==================== block 1
Fig. 1: block 1, clock distribution
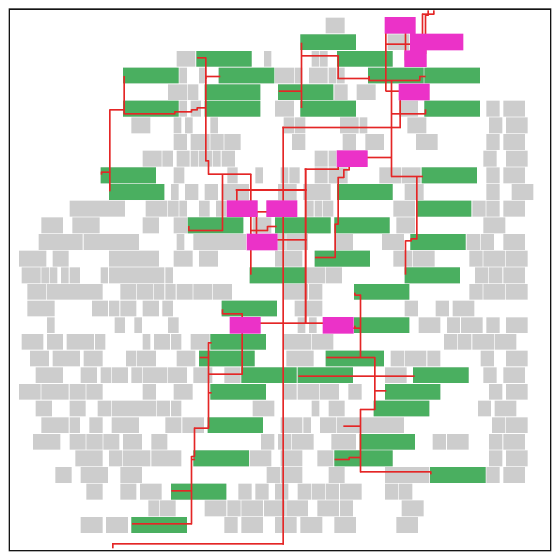

$ cat src/rtl/gpu_pkg.sv
// rtl/gpu_pkg.sv - shared frame store geometry, types and address helper
package gpu_pkg;

  localparam int H_RES     = 320;
  localparam int V_RES     = 240;
  localparam int FB_WORDS  = 76800;
  localparam int FB_ADDR_W = 17;

  typedef logic [2:0]           color_t;
  typedef logic [FB_ADDR_W-1:0] fb_addr_t;

  typedef enum logic [1:0] {
    CLEAR,
    DRAW,
    ARM,
    DONE
  } fw_state_t;

  // y*320 + x using shifts and adds only: 320 = 256 + 64
  function automatic fb_addr_t pixel_addr(input logic [8:0] x, input logic [7:0] y);
    fb_addr_t yy;
    yy = {9'd0, y};
    return (yy << 8) + (yy << 6) + {8'd0, x};
  endfunction

endpackage

$ cat src/rtl/sync_2ff.sv
// rtl/sync_2ff.sv - two-flop single-bit synchronizer
module sync_2ff (
  input  logic clk,
  input  logic rst_n,
  input  logic d,
  output logic q
);

  logic meta;

  // two back-to-back flops resolve metastability on the asynchronous input
  always_ff @(posedge clk or negedge rst_n) begin
    if (!rst_n) begin
      meta <= 1'b0;
      q    <= 1'b0;
    end else begin
      meta <= d;
      q    <= meta;
    end
  end

endmodule

$ cat src/rtl/frame_writer.sv
// rtl/frame_writer.sv - back-buffer clear/draw controller with swap handshake
module frame_writer
  import gpu_pkg::*;
#(
  parameter bit     CLEAR_EN = 1'b1,
  parameter color_t BG_COLOR = 3'b000
) (
  input  logic                 CLOCK_50,
  input  logic                 RESET_N,
  input  logic                 px_valid,
  output logic                 px_ready,
  input  logic [8:0]           px_x,
  input  logic [7:0]           px_y,
  input  color_t               px_color,
  input  logic                 px_last,
  input  logic                 frame_switched,
  output logic                 DRAW_DONE,
  output logic                 BUFFER1_WR,
  output logic                 BUFFER2_WR,
  output logic                 BUFFER1_WR_CLK,
  output logic                 BUFFER2_WR_CLK,
  output color_t               BUFFER1_DATA,
  output color_t               BUFFER2_DATA,
  output logic [FB_ADDR_W-1:0] BUFFER1_ADDR,
  output logic [FB_ADDR_W-1:0] BUFFER2_ADDR
);

  fw_state_t state, state_nxt;
  logic      back_buf;
  fb_addr_t  clr_addr;
  logic      fs_s;
  logic      in_range;
  logic      clr_last;

  logic      issue_en;
  fb_addr_t  issue_addr;
  color_t    issue_data;

  logic      wr_en;
  logic      wr_sel;
  fb_addr_t  wr_addr;
  color_t    wr_data;

  sync_2ff u_fs_sync (
    .clk   (CLOCK_50),
    .rst_n (RESET_N),
    .d     (frame_switched),
    .q     (fs_s)
  );

  assign in_range = (px_x < 9'(H_RES)) && (px_y < 8'(V_RES));
  assign clr_last = (clr_addr == fb_addr_t'(FB_WORDS - 1));

  // next state, handshake outputs and the write request for this cycle
  always_comb begin
    state_nxt  = state;
    px_ready   = 1'b0;
    DRAW_DONE  = 1'b0;
    issue_en   = 1'b0;
    issue_addr = '0;
    issue_data = '0;
    case (state)
      CLEAR: begin
        if (!CLEAR_EN) begin
          state_nxt = DRAW;
        end else begin
          issue_en   = 1'b1;
          issue_addr = clr_addr;
          issue_data = BG_COLOR;
          if (clr_last) state_nxt = DRAW;
        end
      end
      DRAW: begin
        px_ready = 1'b1;
        if (px_valid) begin
          if (in_range) begin
            issue_en   = 1'b1;
            issue_addr = pixel_addr(px_x, px_y);
            issue_data = px_color;
          end
          if (px_last) state_nxt = ARM;
        end
      end
      // a still-high acknowledge from the previous swap must drain first
      ARM: begin
        if (!fs_s) state_nxt = DONE;
      end
      DONE: begin
        DRAW_DONE = 1'b1;
        if (fs_s) state_nxt = CLEAR;
      end
      default: state_nxt = CLEAR;
    endcase
  end

  // state, buffer ownership and clear counter
  always_ff @(posedge CLOCK_50 or negedge RESET_N) begin
    if (!RESET_N) begin
      state    <= CLEAR;
      back_buf <= 1'b1;
      clr_addr <= '0;
    end else begin
      state <= state_nxt;
      if (state == DONE && fs_s) back_buf <= ~back_buf;
      if (state == CLEAR && CLEAR_EN) clr_addr <= clr_last ? '0 : clr_addr + 1'b1;
    end
  end

  // single registered write stage; buffer choice is frozen at issue time
  always_ff @(posedge CLOCK_50 or negedge RESET_N) begin
    if (!RESET_N) begin
      wr_en   <= 1'b0;
      wr_sel  <= 1'b1;
      wr_addr <= '0;
      wr_data <= '0;
    end else begin
      wr_en   <= issue_en;
      wr_addr <= issue_addr;
      wr_data <= issue_data;
      if (issue_en) wr_sel <= back_buf;
    end
  end

  assign BUFFER1_WR     = wr_en & ~wr_sel;
  assign BUFFER2_WR     = wr_en & wr_sel;
  assign BUFFER1_DATA   = wr_sel ? '0 : wr_data;
  assign BUFFER2_DATA   = wr_sel ? wr_data : '0;
  assign BUFFER1_ADDR   = wr_sel ? '0 : wr_addr;
  assign BUFFER2_ADDR   = wr_sel ? wr_addr : '0;
  assign BUFFER1_WR_CLK = CLOCK_50;
  assign BUFFER2_WR_CLK = CLOCK_50;

endmodule

$ cat config.mk
export PLATFORM = sky130hd
export DESIGN_NAME = frame_writer
export DESIGN_NICKNAME = d
export VERILOG_FILES = /design/src/rtl/gpu_pkg.sv /design/src/rtl/sync_2ff.sv /design/src/rtl/frame_writer.sv
export SDC_FILE = /design/constraint.sdc
export NUM_CORES = 1
export LEC_CHECK = 0
export CORE_UTILIZATION = 35
export DETAILED_ROUTE_END_ITERATION = 8
export MAX_ROUTING_LAYER = met4
export SLEW_MARGIN = 20
export SYNTH_ARGS = -nofsm -noshare
export SYNTH_HDL_FRONTEND = slang
export SYNTH_SLANG_ARGS = --single-unit
$ cat constraint.sdc
create_clock -name CLOCK_50 -period 2.3 [get_ports CLOCK_50]
set_input_delay 0.345 -clock CLOCK_50 [delete_from_list [all_inputs] [get_ports CLOCK_50]]
set_output_delay 0.345 -clock CLOCK_50 [all_outputs]
set_load 0.01 [all_outputs]
==================== block 2
### src/rtl/billiard_pkg.sv
// Shared billiard definitions: cue FSM state type, shot-speed constants and
// the direction indices used to address the per-key repeat generators.
package billiard_pkg;

  typedef enum logic [1:0] {IDLE, AIM, FIRE, SETTLE} cue_state_t;

  localparam int SPEED_STEP             = 200;
  localparam int MAX_SHOT_SPEED         = 1000;
  localparam int FIXED_POINT_MULTIPLIER = 64;
  // One charge step adds SPEED_STEP downstream, so this many steps reach full speed.
  localparam int MAX_STEPS              = MAX_SHOT_SPEED / SPEED_STEP;

  localparam int NUM_DIRS  = 4;
  localparam int DIR_UP    = 0;
  localparam int DIR_DOWN  = 1;
  localparam int DIR_LEFT  = 2;
  localparam int DIR_RIGHT = 3;

endpackage

### src/rtl/cue_shot_controller_if.sv
// Signal bundle between the keyboard/motion side and cue_shot_controller.
//  master: drives frame strobe, keys and ball position; observes shot outputs.
//  slave : the controller itself.
interface cue_shot_controller_if;
  logic               startOfFrame;
  logic               keyUp, keyDown, keyLeft, keyRight, keyShoot;
  logic signed [10:0] ballX, ballY;
  logic               chargeUp, chargeDown, chargeLeft, chargeRight;
  logic               releaseBall;
  logic signed [3:0]  chargeLevelX, chargeLevelY;
  logic               ballAtRest;
  logic               aimActive;

  modport master (
    output startOfFrame, keyUp, keyDown, keyLeft, keyRight, keyShoot, ballX, ballY,
    input  chargeUp, chargeDown, chargeLeft, chargeRight, releaseBall,
           chargeLevelX, chargeLevelY, ballAtRest, aimActive
  );

  modport slave (
    input  startOfFrame, keyUp, keyDown, keyLeft, keyRight, keyShoot, ballX, ballY,
    output chargeUp, chargeDown, chargeLeft, chargeRight, releaseBall,
           chargeLevelX, chargeLevelY, ballAtRest, aimActive
  );
endinterface

### src/rtl/cue_shot_controller_key_repeat_gen.sv
// key_repeat_gen: per-direction press/repeat timer.
//  Ports: clk, resetN (async low), startOfFrame, key (held level),
//         enable (controller in AIM), pulse_req (combinational, valid on SOF).
//  CUE_AUTOREPEAT_EN defined: held key requests again every REPEAT_FRAMES SOFs.
//  Undefined: one request per press; key must be seen low at an SOF to re-arm.
module key_repeat_gen #(
  parameter int REPEAT_FRAMES = 6
) (
  input  logic clk,
  input  logic resetN,
  input  logic startOfFrame,
  input  logic key,
  input  logic enable,
  output logic pulse_req
);

`ifdef CUE_AUTOREPEAT_EN
  localparam bit AUTO = 1'b1;
`else
  localparam bit AUTO = 1'b0;
`endif

  localparam int CW = $clog2(REPEAT_FRAMES + 1);
  localparam logic [CW-1:0] LAST = CW'(REPEAT_FRAMES - 1);

  // cnt = number of held SOFs since the last request, 0 means "request now".
  // Without auto-repeat it parks at LAST until the key is released.
  logic [CW-1:0] cnt;

  assign pulse_req = enable && startOfFrame && key && (cnt == '0);

  always_ff @(posedge clk or negedge resetN) begin
    if (!resetN)              cnt <= '0;
    else if (!enable)         cnt <= '0;
    else if (startOfFrame) begin
      if (!key)               cnt <= '0;
      else if (cnt != LAST)   cnt <= cnt + 1'b1;
      else if (AUTO)          cnt <= '0;
    end
  end

endmodule

### src/rtl/cue_shot_controller.sv
// cue_shot_controller: shot-input front end for the white-ball motion block.
//  Ports: clk, resetN (async low), bus (cue_shot_controller_if.slave).
//  Turns held keys into rate-limited 1-clk charge pulses (AIM only), mirrors the
//  per-axis charge level, detects ball-at-rest from the read-back position, and
//  fires/confirms the shot. Repeat behaviour selected by CUE_AUTOREPEAT_EN.
module cue_shot_controller
  import billiard_pkg::*;
#(
  parameter int MAX_STEPS     = billiard_pkg::MAX_STEPS,
  parameter int REPEAT_FRAMES = 6,
  parameter int REST_FRAMES   = 8,
  parameter int SETTLE_FRAMES = 4
) (
  input logic                  clk,
  input logic                  resetN,
  cue_shot_controller_if.slave bus
);

  localparam int RCW = $clog2(REST_FRAMES + 1);
  localparam int SCW = $clog2(SETTLE_FRAMES + 1);
  localparam logic signed [3:0] LMAX = 4'(MAX_STEPS);
  localparam logic signed [3:0] LMIN = -LMAX;

  cue_state_t state, state_nxt;

  logic               shoot_d, shoot_edge, fire_go, chg_en;
  logic signed [3:0]  lvl_x, lvl_y;
  logic [NUM_DIRS-1:0] keys, req;
  logic               up_ok, down_ok, left_ok, right_ok;

  logic               seen, still, moved, rest;
  logic signed [10:0] prev_x, prev_y;
  logic [RCW-1:0]     rest_cnt, rest_cnt_nxt;
  logic [SCW-1:0]     settle_cnt;

  // ---- shoot edge / fire decision ----
  assign shoot_edge = bus.keyShoot && !shoot_d;
  assign fire_go    = (state == AIM) && shoot_edge && ((lvl_x != 0) || (lvl_y != 0));
  // Charging stops on the fire edge so a charge pulse never shares the FIRE clk.
  assign chg_en     = (state == AIM) && !fire_go;

  // ---- per-direction repeat generators ----
  assign keys = {bus.keyRight, bus.keyLeft, bus.keyDown, bus.keyUp};

  for (genvar d = 0; d < NUM_DIRS; d++) begin : g_key
    key_repeat_gen #(.REPEAT_FRAMES(REPEAT_FRAMES)) u_rep (
      .clk          (clk),
      .resetN       (resetN),
      .startOfFrame (bus.startOfFrame),
      .key          (keys[d]),
      .enable       (chg_en),
      .pulse_req    (req[d])
    );
  end

  // Opposite keys held together cancel the axis; saturation blocks the pulse.
  assign up_ok    = req[DIR_UP]    && !bus.keyDown  && (lvl_y < LMAX);
  assign down_ok  = req[DIR_DOWN]  && !bus.keyUp    && (lvl_y > LMIN);
  assign left_ok  = req[DIR_LEFT]  && !bus.keyRight && (lvl_x < LMAX);
  assign right_ok = req[DIR_RIGHT] && !bus.keyLeft  && (lvl_x > LMIN);

  // ---- rest detector ----
  // The first SOF after reset has no history; it counts as unchanged.
  assign still = !seen || ((bus.ballX == prev_x) && (bus.ballY == prev_y));
  assign moved = bus.startOfFrame && !still;

  always_comb begin
    rest_cnt_nxt = rest_cnt;
    if (!still)                               rest_cnt_nxt = '0;
    else if (rest_cnt != RCW'(REST_FRAMES))   rest_cnt_nxt = rest_cnt + 1'b1;
  end

  always_ff @(posedge clk or negedge resetN) begin
    if (!resetN) begin
      seen     <= 1'b0;
      prev_x   <= '0;
      prev_y   <= '0;
      rest_cnt <= '0;
      rest     <= 1'b0;
    end else if (bus.startOfFrame) begin
      seen     <= 1'b1;
      prev_x   <= bus.ballX;
      prev_y   <= bus.ballY;
      rest_cnt <= rest_cnt_nxt;
      rest     <= (rest_cnt_nxt == RCW'(REST_FRAMES));
    end
  end

  // ---- levels, pulses, settle counter ----
  always_ff @(posedge clk or negedge resetN) begin
    if (!resetN) begin
      shoot_d     <= 1'b0;
      lvl_x       <= '0;
      lvl_y       <= '0;
      bus.chargeUp    <= 1'b0;
      bus.chargeDown  <= 1'b0;
      bus.chargeLeft  <= 1'b0;
      bus.chargeRight <= 1'b0;
      settle_cnt  <= '0;
    end else begin
      shoot_d         <= bus.keyShoot;
      bus.chargeUp    <= up_ok;
      bus.chargeDown  <= down_ok;
      bus.chargeLeft  <= left_ok;
      bus.chargeRight <= right_ok;
      if (up_ok)         lvl_y <= lvl_y + 4'sd1;
      else if (down_ok)  lvl_y <= lvl_y - 4'sd1;
      if (left_ok)       lvl_x <= lvl_x + 4'sd1;
      else if (right_ok) lvl_x <= lvl_x - 4'sd1;
      // Ball moved after release: shot taken, charge consumed.
      if (state == SETTLE && moved) begin
        lvl_x <= '0;
        lvl_y <= '0;
      end
      if (state == FIRE)                              settle_cnt <= '0;
      else if (state == SETTLE && bus.startOfFrame)   settle_cnt <= settle_cnt + 1'b1;
    end
  end

  assign bus.chargeLevelX = lvl_x;
  assign bus.chargeLevelY = lvl_y;
  assign bus.ballAtRest   = rest;

  // ---- FSM ----
  always_ff @(posedge clk or negedge resetN) begin
    if (!resetN) state <= IDLE;
    else         state <= state_nxt;
  end

  always_comb begin
    state_nxt = state;
    case (state)
      IDLE:   if (rest) state_nxt = AIM;
      AIM:    if (fire_go) state_nxt = FIRE;
      FIRE:   state_nxt = SETTLE;
      SETTLE: begin
        if (moved) state_nxt = IDLE;
        // No movement within the window: release refused, keep the charge.
        else if (bus.startOfFrame && settle_cnt == SCW'(SETTLE_FRAMES - 1)) state_nxt = AIM;
      end
      default: state_nxt = IDLE;
    endcase
  end

  always_comb begin
    bus.releaseBall = (state == FIRE);
    bus.aimActive   = (state == AIM);
  end

endmodule

### src/flat_wrapper.sv
// flat-port wrapper written by rule: the top's interface ports become plain ports
module cue_shot_controller_flat import billiard_pkg::*;
#(
  parameter int MAX_STEPS     = billiard_pkg::MAX_STEPS,
  parameter int REPEAT_FRAMES = 6,
  parameter int REST_FRAMES   = 8,
  parameter int SETTLE_FRAMES = 4
)
  (clk, resetN, bus_startOfFrame, bus_keyUp, bus_keyDown, bus_keyLeft, bus_keyRight, bus_keyShoot, bus_ballX, bus_ballY, bus_chargeUp, bus_chargeDown, bus_chargeLeft, bus_chargeRight, bus_releaseBall, bus_chargeLevelX, bus_chargeLevelY, bus_ballAtRest, bus_aimActive);
  cue_shot_controller_if bus_i ();
  input logic clk;
  input logic resetN;
  input wire logic [$bits(bus_i.startOfFrame)-1:0] bus_startOfFrame;
  input wire logic [$bits(bus_i.keyUp)-1:0] bus_keyUp;
  input wire logic [$bits(bus_i.keyDown)-1:0] bus_keyDown;
  input wire logic [$bits(bus_i.keyLeft)-1:0] bus_keyLeft;
  input wire logic [$bits(bus_i.keyRight)-1:0] bus_keyRight;
  input wire logic [$bits(bus_i.keyShoot)-1:0] bus_keyShoot;
  input wire logic [$bits(bus_i.ballX)-1:0] bus_ballX;
  input wire logic [$bits(bus_i.ballY)-1:0] bus_ballY;
  output wire logic [$bits(bus_i.chargeUp)-1:0] bus_chargeUp;
  output wire logic [$bits(bus_i.chargeDown)-1:0] bus_chargeDown;
  output wire logic [$bits(bus_i.chargeLeft)-1:0] bus_chargeLeft;
  output wire logic [$bits(bus_i.chargeRight)-1:0] bus_chargeRight;
  output wire logic [$bits(bus_i.releaseBall)-1:0] bus_releaseBall;
  output wire logic [$bits(bus_i.chargeLevelX)-1:0] bus_chargeLevelX;
  output wire logic [$bits(bus_i.chargeLevelY)-1:0] bus_chargeLevelY;
  output wire logic [$bits(bus_i.ballAtRest)-1:0] bus_ballAtRest;
  output wire logic [$bits(bus_i.aimActive)-1:0] bus_aimActive;
  assign bus_i.startOfFrame = bus_startOfFrame;
  assign bus_i.keyUp = bus_keyUp;
  assign bus_i.keyDown = bus_keyDown;
  assign bus_i.keyLeft = bus_keyLeft;
  assign bus_i.keyRight = bus_keyRight;
  assign bus_i.keyShoot = bus_keyShoot;
  assign bus_i.ballX = bus_ballX;
  assign bus_i.ballY = bus_ballY;
  assign bus_chargeUp = bus_i.chargeUp;
  assign bus_chargeDown = bus_i.chargeDown;
  assign bus_chargeLeft = bus_i.chargeLeft;
  assign bus_chargeRight = bus_i.chargeRight;
  assign bus_releaseBall = bus_i.releaseBall;
  assign bus_chargeLevelX = bus_i.chargeLevelX;
  assign bus_chargeLevelY = bus_i.chargeLevelY;
  assign bus_ballAtRest = bus_i.ballAtRest;
  assign bus_aimActive = bus_i.aimActive;
  cue_shot_controller #(.MAX_STEPS(MAX_STEPS), .REPEAT_FRAMES(REPEAT_FRAMES), .REST_FRAMES(REST_FRAMES), .SETTLE_FRAMES(SETTLE_FRAMES)) u_core (.clk(clk), .resetN(resetN), .bus(bus_i));
endmodule
### config.mk
export PLATFORM = sky130hd
export DESIGN_NAME = cue_shot_controller_flat
export DESIGN_NICKNAME = d
export VERILOG_FILES = /design/src/rtl/billiard_pkg.sv /design/src/rtl/cue_shot_controller_if.sv /design/src/rtl/cue_shot_controller_key_repeat_gen.sv /design/src/rtl/cue_shot_controller.sv /design/src/flat_wrapper.sv
export SDC_FILE = /design/constraint.sdc
export NUM_CORES = 1
export LEC_CHECK = 0
export CORE_MARGIN = 8
export CORE_UTILIZATION = 30
export DETAILED_ROUTE_END_ITERATION = 10
export SYNTH_ARGS = -nofsm -noshare
export SYNTH_HDL_FRONTEND = slang
export SYNTH_SLANG_ARGS = --single-unit
### constraint.sdc
create_clock -name clk -period 2.9 [get_ports clk]
set_clock_uncertainty 0.1 [all_clocks]
set_input_delay 0.87 -clock clk [delete_from_list [all_inputs] [get_ports clk]]
set_output_delay 0.87 -clock clk [all_outputs]
set_load 0.005 [all_outputs]
Fig. 2: block 2, supply network
Bar = 20 um. Pins as bars on the die edge. Tap cells in grey.
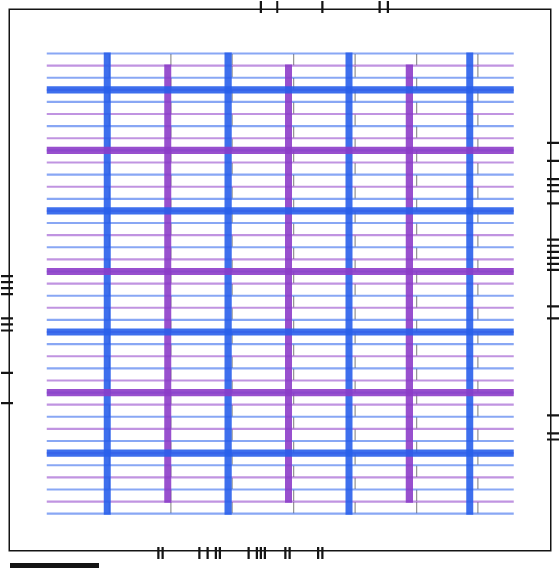
VSS: shown in blue. VDD: shown in purple.
140 tap cells. 45 signal pins sit on the boundary.

==> results.sh, block 2 <==
# flow metrics
export IMPL_crit_cells=10
export IMPL_fin_cells=551
export IMPL_wire_per_inst_um=14.1
export IMPL_whs_ns=0.427
export IMPL_fp_dieW_um=121
export IMPL_largest_area_cell="dfrtp_1"
export IMPL_wl_met3_um=425
export IMPL_clk_path_buf_depth=2
export IMPL_synth_edff_count=0
export IMPL_fp_util_pct=30.7
export IMPL_nonClkBufAreaFrac_pct=16.0
export IMPL_top_power_group="combinational logic"
export IMPL_switching_share_pct=32.9
export IMPL_r2r_end="u_core.bus.chargeLevelY[3]"
export IMPL_logic_area_sq_mm=0.00182
export IMPL_dp_cells=525
export IMPL_ios=45
export IMPL_clkbuf_count=10
export IMPL_simple_gate_share_pct=12.7
export IMPL_area_leaders="dfrtp_1, ha_1, mux2_2"
export IMPL_status="finished, final reports clean"
export IMPL_buffers=82
export IMPL_p_leak_nw=1.92
export IMPL_gp_congestion=0.788
export IMPL_p_switching_mw=1.05
export IMPL_layout_setup_ws_ns=0.0442
export IMPL_cts_resized=10
export IMPL_clock_area_share_pct=5.07
export IMPL_p_clk_share_pct=26.6
export IMPL_fmax_mhz=350
export IMPL_finalPower_mw=3.19
export IMPL_aoi_share_pct=12.6
export IMPL_comb_power_mw=1.30
export IMPL_clkSlewWorstSetupHoldPaths_ns=0.08
export IMPL_cp_data_arrival_time_ns=3.01
export IMPL_cap_violations=0
==> block 2: registers in the layout, indices dropped and copies added, names as in the netlist <==
| register | cells |
|---|---|
| u_core.bus.chargeLeft | 1 |
| u_core.prev_x | 11 |
| u_core.state | 2 |
| u_core.bus.chargeLevelY | 4 |
| u_core.rest_cnt | 4 |
| u_core.prev_y | 11 |
| u_core.bus.chargeLevelX | 4 |
| u_core.shoot_d | 1 |
| u_core.settle_cnt | 3 |
| u_core.bus.chargeUp | 1 |
| u_core.bus.chargeRight | 1 |
| u_core.g_key.u_rep.cnt | 12 |
| u_core.bus.ballAtRest | 1 |
| u_core.bus.chargeDown | 1 |
| u_core.seen | 1 |
==> block 2: synth_stat cells, drive strengths merged, types with 2 or more instances <==
cell type / instances
or3: 2
xor2: 2
dfrtp: 58
ha: 24
nand3b: 2
nor4: 2
mux2: 25
mux2i: 3
a31oi: 5
nand2: 17
nor2: 27
nand2b: 2
nor4bb: 2
fa: 2
nand4: 7
or2: 5
a21oi: 22
xnor2: 27
a22oi: 7
nand3: 9
inv: 24
nor2b: 3
a2111o: 3
o21ai: 16
a211oi: 5
buf: 2
a21o: 3
clkbuf: 6
Fig. 3: block 1, track usage over the die
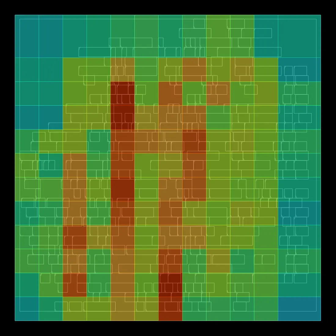
GR Layer Usage met2: 27.5%
GRT Resource Usage Total: 17.2%
Global Route met3 Usage: 4.76%
final core utilization: 53.1%
grt peak-use layer: met2

About Fig. 1:
flip-flops: shown in green, count 44. clock drivers: shown in magenta, count 11. clock wires: shown in red, length 632 um.
There are 12 routed clock nets.

==> results.sh, block 1 <==
# flow metrics
export IMPL_status="finished, final reports clean"
export IMPL_irDropWorstVdd_mv=0.239
export IMPL_cap_violations=0
export IMPL_cp_slowest_cell="clkdlybuf4s50_1"
export IMPL_ys_ff=44
export IMPL_grt_max_degree=45
export IMPL_dp_cells=439
export IMPL_wire_per_inst_um=13.2
export IMPL_crit_start="CLOCK_50"
export IMPL_gp_congestion=0.865
export IMPL_area_leaders="dfrtp_1, ha_1, and2_1"
export IMPL_via_count=2184
export IMPL_clock_skew_ns=0.00879
export IMPL_start_kind="clock port"
export IMPL_cp_data_arrival_time_ns=1.85
export IMPL_drc=0
export IMPL_adder_share_pct=11.2
export IMPL_r2r_end="state[1]"
export IMPL_layout_setup_ws_ns=0.105
export IMPL_final_area_sq_mm=0.00383
export IMPL_via_per_inst=4.81
export IMPL_grt_overflow=0
export IMPL_diodes=0
export IMPL_power_density_mw_per_mm2=495
export IMPL_logic_family="simple AND/OR/NAND/NOR gates"
export IMPL_worst_pin_slew_ns=0.550
export IMPL_async_reset_ff_share_pct=100
export IMPL_final_cell_mix="clkdlybuf4s50_1, dfrtp_1, buf_4, nor2b_1, and2_1"
export IMPL_rr_worst_depth=5
export IMPL_fp_nets=305
export IMPL_finalSetupViolations=0
export IMPL_most_common_cell="dfrtp_1"
export IMPL_die_area_sq_mm=0.00778
export IMPL_wirelength_mm=6.01
export IMPL_maxSlewViolCount=0
export IMPL_first_pass_iters=4
export IMPL_synth_edff_count=0
export IMPL_logic_area_sq_mm=0.00148
export IMPL_nFillCells=681
export IMPL_dpl_instance_area_sq_mm=0.00357
export IMPL_fmax_mhz=460
export IMPL_ant_nets=0
export IMPL_whs_ns=0.00549
export IMPL_path_cells="clkbuf_8 -> clkbuf_8 -> clkdlybuf4s50_1"
export IMPL_synthToLayoutAreaGrowth_pct=47.2
export IMPL_drt_iter0_markers=95
## block 1: cell type report
type | count | area share, %
Multi-Input combinational cell | 190 | 38.6
Inverter | 12 | 1.18
Tap cell | 99 | 3.24
Sequential cell | 44 | 28.8
Clock inverter | 3 | 1.11
Timing Repair Buffer | 95 | 23.3
Clock buffer | 11 | 3.76
## block 1: report_power, final
part	internal, mW	leakage, nW	switching [mW]
combinational	0.143	1.05	0.121
clock	0.528	0.0907	0.325
sequential	0.775	0.573	0.00103
total	1.45	1.72	0.447
## block 1: critical path, delay by kind of cell
kind	cells	cell delay (ns)
buffers and inverters	3	0.70
## block 1: sequential cells by signal, indices dropped and copies added, names as in the netlist
register        flops
state               2
wr_sel              1
wr_addr            17
clr_addr           17
back_buf            1
wr_data             3
wr_en               1
u_fs_sync.q         1
u_fs_sync.meta      1
## block 1: repair_timing
| action | CTS | global route |
|---|---|---|
| gates resized | 7 | 10 |
| setup buffers | 0 | 3 |
| hold buffers | 0 | 0 |
| setup endpoints to repair | 3 | 18 |
| pin swaps | 4 | 10 |

==================== block 3
Fig. 4: block 3, placed cells, one colour a class
Bar = 20 um.
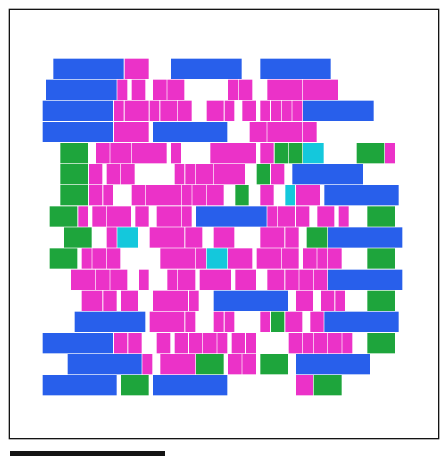

<file path="src/rtl/i_ref_setup_pkg.sv">
// Shared types and constants for the I_REF setup SAR sequencer.
// Optional feature macro: I_REF_SETUP_AVG_EN (3-sample majority decision per bit).
package i_ref_setup_pkg;

  typedef enum logic [1:0] {
    IDLE   = 2'd0,
    SETTLE = 2'd1,
    SAMPLE = 2'd2,
    DONE   = 2'd3
  } i_ref_setup_state_t;

  // Number of comparator samples voted on per bit when averaging is enabled.
  localparam int unsigned MAJ_SAMPLES = 3;

  // Majority of three single-bit votes.
  function automatic logic majority3(input logic [2:0] v);
    return (v[0] & v[1]) | (v[0] & v[2]) | (v[1] & v[2]);
  endfunction

endpackage

</file>
<file path="src/rtl/i_ref_setup_voter.sv">
// 3-sample majority voter: keeps the two previous comparator samples and
// votes them together with the current one. Used only with I_REF_SETUP_AVG_EN.
module i_ref_setup_voter
  import i_ref_setup_pkg::*;
(
  input  logic clk,
  input  logic rst,
  input  logic shift_en,
  input  logic din,
  output logic vote
);

  logic [MAJ_SAMPLES-2:0] hist_q, hist_d;

  // Shift in a new sample on every enabled cycle.
  always_comb begin
    hist_d = hist_q;
    if (shift_en) hist_d = {hist_q[MAJ_SAMPLES-3:0], din};
  end

  // History register.
  always_ff @(posedge clk or posedge rst) begin
    if (rst) hist_q <= '0;
    else     hist_q <= hist_d;
  end

  // The vote includes the current sample so the decision lands on the third edge.
  assign vote = majority3({hist_q, din});

endmodule

</file>
<file path="src/rtl/i_ref_setup_ctrl.sv">
// SAR sequencer for the I_REF setup code. Searches MSB->LSB using a 1-bit
// comparator, then raises completed to switch i_ref_mux to the operational i_ref.
// Optional feature macro: I_REF_SETUP_AVG_EN (3-cycle SAMPLE with majority vote).
module i_ref_setup_ctrl
  import i_ref_setup_pkg::*;
#(
  parameter int unsigned BUS_WIDTH     = 10,
  parameter int unsigned SETTLE_CYCLES = 8
) (
  input  logic                 clk,
  input  logic                 rst,
  input  logic                 start,
  input  logic                 comp_in,
  output logic [BUS_WIDTH-1:0] i_ref_setup,
  output logic                 completed,
  output logic                 busy
);

  localparam int unsigned BIT_W = (BUS_WIDTH > 1) ? $clog2(BUS_WIDTH) : 1;
  localparam int unsigned CNT_W = (SETTLE_CYCLES > 1) ? $clog2(SETTLE_CYCLES) : 1;

  i_ref_setup_state_t   state_q, state_d;
  logic [BUS_WIDTH-1:0] code_q, code_d;
  logic [BIT_W-1:0]     bit_q, bit_d;
  logic [CNT_W-1:0]     cnt_q, cnt_d;
  logic                 completed_q, completed_d;
  logic                 busy_q, busy_d;
  logic                 decide;
  logic                 last_sample;

`ifdef I_REF_SETUP_AVG_EN
  logic [1:0] smp_q, smp_d;
  logic       vote;

  i_ref_setup_voter u_voter (
    .clk      (clk),
    .rst      (rst),
    .shift_en (state_q == SAMPLE),
    .din      (comp_in),
    .vote     (vote)
  );

  assign decide      = vote;
  assign last_sample = (smp_q == 2'(MAJ_SAMPLES - 1));
`else
  assign decide      = comp_in;
  assign last_sample = 1'b1;
`endif

  // Next-state, code, counter and output computation.
  always_comb begin
    // NOTE: every signal gets its hold value first so no path can infer a latch.
    state_d     = state_q;
    code_d      = code_q;
    bit_d       = bit_q;
    cnt_d       = cnt_q;
    completed_d = completed_q;
    busy_d      = busy_q;
`ifdef I_REF_SETUP_AVG_EN
    smp_d       = smp_q;
`endif
    unique case (state_q)
      IDLE, DONE: begin
        if (start) begin
          code_d                = '0;
          code_d[BUS_WIDTH-1]   = 1'b1;
          bit_d                 = BIT_W'(BUS_WIDTH - 1);
          cnt_d                 = '0;
          completed_d           = 1'b0;
          busy_d                = 1'b1;
          state_d               = SETTLE;
        end
      end
      SETTLE: begin
        if (cnt_q == CNT_W'(SETTLE_CYCLES - 1)) begin
          state_d = SAMPLE;
`ifdef I_REF_SETUP_AVG_EN
          smp_d   = '0;
`endif
        end else begin
          cnt_d = cnt_q + 1'b1;
        end
      end
      SAMPLE: begin
        if (last_sample) begin
          // Generated current above target: this bit is too large, drop it.
          if (decide) code_d[bit_q] = 1'b0;
          if (bit_q != '0) begin
            code_d[bit_q - 1'b1] = 1'b1;
            bit_d                = bit_q - 1'b1;
            cnt_d                = '0;
            state_d              = SETTLE;
          end else begin
            completed_d = 1'b1;
            busy_d      = 1'b0;
            state_d     = DONE;
          end
        end
`ifdef I_REF_SETUP_AVG_EN
        else begin
          smp_d = smp_q + 1'b1;
        end
`endif
      end
      default: state_d = IDLE;
    endcase
  end

  // State and output registers; reset parks the code at max for safety.
  always_ff @(posedge clk or posedge rst) begin
    if (rst) begin
      state_q     <= IDLE;
      code_q      <= '1;
      bit_q       <= '0;
      cnt_q       <= '0;
      completed_q <= 1'b0;
      busy_q      <= 1'b0;
`ifdef I_REF_SETUP_AVG_EN
      smp_q       <= '0;
`endif
    end else begin
      // NOTE: non-blocking assignments so every flop samples pre-edge values.
      state_q     <= state_d;
      code_q      <= code_d;
      bit_q       <= bit_d;
      cnt_q       <= cnt_d;
      completed_q <= completed_d;
      busy_q      <= busy_d;
`ifdef I_REF_SETUP_AVG_EN
      smp_q       <= smp_d;
`endif
    end
  end

  assign i_ref_setup = code_q;
  assign completed   = completed_q;
  assign busy        = busy_q;

endmodule

</file>
<file path="config.mk">
export PLATFORM = sky130hd
export DESIGN_NAME = i_ref_setup_ctrl
export DESIGN_NICKNAME = d
export VERILOG_FILES = /design/src/rtl/i_ref_setup_pkg.sv /design/src/rtl/i_ref_setup_voter.sv /design/src/rtl/i_ref_setup_ctrl.sv
export SDC_FILE = /design/constraint.sdc
export NUM_CORES = 1
export LEC_CHECK = 0
export ABC_CLOCK_PERIOD_IN_PS = 3300
export CORE_MARGIN = 4
export CORE_UTILIZATION = 59
export CTS_CLUSTER_DIAMETER = 200
export CTS_CLUSTER_SIZE = 40
export DETAILED_ROUTE_END_ITERATION = 16
export GPL_TIMING_DRIVEN = 0
export HOLD_SLACK_MARGIN = 0.03
export PLACE_DENSITY_LB_ADDON = 0.25
export SYNTH_ARGS = -nofsm -noshare
export SYNTH_HDL_FRONTEND = slang
export SYNTH_SLANG_ARGS = --single-unit
</file>
<file path="constraint.sdc">
create_clock -name clk -period 3.3 [get_ports clk]
set_clock_uncertainty 0.05 [all_clocks]
set_input_delay 0.495 -clock clk [delete_from_list [all_inputs] [get_ports clk]]
set_output_delay 0.495 -clock clk [all_outputs]
set_load 0.02 [all_outputs]
</file>
==================== block 4
===== src/rtl/pcileech_com_pkg.sv =====
// pcileech_com_pkg
//   Shared definitions for the COM RX demultiplexer: the 64-bit COM word
//   layout, the word type and demux state encodings, and a word screening
//   helper.
package pcileech_com_pkg;

  localparam logic [7:0] COM_MAGIC = 8'h77;

  typedef enum logic [1:0] {
    TLP  = 2'b00,
    RSVD = 2'b01,
    LOOP = 2'b10,
    CMD  = 2'b11
  } com_type_t;

  typedef struct packed {
    logic [31:0] payload;
    logic [15:0] addr;
    logic [2:0]  rsvd_hi;
    logic        last;
    logic [1:0]  rsvd_lo;
    com_type_t   ctype;
    logic [7:0]  magic;
  } com_word_t;

  typedef enum logic [1:0] {
    IDLE  = 2'b00,
    FRAME = 2'b01,
    DROP  = 2'b10
  } demux_state_t;

  // A word is routable when the magic matches and the type is not reserved.
  // All-zero words fail the magic check and so fall out here as well.
  function automatic logic word_accepted(input com_word_t w);
    return (w.magic == COM_MAGIC) && (w.ctype != RSVD);
  endfunction

endpackage


===== src/rtl/pcileech_com_rx_tlpbuf.sv =====
// pcileech_com_rx_tlpbuf
//   Commit/rewind dword FIFO holding {last, data}. The write side may rewind
//   its pointer to the last committed frame boundary; the read side only
//   ever sees committed (complete) frames. The read port is a registered
//   output stage that holds steady while valid & ~ready.
// Ports:
//   clk, rst              clock, synchronous active-high reset
//   wr_en, wr_data        write one {last, dword}
//   commit                with wr_en: this dword closes the frame
//   rewind                discard the uncommitted part of the frame
//   full                  no room for a write this cycle
//   tlp_data/last/valid   registered read output
//   tlp_ready             consumer accepts when valid & ready
module pcileech_com_rx_tlpbuf #(
  parameter int DEPTH = 64
) (
  input  logic        clk,
  input  logic        rst,
  input  logic        wr_en,
  input  logic [32:0] wr_data,
  input  logic        commit,
  input  logic        rewind,
  output logic        full,
  output logic [31:0] tlp_data,
  output logic        tlp_last,
  output logic        tlp_valid,
  input  logic        tlp_ready
);

  localparam int AW = $clog2(DEPTH);
  localparam logic [AW:0] PTR_ONE = {{AW{1'b0}}, 1'b1};

  logic [32:0] mem_r [DEPTH];
  logic [AW:0] wr_ptr_r;
  logic [AW:0] cmt_ptr_r;
  logic [AW:0] rd_ptr_r;
  logic        pop_s;
  logic        full_raw_s;

  // Move a committed dword into the output stage whenever it is empty or draining.
  assign pop_s      = (rd_ptr_r != cmt_ptr_r) && (!tlp_valid || tlp_ready);
  assign full_raw_s = (wr_ptr_r[AW] != rd_ptr_r[AW]) &&
                      (wr_ptr_r[AW-1:0] == rd_ptr_r[AW-1:0]);
  // A pop in the same cycle frees the slot being written, so a full buffer still accepts.
  assign full       = full_raw_s && !pop_s;

  // Dword storage; left unreset so it can map onto RAM.
  always_ff @(posedge clk) begin
    if (wr_en) begin
      mem_r[wr_ptr_r[AW-1:0]] <= wr_data;
    end
  end

  // Write and committed pointers; rewind snaps back to the last frame boundary.
  always_ff @(posedge clk) begin
    if (rst) begin
      wr_ptr_r  <= '0;
      cmt_ptr_r <= '0;
    end else if (rewind) begin
      wr_ptr_r <= cmt_ptr_r;
    end else if (wr_en) begin
      wr_ptr_r <= wr_ptr_r + PTR_ONE;
      if (commit) begin
        cmt_ptr_r <= wr_ptr_r + PTR_ONE;
      end
    end
  end

  // Read pointer and registered output stage.
  always_ff @(posedge clk) begin
    if (rst) begin
      rd_ptr_r  <= '0;
      tlp_valid <= 1'b0;
      tlp_data  <= 32'h0000_0000;
      tlp_last  <= 1'b0;
    end else if (pop_s) begin
      rd_ptr_r               <= rd_ptr_r + PTR_ONE;
      tlp_valid              <= 1'b1;
      {tlp_last, tlp_data}   <= mem_r[rd_ptr_r[AW-1:0]];
    end else if (tlp_ready) begin
      tlp_valid <= 1'b0;
    end
  end

endmodule


===== src/rtl/pcileech_com_rx_demux.sv =====
// pcileech_com_rx_demux
//   Splits the 64-bit COM RX word stream (no backpressure) into a framed
//   TLP dword stream, register-write strobes and loopback dwords. Words with
//   a bad magic or the reserved type are dropped. TLP frames are buffered and
//   released only once complete; frames that overflow the buffer or exceed
//   TLP_MAX_DW dwords are dropped and flagged on the sticky err_drop.
// Ports:
//   clk, rst                       clock, synchronous active-high reset
//   rx_data, rx_valid              incoming COM words
//   tlp_data/valid/last, tlp_ready framed TLP output
//   cmd_addr, cmd_data, cmd_wr     register write strobe (one cycle)
//   lb_data, lb_wr_en, lb_ready    loopback toward COM TX (best effort)
//   err_drop                       sticky frame-drop flag
// Build option:
//   COM_RX_DEMUX_STATS_EN adds saturating counters stat_words (every valid
//   word) and stat_bad (magic/type drops).
module pcileech_com_rx_demux
  import pcileech_com_pkg::*;
#(
  parameter int TLP_FIFO_DEPTH = 64,
  parameter int TLP_MAX_DW     = 1024
) (
  input  logic        clk,
  input  logic        rst,
  input  logic [63:0] rx_data,
  input  logic        rx_valid,
  output logic [31:0] tlp_data,
  output logic        tlp_valid,
  output logic        tlp_last,
  input  logic        tlp_ready,
  output logic [15:0] cmd_addr,
  output logic [31:0] cmd_data,
  output logic        cmd_wr,
  output logic [31:0] lb_data,
  output logic        lb_wr_en,
  input  logic        lb_ready,
  output logic        err_drop
`ifdef COM_RX_DEMUX_STATS_EN
  ,
  output logic [31:0] stat_words,
  output logic [15:0] stat_bad
`endif
);

  localparam logic [10:0] MAX_DW = 11'(TLP_MAX_DW);

  com_word_t    word_s;
  logic         good_s;
  logic         tlp_in_s;
  demux_state_t state_r;
  logic [10:0]  dw_cnt_r;
  logic         buf_full_s;
  logic         buf_wr_s;
  logic         buf_commit_s;
  logic         buf_rewind_s;
  logic         overflow_s;
  logic         unused_s;

  assign word_s   = com_word_t'(rx_data);
  assign good_s   = rx_valid && word_accepted(word_s);
  assign tlp_in_s = good_s && (word_s.ctype == TLP);
  assign unused_s = ^{word_s.rsvd_hi, word_s.rsvd_lo};

  // Decide what the current TLP word does to the buffer.
  always_comb begin
    buf_wr_s     = 1'b0;
    buf_commit_s = 1'b0;
    buf_rewind_s = 1'b0;
    overflow_s   = 1'b0;
    if (tlp_in_s) begin
      case (state_r)
        IDLE: begin
          // Nothing uncommitted yet, so no rewind is needed on overflow.
          if (buf_full_s) begin
            overflow_s = 1'b1;
          end else begin
            buf_wr_s     = 1'b1;
            buf_commit_s = word_s.last;
          end
        end
        FRAME: begin
          if (buf_full_s || (dw_cnt_r >= MAX_DW)) begin
            overflow_s   = 1'b1;
            buf_rewind_s = 1'b1;
          end else begin
            buf_wr_s     = 1'b1;
            buf_commit_s = word_s.last;
          end
        end
        DROP: begin
          buf_wr_s = 1'b0;
        end
        default: begin
          buf_wr_s = 1'b0;
        end
      endcase
    end else begin
      buf_wr_s = 1'b0;
    end
  end

  // TLP framing FSM with dword counter and sticky drop flag.
  always_ff @(posedge clk) begin
    if (rst) begin
      state_r  <= IDLE;
      dw_cnt_r <= 11'd0;
      err_drop <= 1'b0;
    end else if (tlp_in_s) begin
      if (overflow_s) begin
        err_drop <= 1'b1;
        state_r  <= word_s.last ? IDLE : DROP;
      end else begin
        case (state_r)
          IDLE: begin
            dw_cnt_r <= 11'd1;
            state_r  <= word_s.last ? IDLE : FRAME;
          end
          FRAME: begin
            dw_cnt_r <= dw_cnt_r + 11'd1;
            state_r  <= word_s.last ? IDLE : FRAME;
          end
          DROP: begin
            state_r <= word_s.last ? IDLE : DROP;
          end
          default: begin
            state_r <= IDLE;
          end
        endcase
      end
    end
  end

  // Register-write strobe path.
  always_ff @(posedge clk) begin
    if (rst) begin
      cmd_wr   <= 1'b0;
      cmd_addr <= 16'h0000;
      cmd_data <= 32'h0000_0000;
    end else begin
      cmd_wr <= good_s && (word_s.ctype == CMD);
      if (good_s && (word_s.ctype == CMD)) begin
        cmd_addr <= word_s.addr;
        cmd_data <= word_s.payload;
      end
    end
  end

  // Loopback path; words arriving while COM TX is almost full are discarded.
  always_ff @(posedge clk) begin
    if (rst) begin
      lb_wr_en <= 1'b0;
      lb_data  <= 32'h0000_0000;
    end else begin
      lb_wr_en <= good_s && (word_s.ctype == LOOP) && lb_ready;
      if (good_s && (word_s.ctype == LOOP) && lb_ready) begin
        lb_data <= word_s.payload;
      end
    end
  end

`ifdef COM_RX_DEMUX_STATS_EN
  // Saturating word and drop counters.
  always_ff @(posedge clk) begin
    if (rst) begin
      stat_words <= 32'h0000_0000;
      stat_bad   <= 16'h0000;
    end else if (rx_valid) begin
      if (stat_words != 32'hFFFF_FFFF) begin
        stat_words <= stat_words + 32'h0000_0001;
      end
      if (!word_accepted(word_s) && (stat_bad != 16'hFFFF)) begin
        stat_bad <= stat_bad + 16'h0001;
      end
    end
  end
`endif

  pcileech_com_rx_tlpbuf #(
    .DEPTH(TLP_FIFO_DEPTH)
  ) u_tlpbuf (
    .clk       (clk),
    .rst       (rst),
    .wr_en     (buf_wr_s),
    .wr_data   ({word_s.last, word_s.payload}),
    .commit    (buf_commit_s),
    .rewind    (buf_rewind_s),
    .full      (buf_full_s),
    .tlp_data  (tlp_data),
    .tlp_last  (tlp_last),
    .tlp_valid (tlp_valid),
    .tlp_ready (tlp_ready)
  );

endmodule

===== config.mk =====
export PLATFORM = sky130hd
export DESIGN_NAME = pcileech_com_rx_demux
export DESIGN_NICKNAME = d
export VERILOG_FILES = /design/src/rtl/pcileech_com_pkg.sv /design/src/rtl/pcileech_com_rx_tlpbuf.sv /design/src/rtl/pcileech_com_rx_demux.sv
export SDC_FILE = /design/constraint.sdc
export NUM_CORES = 2
export LEC_CHECK = 0
export CAP_MARGIN = 40
export CORE_MARGIN = 2
export CORE_UTILIZATION = 25
export DETAILED_ROUTE_END_ITERATION = 16
export PLACE_DENSITY = 0.39
export SYNTH_ARGS = -nofsm -noshare
export SYNTH_HDL_FRONTEND = slang
export SYNTH_SLANG_ARGS = --single-unit

===== constraint.sdc =====
create_clock -name clk -period 3.3 [get_ports clk]
set_input_delay 0.33 -clock clk [delete_from_list [all_inputs] [get_ports clk]]
set_output_delay 0.33 -clock clk [all_outputs]
set_load 0.005 [all_outputs]

==================== block 5
File: src/rtl/rns_add_scheduler.sv
// rtl/rns_add_scheduler.sv - round-robin shared residue adder for one RNS channel (optional RNS_RANGE_CHECK_EN adds res_err)
module rns_add_scheduler #(
    parameter int NUM_REQ = 4,
    parameter int ID_W    = 2,
    parameter int MODULUS = 15
) (
    input  logic                 clk,
    input  logic                 rst,
    input  logic [NUM_REQ-1:0]   req_valid,
    output logic [NUM_REQ-1:0]   req_ready,
    input  logic [4*NUM_REQ-1:0] req_a,
    input  logic [4*NUM_REQ-1:0] req_b,
    output logic                 res_valid,
    input  logic                 res_ready,
    output logic [3:0]           res_data,
    output logic [ID_W-1:0]      res_id,
    output logic                 busy,
    output logic [7:0]           op_count
`ifdef RNS_RANGE_CHECK_EN
    ,
    output logic                 res_err
`endif
);

    localparam logic [1:0] S_IDLE = 2'd0;
    localparam logic [1:0] S_ADD  = 2'd1;
    localparam logic [1:0] S_RED  = 2'd2;
    localparam logic [1:0] S_OUT  = 2'd3;
    localparam logic [4:0] MOD5   = 5'(MODULUS);

    logic [1:0]      state_q, state_d;
    logic [ID_W-1:0] last_q;
    logic [ID_W-1:0] id_q;
    logic [3:0]      a_q, b_q;
    logic [4:0]      sum_q;
    logic            res_valid_q;
    logic [3:0]      res_data_q;
    logic [ID_W-1:0] res_id_q;
    logic [7:0]      op_count_q;

    logic            gnt_found;
    logic [ID_W-1:0] gnt_id;
    logic [ID_W-1:0] scan_idx;
    logic [4:0]      cla_sum;
    logic [4:0]      red_sub;
    logic [3:0]      red_data;

    // Round-robin search starting just after the last granted requester
    always_comb begin
        gnt_found = 1'b0;
        gnt_id    = '0;
        scan_idx  = '0;
        for (int k = 1; k <= NUM_REQ; k++) begin
            scan_idx = ID_W'((int'(last_q) + k) % NUM_REQ);
            if (!gnt_found && req_valid[scan_idx]) begin
                gnt_found = 1'b1;
                gnt_id    = scan_idx;
            end
        end
    end

    // Grant is only offered while idle and out of reset
    always_comb begin
        req_ready = '0;
        if (state_q == S_IDLE && !rst && gnt_found) begin
            req_ready[gnt_id] = 1'b1;
        end
    end

    // 4-bit carry-lookahead add with carry-out kept as bit 4
    always_comb begin
        logic [3:0] g, p;
        logic [4:0] c;
        g    = a_q & b_q;
        p    = a_q ^ b_q;
        c[0] = 1'b0;
        c[1] = g[0];
        c[2] = g[1] | (p[1] & g[0]);
        c[3] = g[2] | (p[2] & g[1]) | (p[2] & p[1] & g[0]);
        c[4] = g[3] | (p[3] & g[2]) | (p[3] & p[2] & g[1]) | (p[3] & p[2] & p[1] & g[0]);
        cla_sum = {c[4], p ^ c[3:0]};
    end

    // Single conditional subtraction; enough because in-range operands sum to at most 2*MODULUS-2
    always_comb begin
        red_sub  = sum_q - MOD5;
        red_data = (sum_q >= MOD5) ? red_sub[3:0] : sum_q[3:0];
    end

    // Sequencer next state
    always_comb begin
        state_d = state_q;
        case (state_q)
            S_IDLE:  if (gnt_found) state_d = S_ADD;
            S_ADD:   state_d = S_RED;
            S_RED:   state_d = S_OUT;
            default: if (res_ready) state_d = S_IDLE;
        endcase
    end

    // State, operand capture, result hold and completion counter
    always_ff @(posedge clk or posedge rst) begin
        if (rst) begin
            state_q     <= S_IDLE;
            last_q      <= ID_W'(NUM_REQ - 1);
            id_q        <= '0;
            a_q         <= '0;
            b_q         <= '0;
            sum_q       <= '0;
            res_valid_q <= 1'b0;
            res_data_q  <= '0;
            res_id_q    <= '0;
            op_count_q  <= '0;
        end else begin
            state_q <= state_d;
            case (state_q)
                S_IDLE: begin
                    if (gnt_found) begin
                        a_q    <= req_a[{gnt_id, 2'b00} +: 4];
                        b_q    <= req_b[{gnt_id, 2'b00} +: 4];
                        id_q   <= gnt_id;
                        last_q <= gnt_id;
                    end
                end
                S_ADD: sum_q <= cla_sum;
                S_RED: begin
                    res_data_q  <= red_data;
                    res_id_q    <= id_q;
                    res_valid_q <= 1'b1;
                end
                default: begin
                    if (res_ready) begin
                        res_valid_q <= 1'b0;
                        op_count_q  <= op_count_q + 8'd1;
                    end
                end
            endcase
        end
    end

`ifdef RNS_RANGE_CHECK_EN
    logic res_err_q;

    // Flag operands that were not residues; lives and dies with res_valid
    always_ff @(posedge clk or posedge rst) begin
        if (rst) begin
            res_err_q <= 1'b0;
        end else if (state_q == S_RED) begin
            res_err_q <= ({1'b0, a_q} >= MOD5) | ({1'b0, b_q} >= MOD5);
        end else if (state_q == S_OUT && res_ready) begin
            res_err_q <= 1'b0;
        end
    end

    assign res_err = res_err_q;
`endif

    assign res_valid = res_valid_q;
    assign res_data  = res_data_q;
    assign res_id    = res_id_q;
    assign busy      = (state_q != S_IDLE);
    assign op_count  = op_count_q;

endmodule

File: config.mk
export PLATFORM = sky130hd
export DESIGN_NAME = rns_add_scheduler
export DESIGN_NICKNAME = d
export VERILOG_FILES = /design/src/rtl/rns_add_scheduler.sv
export SDC_FILE = /design/constraint.sdc
export NUM_CORES = 1
export LEC_CHECK = 0
export CAP_MARGIN = 5
export CELL_PAD_IN_SITES_DETAIL_PLACEMENT = 0
export CELL_PAD_IN_SITES_GLOBAL_PLACEMENT = 1
export CORE_ASPECT_RATIO = 0.5
export CORE_MARGIN = 5
export CORE_UTILIZATION = 36
export DETAILED_ROUTE_END_ITERATION = 16
export PLACE_DENSITY = 0.9
export SLEW_MARGIN = 15
export SYNTH_ARGS = -nofsm -noshare
export SYNTH_HDL_FRONTEND = slang
export SYNTH_SLANG_ARGS = --single-unit
File: constraint.sdc
create_clock -name clk -period 2 [get_ports clk]
set_input_delay 0.3 -clock clk [delete_from_list [all_inputs] [get_ports clk]]
set_output_delay 0.3 -clock clk [all_outputs]
set_load 0.005 [all_outputs]
Fig. 5: block 5, metal layers overlaid
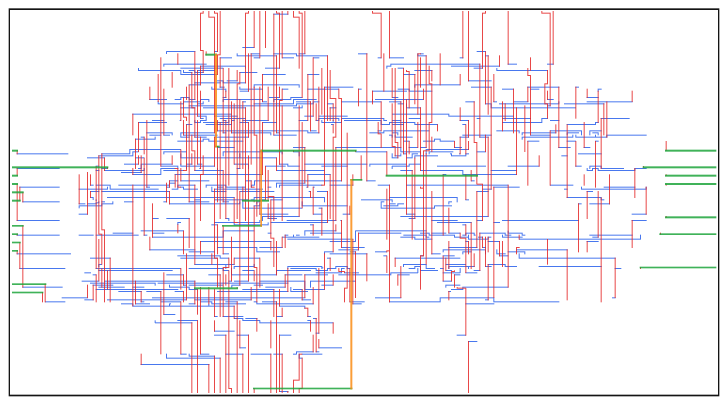
metal 1: shown in blue, wire length 2280 um. metal 4: shown in orange, wire length 61.2 um. metal 2: shown in red, wire length 2440 um. metal 3: shown in green, wire length 167 um.
routed wire length per instance: 14.2 um
via count: 1700

==> results.sh, block 5 <==
# flow metrics
export IMPL_status="finished with violations"
export IMPL_violations="setup timing"
export IMPL_finalSetupViolations=5
export IMPL_fp_util_pct=36.8
export IMPL_p_comb_share_pct=55.9
export IMPL_power_density_mw_per_mm2=1370
export IMPL_clock_latency_ns=0.29
export IMPL_whs_ns=0.475
export IMPL_p_clk_share_pct=13.0
export IMPL_pre_cts_slack_ns=-0.583
export IMPL_fp_nets=239
export IMPL_clkSinkCount=34
export IMPL_min_from="op_count[7]"
export IMPL_drt_iter0_markers=81
export IMPL_area_leaders="dfrtp_1, ha_1, mux2i_1"
export IMPL_synth_warnings=0
export IMPL_start_kind="flop"
export IMPL_syn_inst=189
export IMPL_gp_congestion=0.828
export IMPL_core_area_sq_mm=0.00544
export IMPL_grt_met1_usage_pct=18.2
export IMPL_dpl_hpwl_mm=3.77
export IMPL_ant_nets=0
export IMPL_max_stage_delay_ns=0.59
export IMPL_min_path_type="reg2reg"
export IMPL_crit_start="last_q[1]"
export IMPL_layout_setup_ws_ns=-0.0904
export IMPL_final_core_util_pct=54.5
export IMPL_worst_pin_slew_ns=0.491
export IMPL_ys_types=42
export IMPL_path_cells="buf_6 -> buf_6 -> a211oi_4 -> a2111o_1 -> nor3_2 -> buf_2"
export IMPL_min_to="op_count[7]"
export IMPL_synthToLayoutAreaGrowth_pct=48.3
block 5: layout by cell type (no fill, tap or decap), types with 8 or more instances in the layout:
| cell type | n |
|---|---|
| dfrtp_1 | 32 |
| mux2i_1 | 9 |
| buf_4 | 23 |
| a21oi_1 | 10 |
| nand2_1 | 11 |
| xnor2_1 | 8 |
| clkdlybuf4s50_1 | 51 |
| nor2_1 | 21 |
| inv_1 | 9 |
| ha_1 | 10 |
block 5: state kept, by name (all words and copies together) (netlist names):
| signal | cells |
|---|---|
| last_q | 2 |
| b_q | 4 |
| op_count | 8 |
| id_q | 2 |
| state_q | 2 |
| res_valid | 1 |
| res_data | 4 |
| a_q | 4 |
| sum_q | 5 |
| res_id | 2 |
block 5: power by group through the flow:
stage | Clock, mW | Combinational, mW | Sequential (mW)
floorplan | 0 | 1.35 | 1.23
finish | 0.527 | 2.27 | 1.27
global placement | 0 | 2.03 | 1.26
detailed placement | 0 | 2.10 | 1.28
CTS | 0.546 | 2.19 | 1.26
global route | 0.569 | 2.52 | 1.31
block 5: layout make-up:
class	instances	share of cell area, %
multi-input combinational	139	38.0
sequential	34	28.8
timing repair buffer	84	25.7
tap	73	3.08
clock buffer	6	2.78
inverter	10	1.27
clock inverter	2	0.422
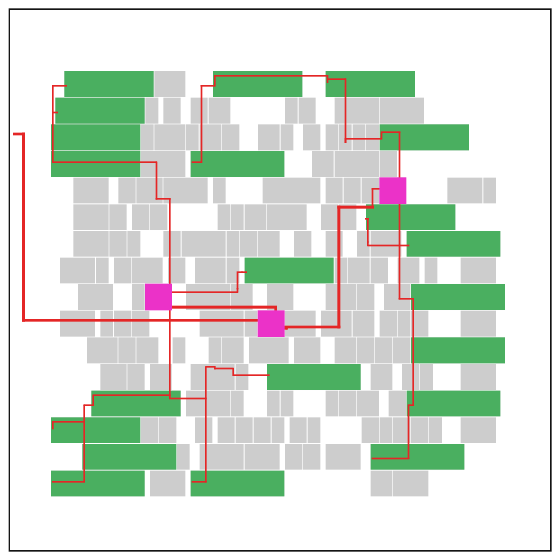
Fig. 6. Clock distribution (block 3).
clock drivers: shown in magenta, count 3. flip-flops: shown in green, count 21. clock wires: shown in red, length 279 um.
Position of the flops: widely spread.
Latency at later pin: 0.31 ns
clk pwr: 128 uW

Notes on Fig. 4 above:
flops: shown in blue, cells 21, share of their area 36%. combinational and other logic: shown in magenta, cells 123, share of their area 50%. clock drivers and dummy loads: shown in cyan, cells 4, share of their area 1.8%. other buffers and delay cells: shown in green, cells 21, share of their area 12%.

==> results.sh, block 3 <==
# flow metrics
export IMPL_fp_dieW_um=55.2
export IMPL_adder_share_pct=10.5
export IMPL_aoi_share_pct=22.0
export IMPL_grt_met1_usage_pct=32.1
export IMPL_ios=16
export IMPL_syn_area_per_cell_sq_um=8.75
export IMPL_cap_violations=0
export IMPL_grt_pass1_wl_mm=4.96
export IMPL_status="finished, final reports clean"
export IMPL_cts_resized=0
export IMPL_ys_chip_area_sq_mm=0.00131
export IMPL_num_multi_input_gates=116
export IMPL_warning_count=33
export IMPL_finalCriticalPeriod_ns=2.03
export IMPL_ys_seq_share_pct=41.0
export IMPL_wl_met2_mm=1.39
export IMPL_die_height_um=55.2
export IMPL_syn_area_sq_mm=0.00131
export IMPL_grt_overflow=0
export IMPL_nonClkBufAreaFrac_pct=12.0
export IMPL_logic_family="AND-OR/OR-AND gates"
export IMPL_synth_warnings=0
export IMPL_dpl_hpwl_mm=2.15
export IMPL_cts_tree="done"
export IMPL_power_density_mw_per_mm2=275
export IMPL_crit_type="reg2out"
export IMPL_fp_nets=165
export IMPL_area_leaders="dfrtp_1, dfstp_2, ha_1"
export IMPL_hold_violations=0
export IMPL_finalSetupViolations=0
export IMPL_comb_power_uw=25.6
export IMPL_ys_cells=150
export IMPL_wire_per_inst_um=15.1
export IMPL_cts_made_buffers=3
export IMPL_clkbuf_count=4
export IMPL_grt_max_degree=22
export IMPL_async_reset_ff_share_pct=100
export IMPL_fin_nets=185
export IMPL_irDropWorstVdd_mv=0.233
export IMPL_io_buffer_count=15
export IMPL_finalPower_uw=419
export IMPL_worst_pin_slew_ns=0.789
export IMPL_syn_inst=150
export IMPL_diodes=0
export IMPL_min_path_type="reg2reg"
export IMPL_core_area_sq_mm=0.00204
export IMPL_final_area_sq_mm=0.00152
[block 3: layout by cell type, fill, tap and decap left out, types with 3 or more instances in the layout]
| cell type | synthesis | routed |
|---|---|---|
| nand4_1 | 3 | 3 |
| nor2_1 | 8 | 8 |
| a21oi_1 | 20 | 20 |
| clkbuf_4 | 0 | 3 |
| clkdlybuf4s50_1 | 0 | 15 |
| a31oi_1 | 5 | 5 |
| buf_2 | 5 | 5 |
| nand2_1 | 21 | 21 |
| dfrtp_1 | 11 | 11 |
| dfstp_2 | 10 | 10 |
| nand2_2 | 3 | 3 |
| inv_1 | 7 | 7 |
| nand3_1 | 5 | 5 |
| ha_1 | 11 | 11 |
| o21ai_1 | 15 | 15 |
[block 3: worst paths after layout]
path | start | to | slack (ns) | depth (start not counted)
worst max register to register | bit_q[0] | i_ref_setup[2] | 1.39 | 6
min in group asynchronous | rst | bit_q[3] | 0.56 | 2
worst min-delay path | i_ref_setup[8] | i_ref_setup[8] | 0.44 | 2
max in group asynchronous | rst | cnt_q[0] | 2.15 | 2
worst max-delay path | i_ref_setup[9] | i_ref_setup[9] | 1.27 | 1
worst min register to register | i_ref_setup[8] | i_ref_setup[8] | 0.44 | 2
Fig. 7: block 4, clock distribution
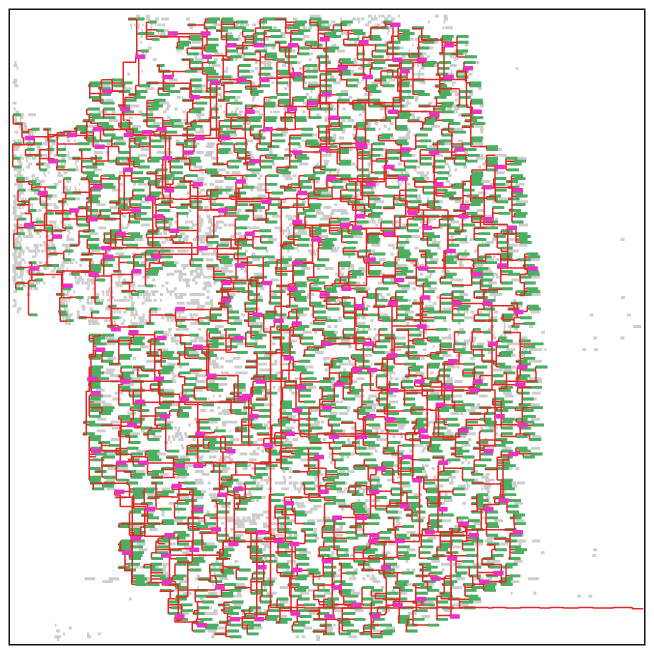
clock wires: shown in red, length 30.7 mm. clock drivers: shown in magenta, count 246. flip-flops: shown in green, count 2263.
There are 247 routed clock nets.

==> results.sh, block 4 <==
# flow metrics
export IMPL_area_leaders="edfxtp_1, mux4_2, mux2i_1"
export IMPL_post_cts_setup_buffers=0
export IMPL_r2r_start="u_tlpbuf.rd_ptr_r[0]"
export IMPL_ff_type="edfxtp_1"
export IMPL_min_to="u_tlpbuf.mem_r[28][25]"
export IMPL_largest_cell_class="registers"
export IMPL_crit_cells=9
export IMPL_clock_latency_ns=0.91
export IMPL_min_path_cells=1
export IMPL_inverters=9
export IMPL_maxSlewHeadroom_pct=38.5
export IMPL_r2r_slack_ns=0.09
export IMPL_num_multi_input_gates=1874
export IMPL_worst_pin_slew_ns=0.920
export IMPL_critPathCaptureType="flop"
export IMPL_finalCriticalPeriod_ns=3.21
export IMPL_synth_warnings=0
export IMPL_status="finished, final reports clean"
export IMPL_wirelength_mm=278
export IMPL_worst_path_most_repeated_cell="buf_4"
export IMPL_ys_seq_share_pct=76.2
export IMPL_wl_met1_mm=124
export IMPL_syn_inst=4409
export IMPL_logic_area_sq_mm=0.0196
export IMPL_clock_area_share_pct=7.45
export IMPL_crit_start="u_tlpbuf.rd_ptr_r[0]"
export IMPL_flop_area_sq_mm=0.0665
export IMPL_flops=2263
export IMPL_clkSlewWorstSetupHoldPaths_ns=0.06
## block 4: metrics by stage
stage	total power, mW	cells	TNS, ns
floorplan	35.1	4409	-310.50
CTS	65.7	9865	0
global placement	37.6	9356	-0.156
global route	66.9	9868	0
detailed placement	37.7	9373	0
finish	64.7	9882	0
## block 4: placed cells by master (no fill, tap or decap), drive strengths merged, types with 21 or more instances in the layout
| cell type | Yosys | routed |
|---|---|---|
| edfxtp | 2112 | 2112 |
| buf | 167 | 503 |
| mux4 | 387 | 387 |
| mux2i | 386 | 386 |
| clkbuf | 96 | 312 |
| nand2 | 214 | 214 |
| dfxtp | 151 | 151 |
| nor2 | 151 | 151 |
| clkdlybuf4s50 | 0 | 146 |
| a21oi | 136 | 136 |
| clkinv | 0 | 101 |
| a22oi | 81 | 81 |
| a211oi | 63 | 63 |
| nand3 | 43 | 43 |
| dlygate4sd3 | 0 | 42 |
| o21ai | 40 | 40 |
| a221oi | 36 | 36 |
| o22ai | 34 | 34 |
| bufinv | 0 | 29 |
| nor3 | 27 | 27 |
| a31oi | 22 | 22 |
| o221ai | 22 | 22 |
| nor2b | 21 | 21 |

==> layout pictures side by side <==
Supply network.
panel A
Bar = 20 um. Pins as bars on the die edge. Tap cells in grey.
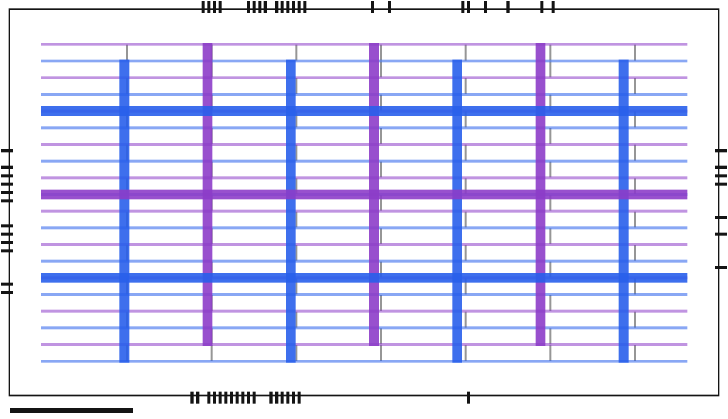
panel B
Bar = 20 um. Pins as bars on the die edge. Tap cells in grey.
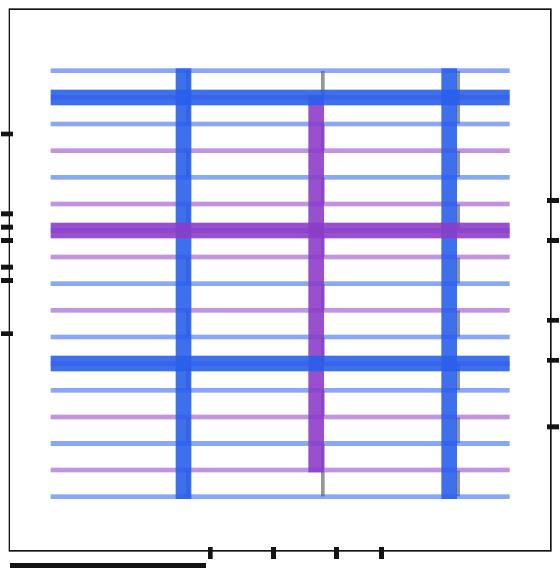
panel C
Bar = 200 um. Pins as bars on the die edge. Tap cells in grey.
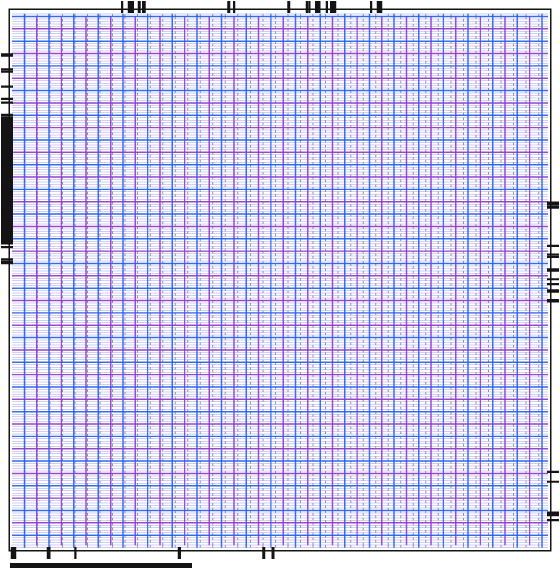
Of these, fewest pins: panel B
Of these, smallest die: panel B
panel A: block 5
panel B: block 3
panel C: block 4


==================== block 6
Fig. 8: block 6, supply network
Bar = 50 um. Pins as bars on the die edge. Tap cells in grey.
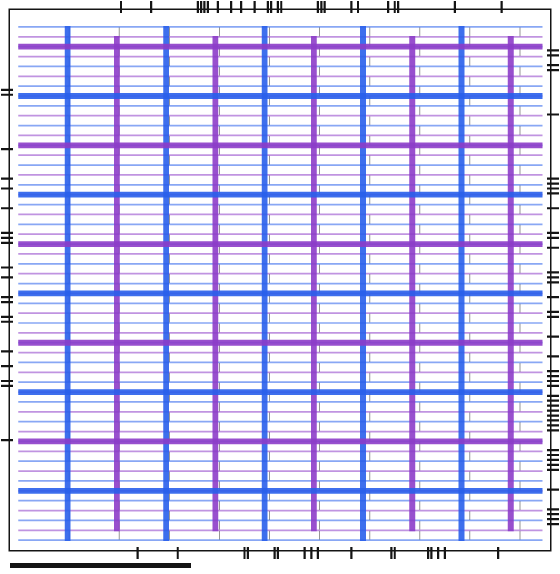

<file path="src/rtl/gfx_cmd_defs.sv">
// gfx_cmd_defs: shared command-stream definitions for the graphics front end.
// Opcode constants, command-word field positions, screen geometry, FSM state
// encoding for the line sequencer and a small coordinate clamp helper.
package gfx_cmd_defs;

    localparam logic [7:0] OP_NOP_C  = 8'h00;
    localparam logic [7:0] OP_LINE_C = 8'h01;

    // Header word: {op, rgb}
    localparam int OP_MSB  = 31;
    localparam int OP_LSB  = 24;
    localparam int RGB_MSB = 23;
    localparam int RGB_LSB = 0;

    // Point word: {6'b0, x[25:16], 6'b0, y[9:0]}
    localparam int X_MSB = 25;
    localparam int X_LSB = 16;
    localparam int Y_MSB = 9;
    localparam int Y_LSB = 0;

    localparam int SCREEN_W = 1024;
    localparam int SCREEN_H = 768;

    typedef enum logic [3:0] {
        IDLE       = 4'd0,
        GET_P0     = 4'd1,
        GET_P1     = 4'd2,
        WAIT_LE    = 4'd3,
        S_COLOR    = 4'd4,
        S_X0       = 4'd5,
        S_Y0       = 4'd6,
        S_X1       = 4'd7,
        S_Y1       = 4'd8,
        WAIT_START = 4'd9,
        WAIT_DONE  = 4'd10
    } seq_state_e;

    // Saturate a 10-bit coordinate at lim.
    function automatic logic [9:0] clamp_coord(input logic [9:0] v, input logic [9:0] lim);
        return (v > lim) ? lim : v;
    endfunction

endpackage

</file>
<file path="src/rtl/line_cmd_fifo.sv">
// line_cmd_fifo: synchronous first-word-fall-through FIFO for command words.
// full/empty are registered; a push is ignored while full, a pop while empty.
module line_cmd_fifo #(
    parameter int DEPTH = 4,
    parameter int WIDTH = 32
) (
    input  logic             clk,
    input  logic             rst_n,
    input  logic [WIDTH-1:0] din,
    input  logic             push,
    input  logic             pop,
    output logic [WIDTH-1:0] dout,
    output logic             full,
    output logic             empty
);

    localparam int             AW      = $clog2(DEPTH);
    localparam logic [AW-1:0]  PTR_ONE = AW'(1'b1);
    localparam logic [AW:0]    CNT_ONE = (AW + 1)'(1'b1);
    localparam logic [AW:0]    CNT_MAX = (AW + 1)'(DEPTH);

    logic [WIDTH-1:0] mem_r [DEPTH];
    logic [AW-1:0]    wr_ptr_r;
    logic [AW-1:0]    rd_ptr_r;
    logic [AW:0]      count_r;
    logic [AW:0]      count_next_s;
    logic             full_r;
    logic             empty_r;
    logic             push_ok_s;
    logic             pop_ok_s;

    assign full  = full_r;
    assign empty = empty_r;
    assign dout  = mem_r[rd_ptr_r];

    // Qualify requests against the registered flags and compute the next occupancy.
    always_comb begin
        push_ok_s    = push && !full_r;
        pop_ok_s     = pop && !empty_r;
        count_next_s = count_r;
        if (push_ok_s && !pop_ok_s) begin
            count_next_s = count_r + CNT_ONE;
        end else if (!push_ok_s && pop_ok_s) begin
            count_next_s = count_r - CNT_ONE;
        end else begin
            count_next_s = count_r;
        end
    end

    // Storage array; contents need no reset since empty_r guards every read.
    always_ff @(posedge clk) begin
        if (push_ok_s) begin
            mem_r[wr_ptr_r] <= din;
        end
    end

    // Pointers, occupancy and registered full/empty flags.
    always_ff @(posedge clk or negedge rst_n) begin
        if (!rst_n) begin
            wr_ptr_r <= '0;
            rd_ptr_r <= '0;
            count_r  <= '0;
            full_r   <= 1'b0;
            empty_r  <= 1'b1;
        end else begin
            if (push_ok_s) begin
                wr_ptr_r <= wr_ptr_r + PTR_ONE;
            end
            if (pop_ok_s) begin
                rd_ptr_r <= rd_ptr_r + PTR_ONE;
            end
            count_r <= count_next_s;
            full_r  <= (count_next_s == CNT_MAX);
            empty_r <= (count_next_s == '0);
        end
    end

endmodule

</file>
<file path="src/rtl/line_cmd_sequencer.sv">
// line_cmd_sequencer: buffers CPU command words, decodes LINE commands and
// replays them onto the line engine config port as one strobe per cycle,
// trigger alongside y1, then waits for the engine to finish the draw.
// Build option: define LINE_SEQ_CLAMP_EN to clamp y0/y1 to Y_MAX when latched.
module line_cmd_sequencer
    import gfx_cmd_defs::*;
#(
    parameter int         CMD_DEPTH = 4,
    parameter logic [9:0] Y_MAX     = 10'd767,
    parameter logic [7:0] OP_NOP    = OP_NOP_C,
    parameter logic [7:0] OP_LINE   = OP_LINE_C
) (
    input  logic        clk,
    input  logic        rst_n,
    input  logic [31:0] cmd_data,
    input  logic        cmd_valid,
    output logic        cmd_ready,
    input  logic        LE_ready,
    output logic [31:0] LE_color,
    output logic [9:0]  LE_point,
    output logic        LE_color_valid,
    output logic        LE_x0_valid,
    output logic        LE_y0_valid,
    output logic        LE_x1_valid,
    output logic        LE_y1_valid,
    output logic        LE_trigger,
    output logic        seq_idle,
    output logic        err_bad_op,
    input  logic        err_clear,
    output logic [15:0] lines_done
);

    seq_state_e  state_r;
    seq_state_e  state_next_s;
    logic [31:0] fifo_dout_s;
    logic        fifo_full_s;
    logic        fifo_empty_s;
    logic        fifo_pop_s;
    logic [7:0]  hdr_op_s;
    logic        line_hdr_s;
    logic        bad_op_s;
    logic        lat_p0_s;
    logic        lat_p1_s;
    logic        draw_done_s;
    logic        reserved_unused_s;

    logic [23:0] rgb_r;
    logic [9:0]  x0_r, y0_r, x1_r, y1_r;
    logic [31:0] color_r;
    logic [9:0]  point_r;
    logic        color_valid_r, x0_valid_r, y0_valid_r, x1_valid_r, y1_valid_r, trigger_r;
    logic        seq_idle_r;
    logic        err_r;
    logic [15:0] lines_done_r;

    // y coordinate as it is latched: saturated only when clamping is built in.
    function automatic logic [9:0] fix_y(input logic [9:0] y);
`ifdef LINE_SEQ_CLAMP_EN
        return clamp_coord(y, Y_MAX);
`else
        return y;
`endif
    endfunction

    line_cmd_fifo #(
        .DEPTH (CMD_DEPTH),
        .WIDTH (32)
    ) u_fifo (
        .clk   (clk),
        .rst_n (rst_n),
        .din   (cmd_data),
        .push  (cmd_valid && cmd_ready),
        .pop   (fifo_pop_s),
        .dout  (fifo_dout_s),
        .full  (fifo_full_s),
        .empty (fifo_empty_s)
    );

    assign hdr_op_s          = fifo_dout_s[OP_MSB:OP_LSB];
    assign reserved_unused_s = ^{fifo_dout_s[31:26], fifo_dout_s[15:10]};

    assign cmd_ready      = !fifo_full_s;
    assign LE_color       = color_r;
    assign LE_point       = point_r;
    assign LE_color_valid = color_valid_r;
    assign LE_x0_valid    = x0_valid_r;
    assign LE_y0_valid    = y0_valid_r;
    assign LE_x1_valid    = x1_valid_r;
    assign LE_y1_valid    = y1_valid_r;
    assign LE_trigger     = trigger_r;
    assign seq_idle       = seq_idle_r;
    assign err_bad_op     = err_r;
    assign lines_done     = lines_done_r;

    // Next-state decode, FIFO pops and latch enables.
    always_comb begin
        state_next_s = state_r;
        fifo_pop_s   = 1'b0;
        line_hdr_s   = 1'b0;
        bad_op_s     = 1'b0;
        lat_p0_s     = 1'b0;
        lat_p1_s     = 1'b0;
        draw_done_s  = 1'b0;
        case (state_r)
            IDLE: begin
                if (!fifo_empty_s) begin
                    fifo_pop_s = 1'b1;
                    if (hdr_op_s == OP_LINE) begin
                        line_hdr_s   = 1'b1;
                        state_next_s = GET_P0;
                    end else if (hdr_op_s == OP_NOP) begin
                        state_next_s = IDLE;
                    end else begin
                        bad_op_s     = 1'b1;
                        state_next_s = IDLE;
                    end
                end else begin
                    state_next_s = IDLE;
                end
            end
            GET_P0: begin
                if (!fifo_empty_s) begin
                    fifo_pop_s   = 1'b1;
                    lat_p0_s     = 1'b1;
                    state_next_s = GET_P1;
                end else begin
                    state_next_s = GET_P0;
                end
            end
            GET_P1: begin
                if (!fifo_empty_s) begin
                    fifo_pop_s   = 1'b1;
                    lat_p1_s     = 1'b1;
                    state_next_s = WAIT_LE;
                end else begin
                    state_next_s = GET_P1;
                end
            end
            WAIT_LE: begin
                if (LE_ready) begin
                    state_next_s = S_COLOR;
                end else begin
                    state_next_s = WAIT_LE;
                end
            end
            S_COLOR:    state_next_s = S_X0;
            S_X0:       state_next_s = S_Y0;
            S_Y0:       state_next_s = S_X1;
            S_X1:       state_next_s = S_Y1;
            S_Y1:       state_next_s = WAIT_START;
            WAIT_START: state_next_s = WAIT_DONE;
            WAIT_DONE: begin
                if (LE_ready) begin
                    draw_done_s  = 1'b1;
                    state_next_s = IDLE;
                end else begin
                    state_next_s = WAIT_DONE;
                end
            end
            default: state_next_s = IDLE;
        endcase
    end

    // FSM state register.
    always_ff @(posedge clk or negedge rst_n) begin
        if (!rst_n) begin
            state_r <= IDLE;
        end else begin
            state_r <= state_next_s;
        end
    end

    // Command field latches: colour on the header, endpoints on the point words.
    always_ff @(posedge clk or negedge rst_n) begin
        if (!rst_n) begin
            rgb_r <= 24'd0;
            x0_r  <= 10'd0;
            y0_r  <= 10'd0;
            x1_r  <= 10'd0;
            y1_r  <= 10'd0;
        end else begin
            if (line_hdr_s) begin
                rgb_r <= fifo_dout_s[RGB_MSB:RGB_LSB];
            end
            if (lat_p0_s) begin
                x0_r <= fifo_dout_s[X_MSB:X_LSB];
                y0_r <= fix_y(fifo_dout_s[Y_MSB:Y_LSB]);
            end
            if (lat_p1_s) begin
                x1_r <= fifo_dout_s[X_MSB:X_LSB];
                y1_r <= fix_y(fifo_dout_s[Y_MSB:Y_LSB]);
            end
        end
    end

    // Strobes are registered from the next state so they line up with the state itself.
    always_ff @(posedge clk or negedge rst_n) begin
        if (!rst_n) begin
            color_valid_r <= 1'b0;
            x0_valid_r    <= 1'b0;
            y0_valid_r    <= 1'b0;
            x1_valid_r    <= 1'b0;
            y1_valid_r    <= 1'b0;
            trigger_r     <= 1'b0;
        end else begin
            color_valid_r <= (state_next_s == S_COLOR);
            x0_valid_r    <= (state_next_s == S_X0);
            y0_valid_r    <= (state_next_s == S_Y0);
            x1_valid_r    <= (state_next_s == S_X1);
            y1_valid_r    <= (state_next_s == S_Y1);
            trigger_r     <= (state_next_s == S_Y1);
        end
    end

    // Colour and point data; both hold outside their strobe cycles.
    always_ff @(posedge clk or negedge rst_n) begin
        if (!rst_n) begin
            color_r <= 32'd0;
            point_r <= 10'd0;
        end else begin
            case (state_next_s)
                S_COLOR: color_r <= {8'h00, rgb_r};
                S_X0:    point_r <= x0_r;
                S_Y0:    point_r <= y0_r;
                S_X1:    point_r <= x1_r;
                S_Y1:    point_r <= y1_r;
                default: point_r <= point_r;
            endcase
        end
    end

    // Status: idle flag, sticky bad-opcode flag (set beats clear), line counter.
    always_ff @(posedge clk or negedge rst_n) begin
        if (!rst_n) begin
            seq_idle_r   <= 1'b1;
            err_r        <= 1'b0;
            lines_done_r <= 16'd0;
        end else begin
            seq_idle_r <= fifo_empty_s && (state_r == IDLE);
            if (bad_op_s) begin
                err_r <= 1'b1;
            end else if (err_clear) begin
                err_r <= 1'b0;
            end
            if (draw_done_s) begin
                lines_done_r <= lines_done_r + 16'd1;
            end
        end
    end

endmodule

</file>
<file path="config.mk">
export PLATFORM = sky130hd
export DESIGN_NAME = line_cmd_sequencer
export DESIGN_NICKNAME = d
export VERILOG_FILES = /design/src/rtl/gfx_cmd_defs.sv /design/src/rtl/line_cmd_fifo.sv /design/src/rtl/line_cmd_sequencer.sv
export SDC_FILE = /design/constraint.sdc
export NUM_CORES = 1
export LEC_CHECK = 0
export CAP_MARGIN = 30
export CORE_MARGIN = 2
export CORE_UTILIZATION = 50
export DETAILED_ROUTE_END_ITERATION = 6
export PLACE_DENSITY = 0.72
export RECOVER_POWER = 25
export SLEW_MARGIN = 20
export SYNTH_ARGS = -nofsm -noshare
export SYNTH_HDL_FRONTEND = slang
export SYNTH_HIERARCHICAL = 1
export SYNTH_SLANG_ARGS = --single-unit
</file>
<file path="constraint.sdc">
create_clock -name clk -period 3.7 [get_ports clk]
set_clock_uncertainty 0.15 [all_clocks]
set_input_delay 0.74 -clock clk [delete_from_list [all_inputs] [get_ports clk]]
set_output_delay 0.74 -clock clk [all_outputs]
set_load 0.01 [all_outputs]
</file>
==================== block 7
$ cat src/rtl/if_id_hazard_ctrl_if.sv
// if_id_hazard_ctrl_if: signal bundle between the IF/ID datapath (master) and its hazard controller (slave)
interface if_id_hazard_ctrl_if #(parameter int CNT_W = 16);
  logic [4:0] if_id_rs1, if_id_rs2, id_ex_rd;
  logic uses_rs1, uses_rs2, id_ex_mem_read, branch_taken, imem_ready;
  logic pc_we, if_id_we, if_id_flush, id_ex_flush, fetch_err;
  logic [CNT_W-1:0] stall_count, flush_count;
  modport master (
    output if_id_rs1, if_id_rs2, id_ex_rd, uses_rs1, uses_rs2, id_ex_mem_read, branch_taken, imem_ready,
    input  pc_we, if_id_we, if_id_flush, id_ex_flush, fetch_err, stall_count, flush_count
  );
  modport slave (
    input  if_id_rs1, if_id_rs2, id_ex_rd, uses_rs1, uses_rs2, id_ex_mem_read, branch_taken, imem_ready,
    output pc_we, if_id_we, if_id_flush, id_ex_flush, fetch_err, stall_count, flush_count
  );
endinterface

$ cat src/rtl/if_id_hazard_ctrl.sv
// if_id_hazard_ctrl: PC/IF-ID advance, hold and flush control with load-use, redirect and imem-wait handling
module if_id_hazard_ctrl #(
  parameter int CNT_W   = 16,
  parameter int TIMEOUT = 255
) (
  input logic clk,
  input logic rst,
  if_id_hazard_ctrl_if.slave bus
);
  typedef enum logic {RUN, WAIT} state_t;
  localparam logic [9:0] TMO = 10'(TIMEOUT);
  state_t state, state_n;
  logic pend, pend_n, load_use;
  logic [9:0] wcnt, wcnt_n;
  assign load_use = bus.id_ex_mem_read && bus.id_ex_rd != 5'd0 &&
                    ((bus.uses_rs1 && bus.if_id_rs1 == bus.id_ex_rd) ||
                     (bus.uses_rs2 && bus.if_id_rs2 == bus.id_ex_rd));
  // {pc_we, if_id_we, if_id_flush, id_ex_flush}; a pending redirect discards the stale word on the first ready cycle
  assign {bus.pc_we, bus.if_id_we, bus.if_id_flush, bus.id_ex_flush} =
    bus.branch_taken ? 4'b1011 :
    !bus.imem_ready  ? 4'b0001 :
    pend             ? 4'b1011 :
    load_use         ? 4'b0001 : 4'b1100;
  always_comb begin
    state_n = bus.imem_ready ? RUN : WAIT;
    wcnt_n  = bus.imem_ready ? 10'd0 : state == RUN ? 10'd1 : wcnt == TMO ? wcnt : wcnt + 10'd1;
    pend_n  = !bus.imem_ready && (pend || bus.branch_taken);
  end
  always_ff @(posedge clk or posedge rst) begin
    if (rst) begin
      state           <= RUN;
      wcnt            <= '0;
      pend            <= 1'b0;
      bus.fetch_err   <= 1'b0;
      bus.stall_count <= '0;
      bus.flush_count <= '0;
    end else begin
      state         <= state_n;
      wcnt          <= wcnt_n;
      pend          <= pend_n;
      bus.fetch_err <= bus.fetch_err || wcnt_n == TMO;
      if (!bus.pc_we && !(&bus.stall_count)) bus.stall_count <= bus.stall_count + CNT_W'(1);
      if (bus.branch_taken && !(&bus.flush_count)) bus.flush_count <= bus.flush_count + CNT_W'(1);
    end
  end
endmodule

$ cat src/flat_wrapper.sv
// flat-port wrapper written by rule: the top's interface ports become plain ports
module if_id_hazard_ctrl_flat 
#(
  parameter int CNT_W   = 16,
  parameter int TIMEOUT = 255
)
  (clk, rst, bus_if_id_rs1, bus_if_id_rs2, bus_id_ex_rd, bus_uses_rs1, bus_uses_rs2, bus_id_ex_mem_read, bus_branch_taken, bus_imem_ready, bus_pc_we, bus_if_id_we, bus_if_id_flush, bus_id_ex_flush, bus_fetch_err, bus_stall_count, bus_flush_count);
  if_id_hazard_ctrl_if #(.CNT_W(CNT_W)) bus_i ();
  input logic clk;
  input logic rst;
  input wire logic [$bits(bus_i.if_id_rs1)-1:0] bus_if_id_rs1;
  input wire logic [$bits(bus_i.if_id_rs2)-1:0] bus_if_id_rs2;
  input wire logic [$bits(bus_i.id_ex_rd)-1:0] bus_id_ex_rd;
  input wire logic [$bits(bus_i.uses_rs1)-1:0] bus_uses_rs1;
  input wire logic [$bits(bus_i.uses_rs2)-1:0] bus_uses_rs2;
  input wire logic [$bits(bus_i.id_ex_mem_read)-1:0] bus_id_ex_mem_read;
  input wire logic [$bits(bus_i.branch_taken)-1:0] bus_branch_taken;
  input wire logic [$bits(bus_i.imem_ready)-1:0] bus_imem_ready;
  output wire logic [$bits(bus_i.pc_we)-1:0] bus_pc_we;
  output wire logic [$bits(bus_i.if_id_we)-1:0] bus_if_id_we;
  output wire logic [$bits(bus_i.if_id_flush)-1:0] bus_if_id_flush;
  output wire logic [$bits(bus_i.id_ex_flush)-1:0] bus_id_ex_flush;
  output wire logic [$bits(bus_i.fetch_err)-1:0] bus_fetch_err;
  output wire logic [$bits(bus_i.stall_count)-1:0] bus_stall_count;
  output wire logic [$bits(bus_i.flush_count)-1:0] bus_flush_count;
  assign bus_i.if_id_rs1 = bus_if_id_rs1;
  assign bus_i.if_id_rs2 = bus_if_id_rs2;
  assign bus_i.id_ex_rd = bus_id_ex_rd;
  assign bus_i.uses_rs1 = bus_uses_rs1;
  assign bus_i.uses_rs2 = bus_uses_rs2;
  assign bus_i.id_ex_mem_read = bus_id_ex_mem_read;
  assign bus_i.branch_taken = bus_branch_taken;
  assign bus_i.imem_ready = bus_imem_ready;
  assign bus_pc_we = bus_i.pc_we;
  assign bus_if_id_we = bus_i.if_id_we;
  assign bus_if_id_flush = bus_i.if_id_flush;
  assign bus_id_ex_flush = bus_i.id_ex_flush;
  assign bus_fetch_err = bus_i.fetch_err;
  assign bus_stall_count = bus_i.stall_count;
  assign bus_flush_count = bus_i.flush_count;
  if_id_hazard_ctrl #(.CNT_W(CNT_W), .TIMEOUT(TIMEOUT)) u_core (.clk(clk), .rst(rst), .bus(bus_i));
endmodule
$ cat config.mk
export PLATFORM = sky130hd
export DESIGN_NAME = if_id_hazard_ctrl_flat
export DESIGN_NICKNAME = d
export VERILOG_FILES = /design/src/rtl/if_id_hazard_ctrl_if.sv /design/src/rtl/if_id_hazard_ctrl.sv /design/src/flat_wrapper.sv
export SDC_FILE = /design/constraint.sdc
export NUM_CORES = 1
export LEC_CHECK = 0
export ABC_AREA = 1
export CAP_MARGIN = 5
export CORE_UTILIZATION = 51
export DETAILED_ROUTE_END_ITERATION = 12
export GPL_TIMING_DRIVEN = 0
export PLACE_DENSITY = 0.89
export SYNTH_ARGS = -nofsm -noshare
export SYNTH_HDL_FRONTEND = slang
export SYNTH_SLANG_ARGS = --single-unit
$ cat constraint.sdc
create_clock -name clk -period 1.75 [get_ports clk]
set_input_delay 0.2625 -clock clk [delete_from_list [all_inputs] [get_ports clk]]
set_output_delay 0.2625 -clock clk [all_outputs]
set_load 0.02 [all_outputs]
==================== block 8
## config.mk

```make
export PLATFORM = sky130hd
export DESIGN_NAME = v_sram_writer_flat
export DESIGN_NICKNAME = d
export VERILOG_FILES = /design/src/rtl/v_sram_pkg.sv /design/src/rtl/v_sram_writer_if.sv /design/src/rtl/v_wr_addr_gen.sv /design/src/rtl/v_sram_writer.sv /design/src/flat_wrapper.sv
export SDC_FILE = /design/constraint.sdc
export NUM_CORES = 1
export LEC_CHECK = 0
export CORE_MARGIN = 10
export CORE_UTILIZATION = 48
export DETAILED_ROUTE_END_ITERATION = 8
export PLACE_DENSITY = 0.81
export RECOVER_POWER = 25
export SLEW_MARGIN = 20
export SYNTH_ARGS = -nofsm -noshare
export SYNTH_HDL_FRONTEND = slang
export SYNTH_SLANG_ARGS = --single-unit
```

## constraint.sdc

```tcl
create_clock -name clock -period 2.8 [get_ports clock]
set_input_delay 0.56 -clock clock [delete_from_list [all_inputs] [get_ports clock]]
set_output_delay 0.56 -clock clock [all_outputs]
set_load 0.05 [all_outputs]
```

## src/rtl/v_sram_pkg.sv

```systemverilog
// Shared sizing and FSM state type for the V SRAM writer.
package v_sram_pkg;

  localparam int unsigned N_BANKS = 4;
  localparam int unsigned ADDR_W  = 9;
  localparam int unsigned DATA_W  = 48;
  localparam int unsigned CNT_W   = 11;

  typedef enum logic [1:0] {
    IDLE  = 2'd0,
    WRITE = 2'd1,
    DONE  = 2'd2
  } wr_state_e;

endpackage

```

## src/rtl/v_sram_writer_if.sv

```systemverilog
// Burst request / source-word handshake between a producer and the V SRAM writer.
interface v_sram_writer_if #(
  parameter int unsigned ADDR_W = v_sram_pkg::ADDR_W,
  parameter int unsigned DATA_W = v_sram_pkg::DATA_W,
  parameter int unsigned CNT_W  = v_sram_pkg::CNT_W
);

  logic              start;
  logic [ADDR_W-1:0] base_addr;
  logic [CNT_W-1:0]  word_count;
  logic              in_valid;
  logic [DATA_W-1:0] in_data;
  logic              in_ready;
  logic              busy;
  logic              done;

  modport master (
    output start, base_addr, word_count, in_valid, in_data,
    input  in_ready, busy, done
  );

  modport slave (
    input  start, base_addr, word_count, in_valid, in_data,
    output in_ready, busy, done
  );

endinterface

```

## src/rtl/v_wr_addr_gen.sv

```systemverilog
// Beat counter, bank select and row-address generator for the V SRAM writer.
module v_wr_addr_gen #(
  parameter  int unsigned N_BANKS = v_sram_pkg::N_BANKS,
  parameter  int unsigned ADDR_W  = v_sram_pkg::ADDR_W,
  parameter  int unsigned CNT_W   = v_sram_pkg::CNT_W,
  localparam int unsigned BANK_W  = $clog2(N_BANKS)
) (
  input  logic              clock,
  input  logic              reset_n,
  input  logic              load,
  input  logic [ADDR_W-1:0] base_addr,
  input  logic [CNT_W-1:0]  word_count,
  input  logic              advance,
  output logic [BANK_W-1:0] bank_c,
  output logic [ADDR_W-1:0] row_c,
  output logic              last_c,
  output logic              wrap_c
);

  logic [CNT_W-1:0]  beat_q, beat_d;
  logic [CNT_W-1:0]  cnt_q,  cnt_d;
  logic [ADDR_W-1:0] row_q,  row_d;
  logic              bank_last_c;

  assign bank_c      = beat_q[BANK_W-1:0];
  assign bank_last_c = (bank_c == BANK_W'(N_BANKS - 1));
  assign row_c       = row_q;
  assign last_c      = (beat_q == cnt_q - CNT_W'(1));
  // Row steps from all-ones to zero while beats remain in the burst.
  assign wrap_c      = advance && bank_last_c && (&row_q) && !last_c;

  always_comb begin
    beat_d = beat_q;
    cnt_d  = cnt_q;
    row_d  = row_q;
    if (load) begin
      beat_d = '0;
      cnt_d  = word_count;
      row_d  = base_addr;
    end else if (advance) begin
      beat_d = beat_q + CNT_W'(1);
      if (bank_last_c) row_d = row_q + ADDR_W'(1);
    end
  end

  always_ff @(posedge clock or negedge reset_n) begin
    if (!reset_n) begin
      beat_q <= '0;
      cnt_q  <= '0;
      row_q  <= '0;
    end else begin
      beat_q <= beat_d;
      cnt_q  <= cnt_d;
      row_q  <= row_d;
    end
  end

endmodule

```

## src/rtl/v_sram_writer.sv

```systemverilog
// Streams a burst of source words round-robin into four V SRAM banks.
// Optional sticky err output enabled by defining V_WR_ERR_EN.
module v_sram_writer
  import v_sram_pkg::*;
#(
  parameter int unsigned N_BANKS = v_sram_pkg::N_BANKS,
  parameter int unsigned ADDR_W  = v_sram_pkg::ADDR_W,
  parameter int unsigned DATA_W  = v_sram_pkg::DATA_W,
  parameter int unsigned CNT_W   = v_sram_pkg::CNT_W
) (
  input  logic              clock,
  input  logic              reset_n,
  v_sram_writer_if.slave    src,
`ifdef V_WR_ERR_EN
  output logic              err,
`endif
  output logic              WE_1,
  output logic              WE_2,
  output logic              WE_3,
  output logic              WE_4,
  output logic [ADDR_W-1:0] sram1_WriteAddress1,
  output logic [ADDR_W-1:0] sram2_WriteAddress1,
  output logic [ADDR_W-1:0] sram3_WriteAddress1,
  output logic [ADDR_W-1:0] sram4_WriteAddress1,
  output logic [DATA_W-1:0] sram1_WriteBus1,
  output logic [DATA_W-1:0] sram2_WriteBus1,
  output logic [DATA_W-1:0] sram3_WriteBus1,
  output logic [DATA_W-1:0] sram4_WriteBus1
);

  localparam int unsigned BANK_W = $clog2(N_BANKS);

  wr_state_e         state_q, state_d;
  logic              in_ready_q, in_ready_d;
  logic              busy_q, busy_d;
  logic              done_q, done_d;
  logic [N_BANKS-1:0] we_q, we_d;
  logic [ADDR_W-1:0] addr_q [N_BANKS];
  logic [ADDR_W-1:0] addr_d [N_BANKS];
  logic [DATA_W-1:0] wbus_q [N_BANKS];
  logic [DATA_W-1:0] wbus_d [N_BANKS];

  logic              accept_c, load_c, last_c, wrap_c;
  logic [BANK_W-1:0] bank_c;
  logic [ADDR_W-1:0] row_c;

  assign accept_c = src.in_valid && in_ready_q;
  assign load_c   = (state_q == IDLE) && src.start && (src.word_count != '0);

  v_wr_addr_gen #(
    .N_BANKS (N_BANKS),
    .ADDR_W  (ADDR_W),
    .CNT_W   (CNT_W)
  ) u_addr_gen (
    .clock      (clock),
    .reset_n    (reset_n),
    .load       (load_c),
    .base_addr  (src.base_addr),
    .word_count (src.word_count),
    .advance    (accept_c),
    .bank_c     (bank_c),
    .row_c      (row_c),
    .last_c     (last_c),
    .wrap_c     (wrap_c)
  );

  // Next state plus next registered outputs; in_ready/busy/done follow the next state.
  always_comb begin
    state_d = state_q;
    we_d    = '0;
    addr_d  = addr_q;
    wbus_d  = wbus_q;
    unique case (state_q)
      IDLE:    if (src.start) state_d = (src.word_count == '0) ? DONE : WRITE;
      WRITE:   if (accept_c && last_c) state_d = DONE;
      DONE:    state_d = IDLE;
      default: state_d = IDLE;
    endcase
    if (accept_c) begin
      we_d[bank_c]   = 1'b1;
      addr_d[bank_c] = row_c;
      wbus_d[bank_c] = src.in_data;
    end
    in_ready_d = (state_d == WRITE);
    busy_d     = (state_d != IDLE);
    done_d     = (state_d == DONE);
  end

  always_ff @(posedge clock or negedge reset_n) begin
    if (!reset_n) begin
      state_q    <= IDLE;
      in_ready_q <= 1'b0;
      busy_q     <= 1'b0;
      done_q     <= 1'b0;
      we_q       <= '0;
      for (int unsigned i = 0; i < N_BANKS; i++) begin
        addr_q[i] <= '0;
        wbus_q[i] <= '0;
      end
    end else begin
      state_q    <= state_d;
      in_ready_q <= in_ready_d;
      busy_q     <= busy_d;
      done_q     <= done_d;
      we_q       <= we_d;
      addr_q     <= addr_d;
      wbus_q     <= wbus_d;
    end
  end

`ifdef V_WR_ERR_EN
  logic err_q, err_d;

  // Sticky: start while not idle, or a row address wrapping within a burst.
  always_comb begin
    err_d = err_q | (src.start && (state_q != IDLE)) | wrap_c;
  end

  always_ff @(posedge clock or negedge reset_n) begin
    if (!reset_n) err_q <= 1'b0;
    else          err_q <= err_d;
  end

  assign err = err_q;
`endif

  assign src.in_ready = in_ready_q;
  assign src.busy     = busy_q;
  assign src.done     = done_q;

  assign WE_1 = we_q[0];
  assign WE_2 = we_q[1];
  assign WE_3 = we_q[2];
  assign WE_4 = we_q[3];

  assign sram1_WriteAddress1 = addr_q[0];
  assign sram2_WriteAddress1 = addr_q[1];
  assign sram3_WriteAddress1 = addr_q[2];
  assign sram4_WriteAddress1 = addr_q[3];

  assign sram1_WriteBus1 = wbus_q[0];
  assign sram2_WriteBus1 = wbus_q[1];
  assign sram3_WriteBus1 = wbus_q[2];
  assign sram4_WriteBus1 = wbus_q[3];

endmodule
```

## src/flat_wrapper.sv

```systemverilog
// flat-port wrapper written by rule: the top's interface ports become plain ports
module v_sram_writer_flat import v_sram_pkg::*;
#(
  parameter int unsigned N_BANKS = v_sram_pkg::N_BANKS,
  parameter int unsigned ADDR_W  = v_sram_pkg::ADDR_W,
  parameter int unsigned DATA_W  = v_sram_pkg::DATA_W,
  parameter int unsigned CNT_W   = v_sram_pkg::CNT_W
)
  (clock, reset_n, WE_1, WE_2, WE_3, WE_4, sram1_WriteAddress1, sram2_WriteAddress1, sram3_WriteAddress1, sram4_WriteAddress1, sram1_WriteBus1, sram2_WriteBus1, sram3_WriteBus1, sram4_WriteBus1, src_start, src_base_addr, src_word_count, src_in_valid, src_in_data, src_in_ready, src_busy, src_done);
  v_sram_writer_if #(.ADDR_W(ADDR_W), .DATA_W(DATA_W), .CNT_W(CNT_W)) src_i ();
  input  logic clock;
  input  logic reset_n;
  output logic WE_1;
  output logic WE_2;
  output logic WE_3;
  output logic WE_4;
  output logic [ADDR_W-1:0] sram1_WriteAddress1;
  output logic [ADDR_W-1:0] sram2_WriteAddress1;
  output logic [ADDR_W-1:0] sram3_WriteAddress1;
  output logic [ADDR_W-1:0] sram4_WriteAddress1;
  output logic [DATA_W-1:0] sram1_WriteBus1;
  output logic [DATA_W-1:0] sram2_WriteBus1;
  output logic [DATA_W-1:0] sram3_WriteBus1;
  output logic [DATA_W-1:0] sram4_WriteBus1;
  input wire logic [$bits(src_i.start)-1:0] src_start;
  input wire logic [$bits(src_i.base_addr)-1:0] src_base_addr;
  input wire logic [$bits(src_i.word_count)-1:0] src_word_count;
  input wire logic [$bits(src_i.in_valid)-1:0] src_in_valid;
  input wire logic [$bits(src_i.in_data)-1:0] src_in_data;
  output wire logic [$bits(src_i.in_ready)-1:0] src_in_ready;
  output wire logic [$bits(src_i.busy)-1:0] src_busy;
  output wire logic [$bits(src_i.done)-1:0] src_done;
  assign src_i.start = src_start;
  assign src_i.base_addr = src_base_addr;
  assign src_i.word_count = src_word_count;
  assign src_i.in_valid = src_in_valid;
  assign src_i.in_data = src_in_data;
  assign src_in_ready = src_i.in_ready;
  assign src_busy = src_i.busy;
  assign src_done = src_i.done;
  v_sram_writer #(.N_BANKS(N_BANKS), .ADDR_W(ADDR_W), .DATA_W(DATA_W), .CNT_W(CNT_W)) u_core (.clock(clock), .reset_n(reset_n), .src(src_i), .WE_1(WE_1), .WE_2(WE_2), .WE_3(WE_3), .WE_4(WE_4), .sram1_WriteAddress1(sram1_WriteAddress1), .sram2_WriteAddress1(sram2_WriteAddress1), .sram3_WriteAddress1(sram3_WriteAddress1), .sram4_WriteAddress1(sram4_WriteAddress1), .sram1_WriteBus1(sram1_WriteBus1), .sram2_WriteBus1(sram2_WriteBus1), .sram3_WriteBus1(sram3_WriteBus1), .sram4_WriteBus1(sram4_WriteBus1));
endmodule
```

==================== block 9
### src/rtl/rr_reg_arbiter.sv
// Round-robin arbiter feeding a single registered byte stage. One requester
// owns the output register at a time, and the register holds its byte until downstream accepts it.
module rr_reg_arbiter #(
    parameter  int unsigned N_REQ = 4,
    parameter  int unsigned DW    = 8,
    localparam int unsigned SW    = $clog2(N_REQ)
) (
    input  logic                clk,
    input  logic                rst_n,
    input  logic [N_REQ-1:0]    req_valid,
    input  logic [N_REQ*DW-1:0] req_data,
    output logic [N_REQ-1:0]    req_ready,
    output logic                out_valid,
    output logic [DW-1:0]       out_data,
    output logic [SW-1:0]       out_src,
    input  logic                out_ready,
    output logic [15:0]         grant_cnt
);

    typedef enum logic {EMPTY, FULL} state_t;

    state_t        state_q, state_d;
    logic [SW-1:0] ptr_q, ptr_d;
    logic [SW-1:0] src_q, src_d;
    logic [DW-1:0] data_q, data_d;
    logic [15:0]   cnt_q, cnt_d;

    logic          grant_found;
    logic [SW-1:0] grant_idx;
    logic          take;
    logic          grant;
    logic [DW-1:0] req_bytes [N_REQ];

    always_comb begin
        for (int unsigned i = 0; i < N_REQ; i++) begin
            req_bytes[i] = req_data[i*DW +: DW];
        end
    end

    // Scan from the pointer, wrapping modulo N_REQ; the first valid requester wins.
    always_comb begin
        int unsigned idx;
        idx         = 0;
        grant_found = 1'b0;
        grant_idx   = '0;
        for (int unsigned k = 0; k < N_REQ; k++) begin
            idx = 32'(ptr_q) + k;
            if (idx >= N_REQ) begin
                idx = idx - N_REQ;
            end
            if (!grant_found && req_valid[idx[SW-1:0]]) begin
                grant_found = 1'b1;
                grant_idx   = idx[SW-1:0];
            end
        end
    end

    always_comb begin
        take    = (state_q == EMPTY) || out_ready;
        grant   = take && grant_found;

        req_ready = '0;
        if (grant && rst_n) begin
            req_ready[grant_idx] = 1'b1;
        end

        state_d = state_q;
        ptr_d   = ptr_q;
        src_d   = src_q;
        data_d  = data_q;
        cnt_d   = cnt_q;

        if (grant) begin
            state_d = FULL;
            data_d  = req_bytes[grant_idx];
            src_d   = grant_idx;
            ptr_d   = (grant_idx == SW'(N_REQ - 1)) ? '0 : grant_idx + 1'b1;
            cnt_d   = cnt_q + 16'd1;
        end else if (state_q == FULL && out_ready) begin
            state_d = EMPTY;
        end
    end

    always_ff @(posedge clk) begin
        if (!rst_n) begin
            state_q <= EMPTY;
            ptr_q   <= '0;
            src_q   <= '0;
            data_q  <= '0;
            cnt_q   <= '0;
        end else begin
            state_q <= state_d;
            ptr_q   <= ptr_d;
            src_q   <= src_d;
            data_q  <= data_d;
            cnt_q   <= cnt_d;
        end
    end

    assign out_valid = (state_q == FULL);
    assign out_data  = data_q;
    assign out_src   = src_q;
    assign grant_cnt = cnt_q;

endmodule

### config.mk
export PLATFORM = sky130hd
export DESIGN_NAME = rr_reg_arbiter
export DESIGN_NICKNAME = d
export VERILOG_FILES = /design/src/rtl/rr_reg_arbiter.sv
export SDC_FILE = /design/constraint.sdc
export NUM_CORES = 1
export LEC_CHECK = 0
export CORE_ASPECT_RATIO = 1.1
export CORE_MARGIN = 4
export CORE_UTILIZATION = 30
export CTS_CLUSTER_SIZE = 24
export DETAILED_ROUTE_END_ITERATION = 10
export GPL_TIMING_DRIVEN = 0
export PLACE_DENSITY_LB_ADDON = 0.05
export RECOVER_POWER = 25
export SYNTH_ARGS = -nofsm -noshare
export SYNTH_HDL_FRONTEND = slang
export SYNTH_SLANG_ARGS = --single-unit
export TNS_END_PERCENT = 20
### constraint.sdc
create_clock -name clk -period 3.4 [get_ports clk]
set_input_delay 0.51 -clock clk [delete_from_list [all_inputs] [get_ports clk]]
set_output_delay 0.51 -clock clk [all_outputs]
set_load 0.01 [all_outputs]
Fig. 9: block 9, clock distribution
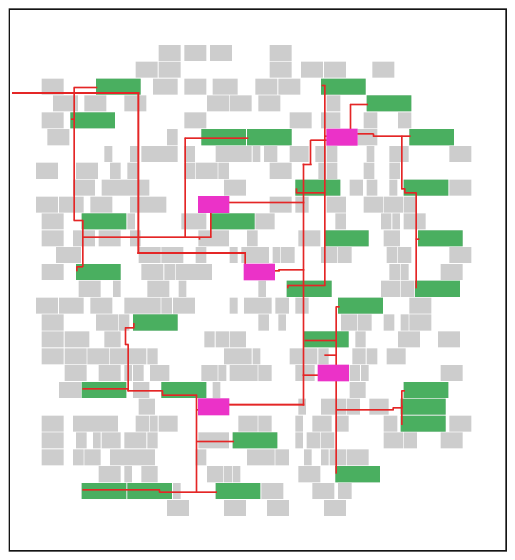
flip-flops: shown in green, count 29. clock drivers: shown in magenta, count 5. clock wires: shown in red, length 472 um.
There are 6 routed clock nets. Position of the flops: widely spread.
clock skew: 0.00655 ns

==> results.sh, block 9 <==
# flow metrics
export IMPL_critPathCaptureType="output pin"
export IMPL_nonClkBufAreaFrac_pct=28.5
export IMPL_fin_cells=343
export IMPL_ys_types=39
export IMPL_grt_met1_usage_pct=17.2
export IMPL_min_period_over_period_pct=94.5
export IMPL_core_area_sq_mm=0.00547
export IMPL_num_multi_input_gates=145
export IMPL_htreeDepth=2
export IMPL_die_area_sq_mm=0.00697
export IMPL_status="finished, final reports clean"
export IMPL_min_path_type="reg2reg"
export IMPL_diodes=0
export IMPL_area_leaders="dfxtp_1, a41oi_2, and2_1"
export IMPL_grt_max_degree=12
export IMPL_common_cells="dfxtp_1, and2_1, nand2_1"
export IMPL_r2r_slack_ns=1.29
export IMPL_grt_overflow=0
export IMPL_cp_data_required_time_ns=2.89
export IMPL_wirelength_mm=4.92
export IMPL_clock_latency_ns=0.28
export IMPL_syn_area_sq_mm=0.00171
export IMPL_ys_chip_area_sq_mm=0.00171
export IMPL_yosysTopAreaCellShare_pct=34.0
export IMPL_fp_dieW_um=80.0
export IMPL_fp_nets=234
export IMPL_fp_util_pct=31.3
export IMPL_crit_start="req_valid[1]"
export IMPL_hold_violations=0
export IMPL_wl_met3_um=340
export IMPL_flops=29
export IMPL_synthToLayoutAreaGrowth_pct=53.9
## block 9: worst max-delay path, cell delays in order
cell             delay [ns]
clkdlybuf4s50_1        0.59
a21oi_1                0.07
o21a_1                 0.21
o22ai_4                0.20
buf_4                  0.24
inv_1                  0.08
ha_1                   0.18
and2_1                 0.14
clkdlybuf4s50_1        0.48
## block 9: repair_timing
item	4_1_cts	5_1_grt
endpoints found under the hold margin	0	0
buffers inserted	1	0
pin swaps	1	0
endpoints found under the setup margin	4	1
gates resized	4	1
## block 9: cells by family (layout without fill, tap and decap cells)
logic type | Yosys count | after routing | share of synthesized area (%)
multiplexers | 10 | 10 | 6.37
adder cells (fa/ha/maj) | 5 | 5 | 3.66
buffers and inverters | 16 | 94 | 4.61
XOR/XNOR | 11 | 11 | 5.64
AND-OR/OR-AND | 46 | 46 | 23.1
flip-flops | 29 | 29 | 34.0
AND/OR/NAND/NOR | 73 | 73 | 22.7
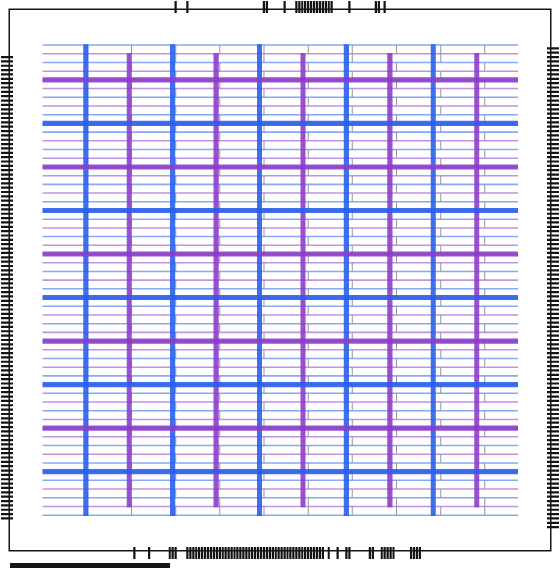
Fig. 10. Supply network (block 8).
Bar = 50 um. Pins as bars on the die edge. Tap cells in grey.
VSS: shown in blue. VDD: shown in purple.
55 met1 rails follow the rows. 10 straps on met4. 10 straps on met5. 307 signal pins sit on the boundary. The core has 54 rows.

==> results.sh, block 8 <==
# flow metrics
export IMPL_critPathBufInv=1
export IMPL_hold_violations=0
export IMPL_fin_cells=1459
export IMPL_final_core_util_pct=68.3
export IMPL_crit_family="buffers and inverters"
export IMPL_syn_area_sq_mm=0.0106
export IMPL_endpoint="sram1_WriteAddress1[5]"
export IMPL_hold_buffers=0
export IMPL_status="finished with violations"
export IMPL_rsz0062_at_grt="no"
export IMPL_maxSlewViolCount=270
export IMPL_violations="capacitance limit, slew limit"
export IMPL_wirelength_mm=30.2
export IMPL_most_common_cell="dfrtp_1"
export IMPL_cap_violations=2
## block 8: flip-flops by register name, indices dropped and copies added, names as in the netlist
name / flops
u_core.sram1_WriteBus1: 48
u_core.sram2_WriteBus1: 48
u_core.sram3_WriteBus1: 48
u_core.sram4_WriteBus1: 48
u_core.u_addr_gen.beat_q: 11
u_core.u_addr_gen.cnt_q: 11
u_core.sram1_WriteAddress1: 9
u_core.sram2_WriteAddress1: 9
u_core.sram3_WriteAddress1: 9
u_core.sram4_WriteAddress1: 9
u_core.u_addr_gen.row_c: 9
u_core.we_q: 4
u_core.state_q: 2
u_core.src.busy: 1
u_core.src.done: 1
u_core.src.in_ready: 1
## block 8: how the worst min path moves through the flow
stage	to	cells after the start
floorplan	u_core.sram1_WriteAddress1[0]	0
global placement	u_core.sram4_WriteBus1[26]	2
detailed placement	u_core.sram4_WriteBus1[0]	2
CTS	u_core.sram2_WriteBus1[33]	2
global route	u_core.sram4_WriteBus1[36]	2
finish	u_core.sram4_WriteBus1[0]	2
Fig. 11: block 6, placed cells, one colour a class
Bar = 50 um.
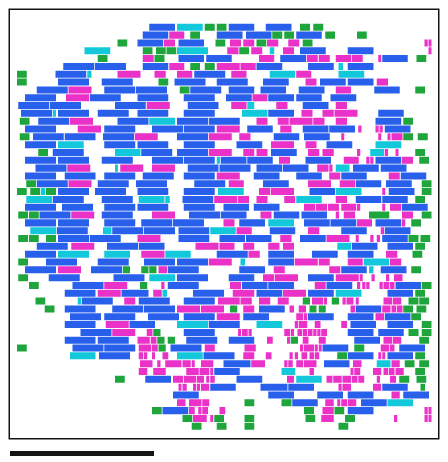
other buffers and delay cells: shown in green, cells 110, share of their area 8.7%. flops: shown in blue, cells 262, share of their area 59%. combinational and other logic: shown in magenta, cells 299, share of their area 25%. clock drivers and dummy loads: shown in cyan, cells 49, share of their area 7.4%.

Fig. 12: block 6, track usage over the die
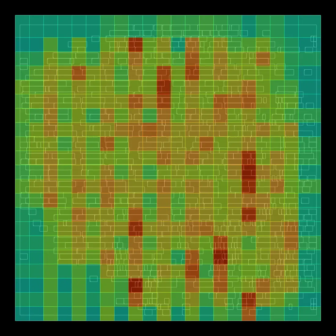
final core utilization: 61.7%
grt peak-use layer: met2
routed wire length per instance: 18.8 um
GR Layer Usage met2: 29.1%

## Picture notes: Fig. 8
VSS: shown in blue. VDD: shown in purple.
53 met1 rails follow the rows. 10 straps on met5. 10 straps on met4. 270 tap cells.

==> results.sh, block 6 <==
# flow metrics
export IMPL_status="finished with violations"
export IMPL_fin_cells=990
export IMPL_maxSlewViolCount=78
export IMPL_maxSlewHeadroom_pct=-29.1
export IMPL_via_per_inst=5.34
export IMPL_cts_root_buf="clkbuf_16"
export IMPL_post_cts_setup_buffers=0
export IMPL_wl_met1_mm=8.39
export IMPL_fp_util_pct=51.3
export IMPL_ios=104
export IMPL_drt_iter0_markers=330
export IMPL_async_reset_ff_share_pct=51.1
export IMPL_clkSinkCount=262
export IMPL_ff_type="dfrtp_1"
export IMPL_violations="capacitance limit, slew limit"
export IMPL_cap_violations=1
export IMPL_wl_met3_um=890
export IMPL_rsz0062_at_grt="no"
-- block 6: final cells by class --
type                            count  share of cell area, %
Clock buffer                       36                   6.03
Clock inverter                     13                   1.16
Inverter                            9                  0.268
Sequential cell                   262                   57.1
Timing Repair Buffer              110                   8.50
Tap cell                          270                   2.68
Multi-Input combinational cell    290                   24.2
-- block 6: critical path, cell delays in order (launching register included) --
cell and delay (ns):
dfrtp_2 0.45, buf_4 0.36, mux4_2 0.61, nor4_4 0.38, nand4_4 0.12, buf_4 0.31
mux2_4 0.35
-- block 6: placed cells by master (no fill, tap or decap), types with 9 or more instances in the layout --
cell type / count
and2_1: 9
buf_4: 14
clkbuf_16: 27
clkdlybuf4s50_1: 76
dfrtp_1: 131
dlygate4sd3_1: 18
edfxtp_1: 128
mux2_2: 70
mux2_4: 19
mux4_2: 42
nand2_1: 44
nor2_1: 11
xnor2_1: 17
-- block 6: cells by family after synthesis --
logic type | synth area share, %
other | 0.0358
XOR/XNOR | 1.83
AND/OR/NAND/NOR | 5.76
multiplexers | 19.4
flip-flops | 68.7
AND-OR/OR-AND | 1.06
adder cells (fa/ha/maj) | 0.835
buffers and inverters | 2.47
Fig. 13: block 7, clock distribution
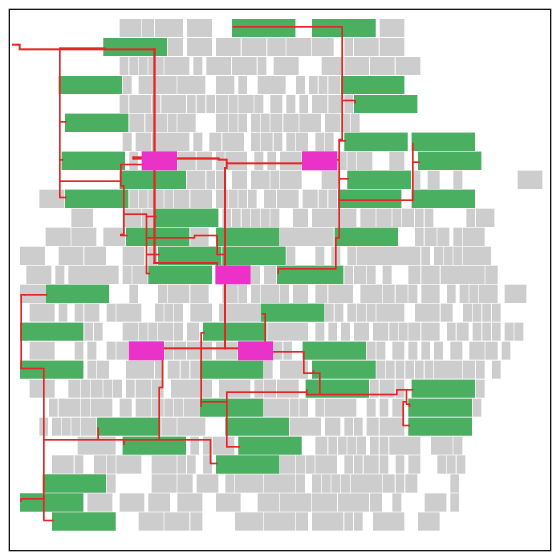
clock wires: shown in red, length 477 um. clock drivers: shown in magenta, count 5. flip-flops: shown in green, count 45.
Position of the flops: widely spread. There are 6 routed clock nets.
clock skew: 0.00203 ns
Latency at later pin: 0.29 ns

==> results.sh, block 7 <==
# flow metrics
export IMPL_status="finished, final reports clean"
export IMPL_num_rows=27
export IMPL_dpl_hpwl_mm=5.10
export IMPL_worst_pin_slew_ns=0.435
export IMPL_tns_ns=0
export IMPL_crit_type="reg2out"
export IMPL_max_stage_delay_ns=0.66
export IMPL_ys_cells=393
export IMPL_ant_nets=0
export IMPL_clkSinkCount=45
export IMPL_hold_buffers=0
export IMPL_first_pass_iters=5
export IMPL_warning_count=27
export IMPL_ys_chip_area_sq_mm=0.00290
export IMPL_critPathCaptureType="output pin"
export IMPL_grt_pass1_vias=2782
## block 7: cell families after synthesis
| kind of cell | share of synthesized area (%) |
|---|---|
| buffers and inverters | 8.72 |
| AOI/OAI and AO/OA | 2.81 |
| DFF | 38.9 |
| xor gates and xnor gates | 9.33 |
| and+or+nand+nor | 39.0 |
| adders and majority gates | 1.30 |
## block 7: layout make-up
type | instances | area [sq um] | area share, %
well taps | 72 | 90.1 | 2.33
plain buffers | 7 | 52.6 | 1.36
clock buffers | 5 | 68.8 | 1.78
inverters | 55 | 211 | 5.48
multi-input cells | 287 | 1590 | 41.2
flip-flops and latches | 45 | 1130 | 29.2
clock inverters | 1 | 5.00 | 0.130
repair buffers | 72 | 711 | 18.4
## block 7: timing repair
action                                  4_1_cts  5_1_grt
cloned                                        0        1
pin swaps                                    10       15
resized                                      39       34
endpoints found under the setup margin       16       19
endpoints found under the hold margin         0        0
setup buffers                                 3       11
## block 7: routing by layer
metal	GRT usage, %	vias to the layer above	part of all wire, %
met2	42.6	115	51
met5	0	-	0
met1	30.4	1415	42
met4	9.25	0	1.9
li1	-	1397	-
met3	3.65	15	5.0

==> gallery <==
Metal layers overlaid.
image #1
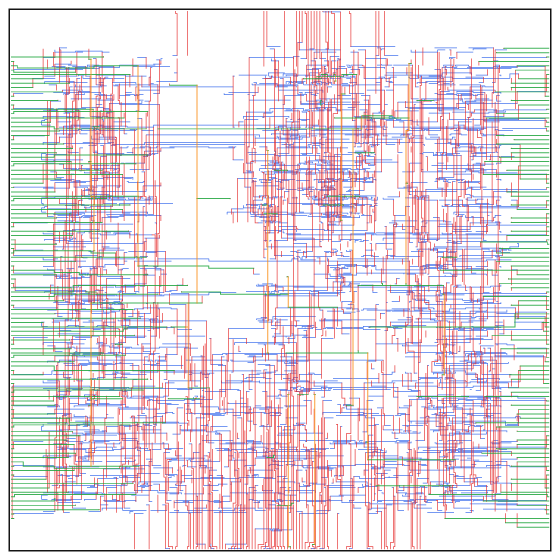
image #2
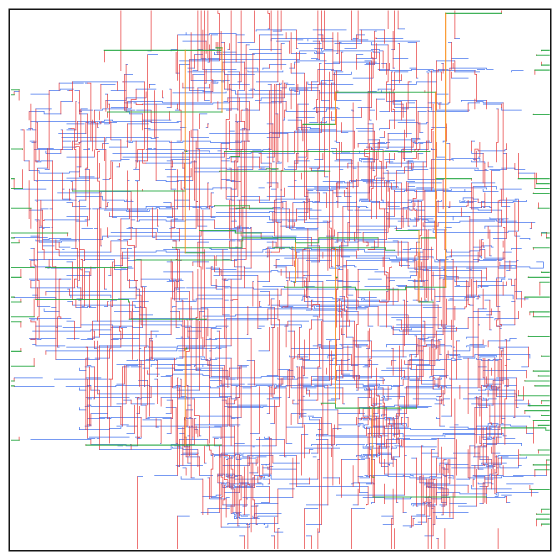
image #3
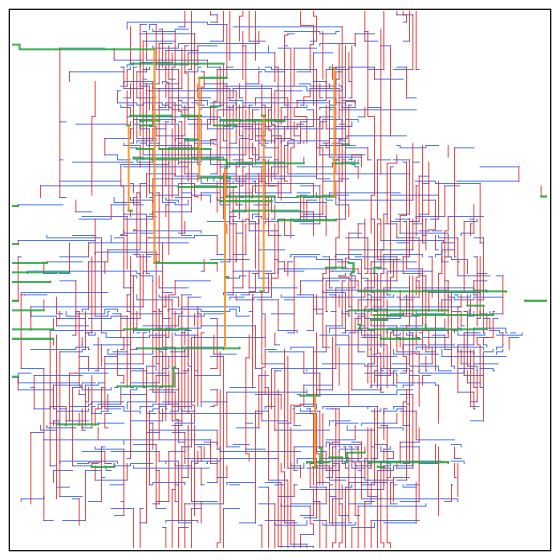
image #4
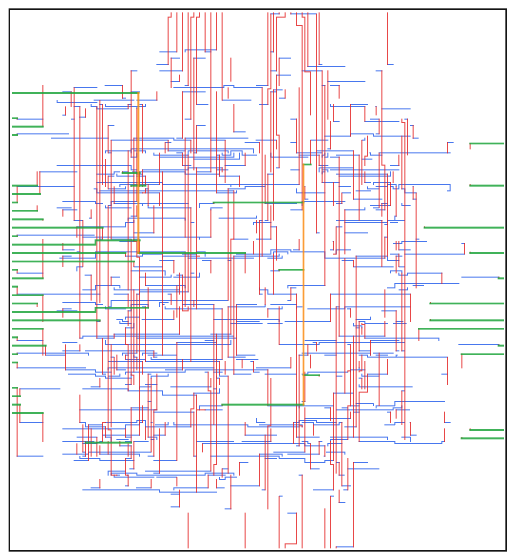
The one with the least wire is image #4.
| from | picture |
|---|---|
| block 8 | image #1 |
| block 6 | image #2 |
| block 9 | image #4 |
| block 7 | image #3 |



==> gallery <==
Clock distribution.
(a)
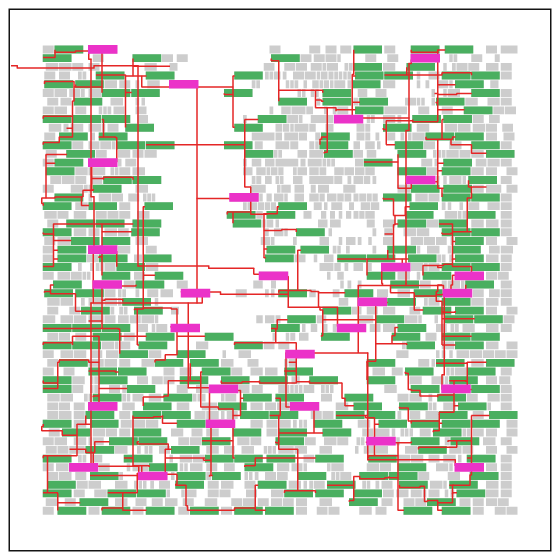
(b)
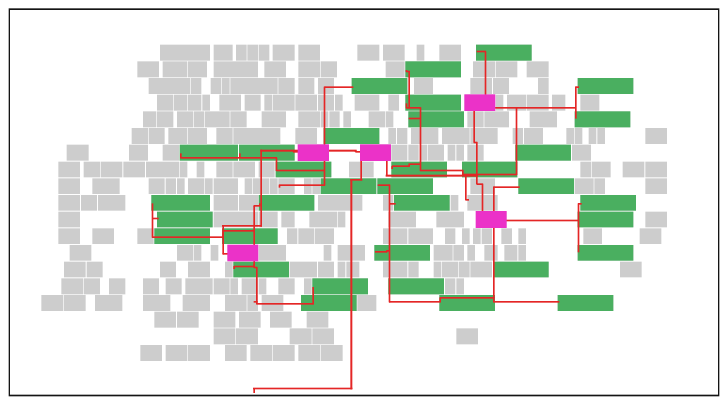
(c)
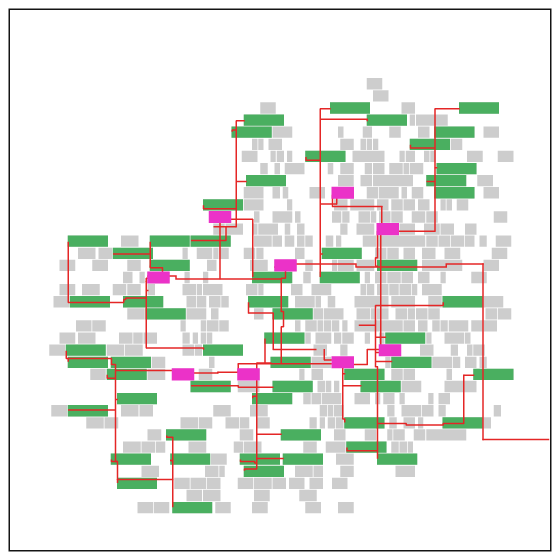
(d)
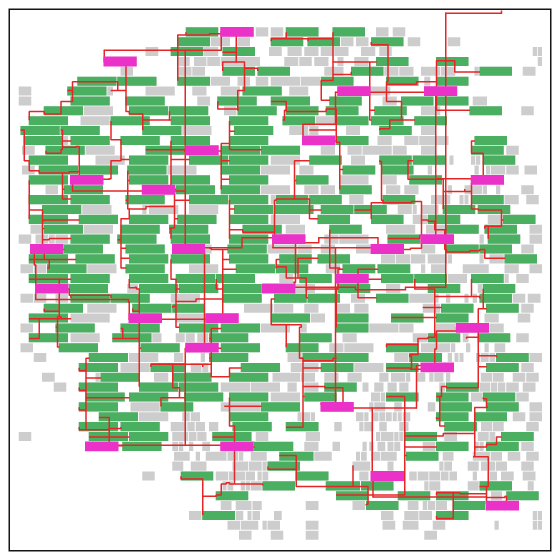
Block 2 is (c).
Block 6 is (d).
Block 5 is (b).
Block 8 is (a).
Of these, fewest sequential cells: (b)


==> layout pictures side by side <==
Track usage over the die.
shot_01.png
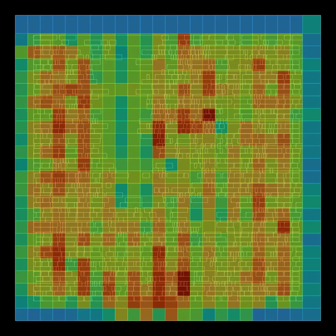
shot_02.png
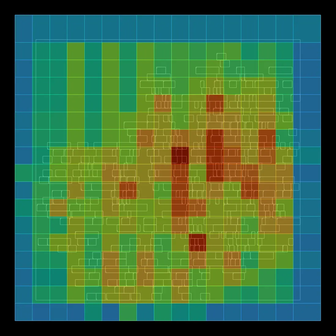
shot_03.png
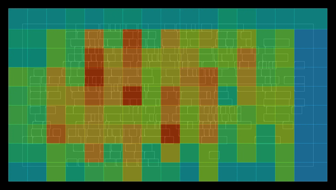
shot_04.png
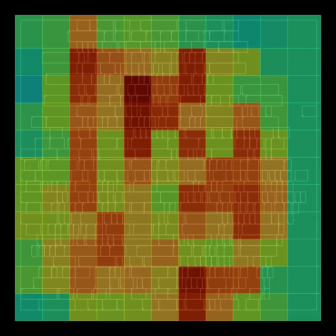
shot_05.png
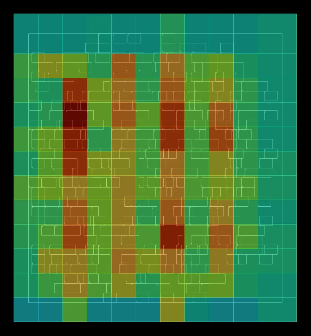
shot_06.png
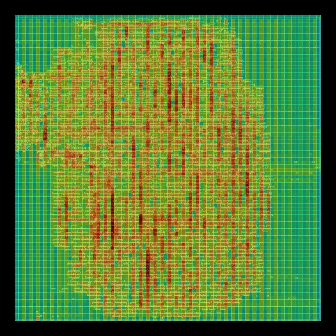
Of these, lowest utilization: shot_06.png
Of these, lowest track usage: shot_02.png
- shot_06.png = block 4
- shot_01.png = block 8
- shot_05.png = block 9
- shot_03.png = block 5
- shot_02.png = block 2
- shot_04.png = block 7

Power and IR drop assume default switching activity.
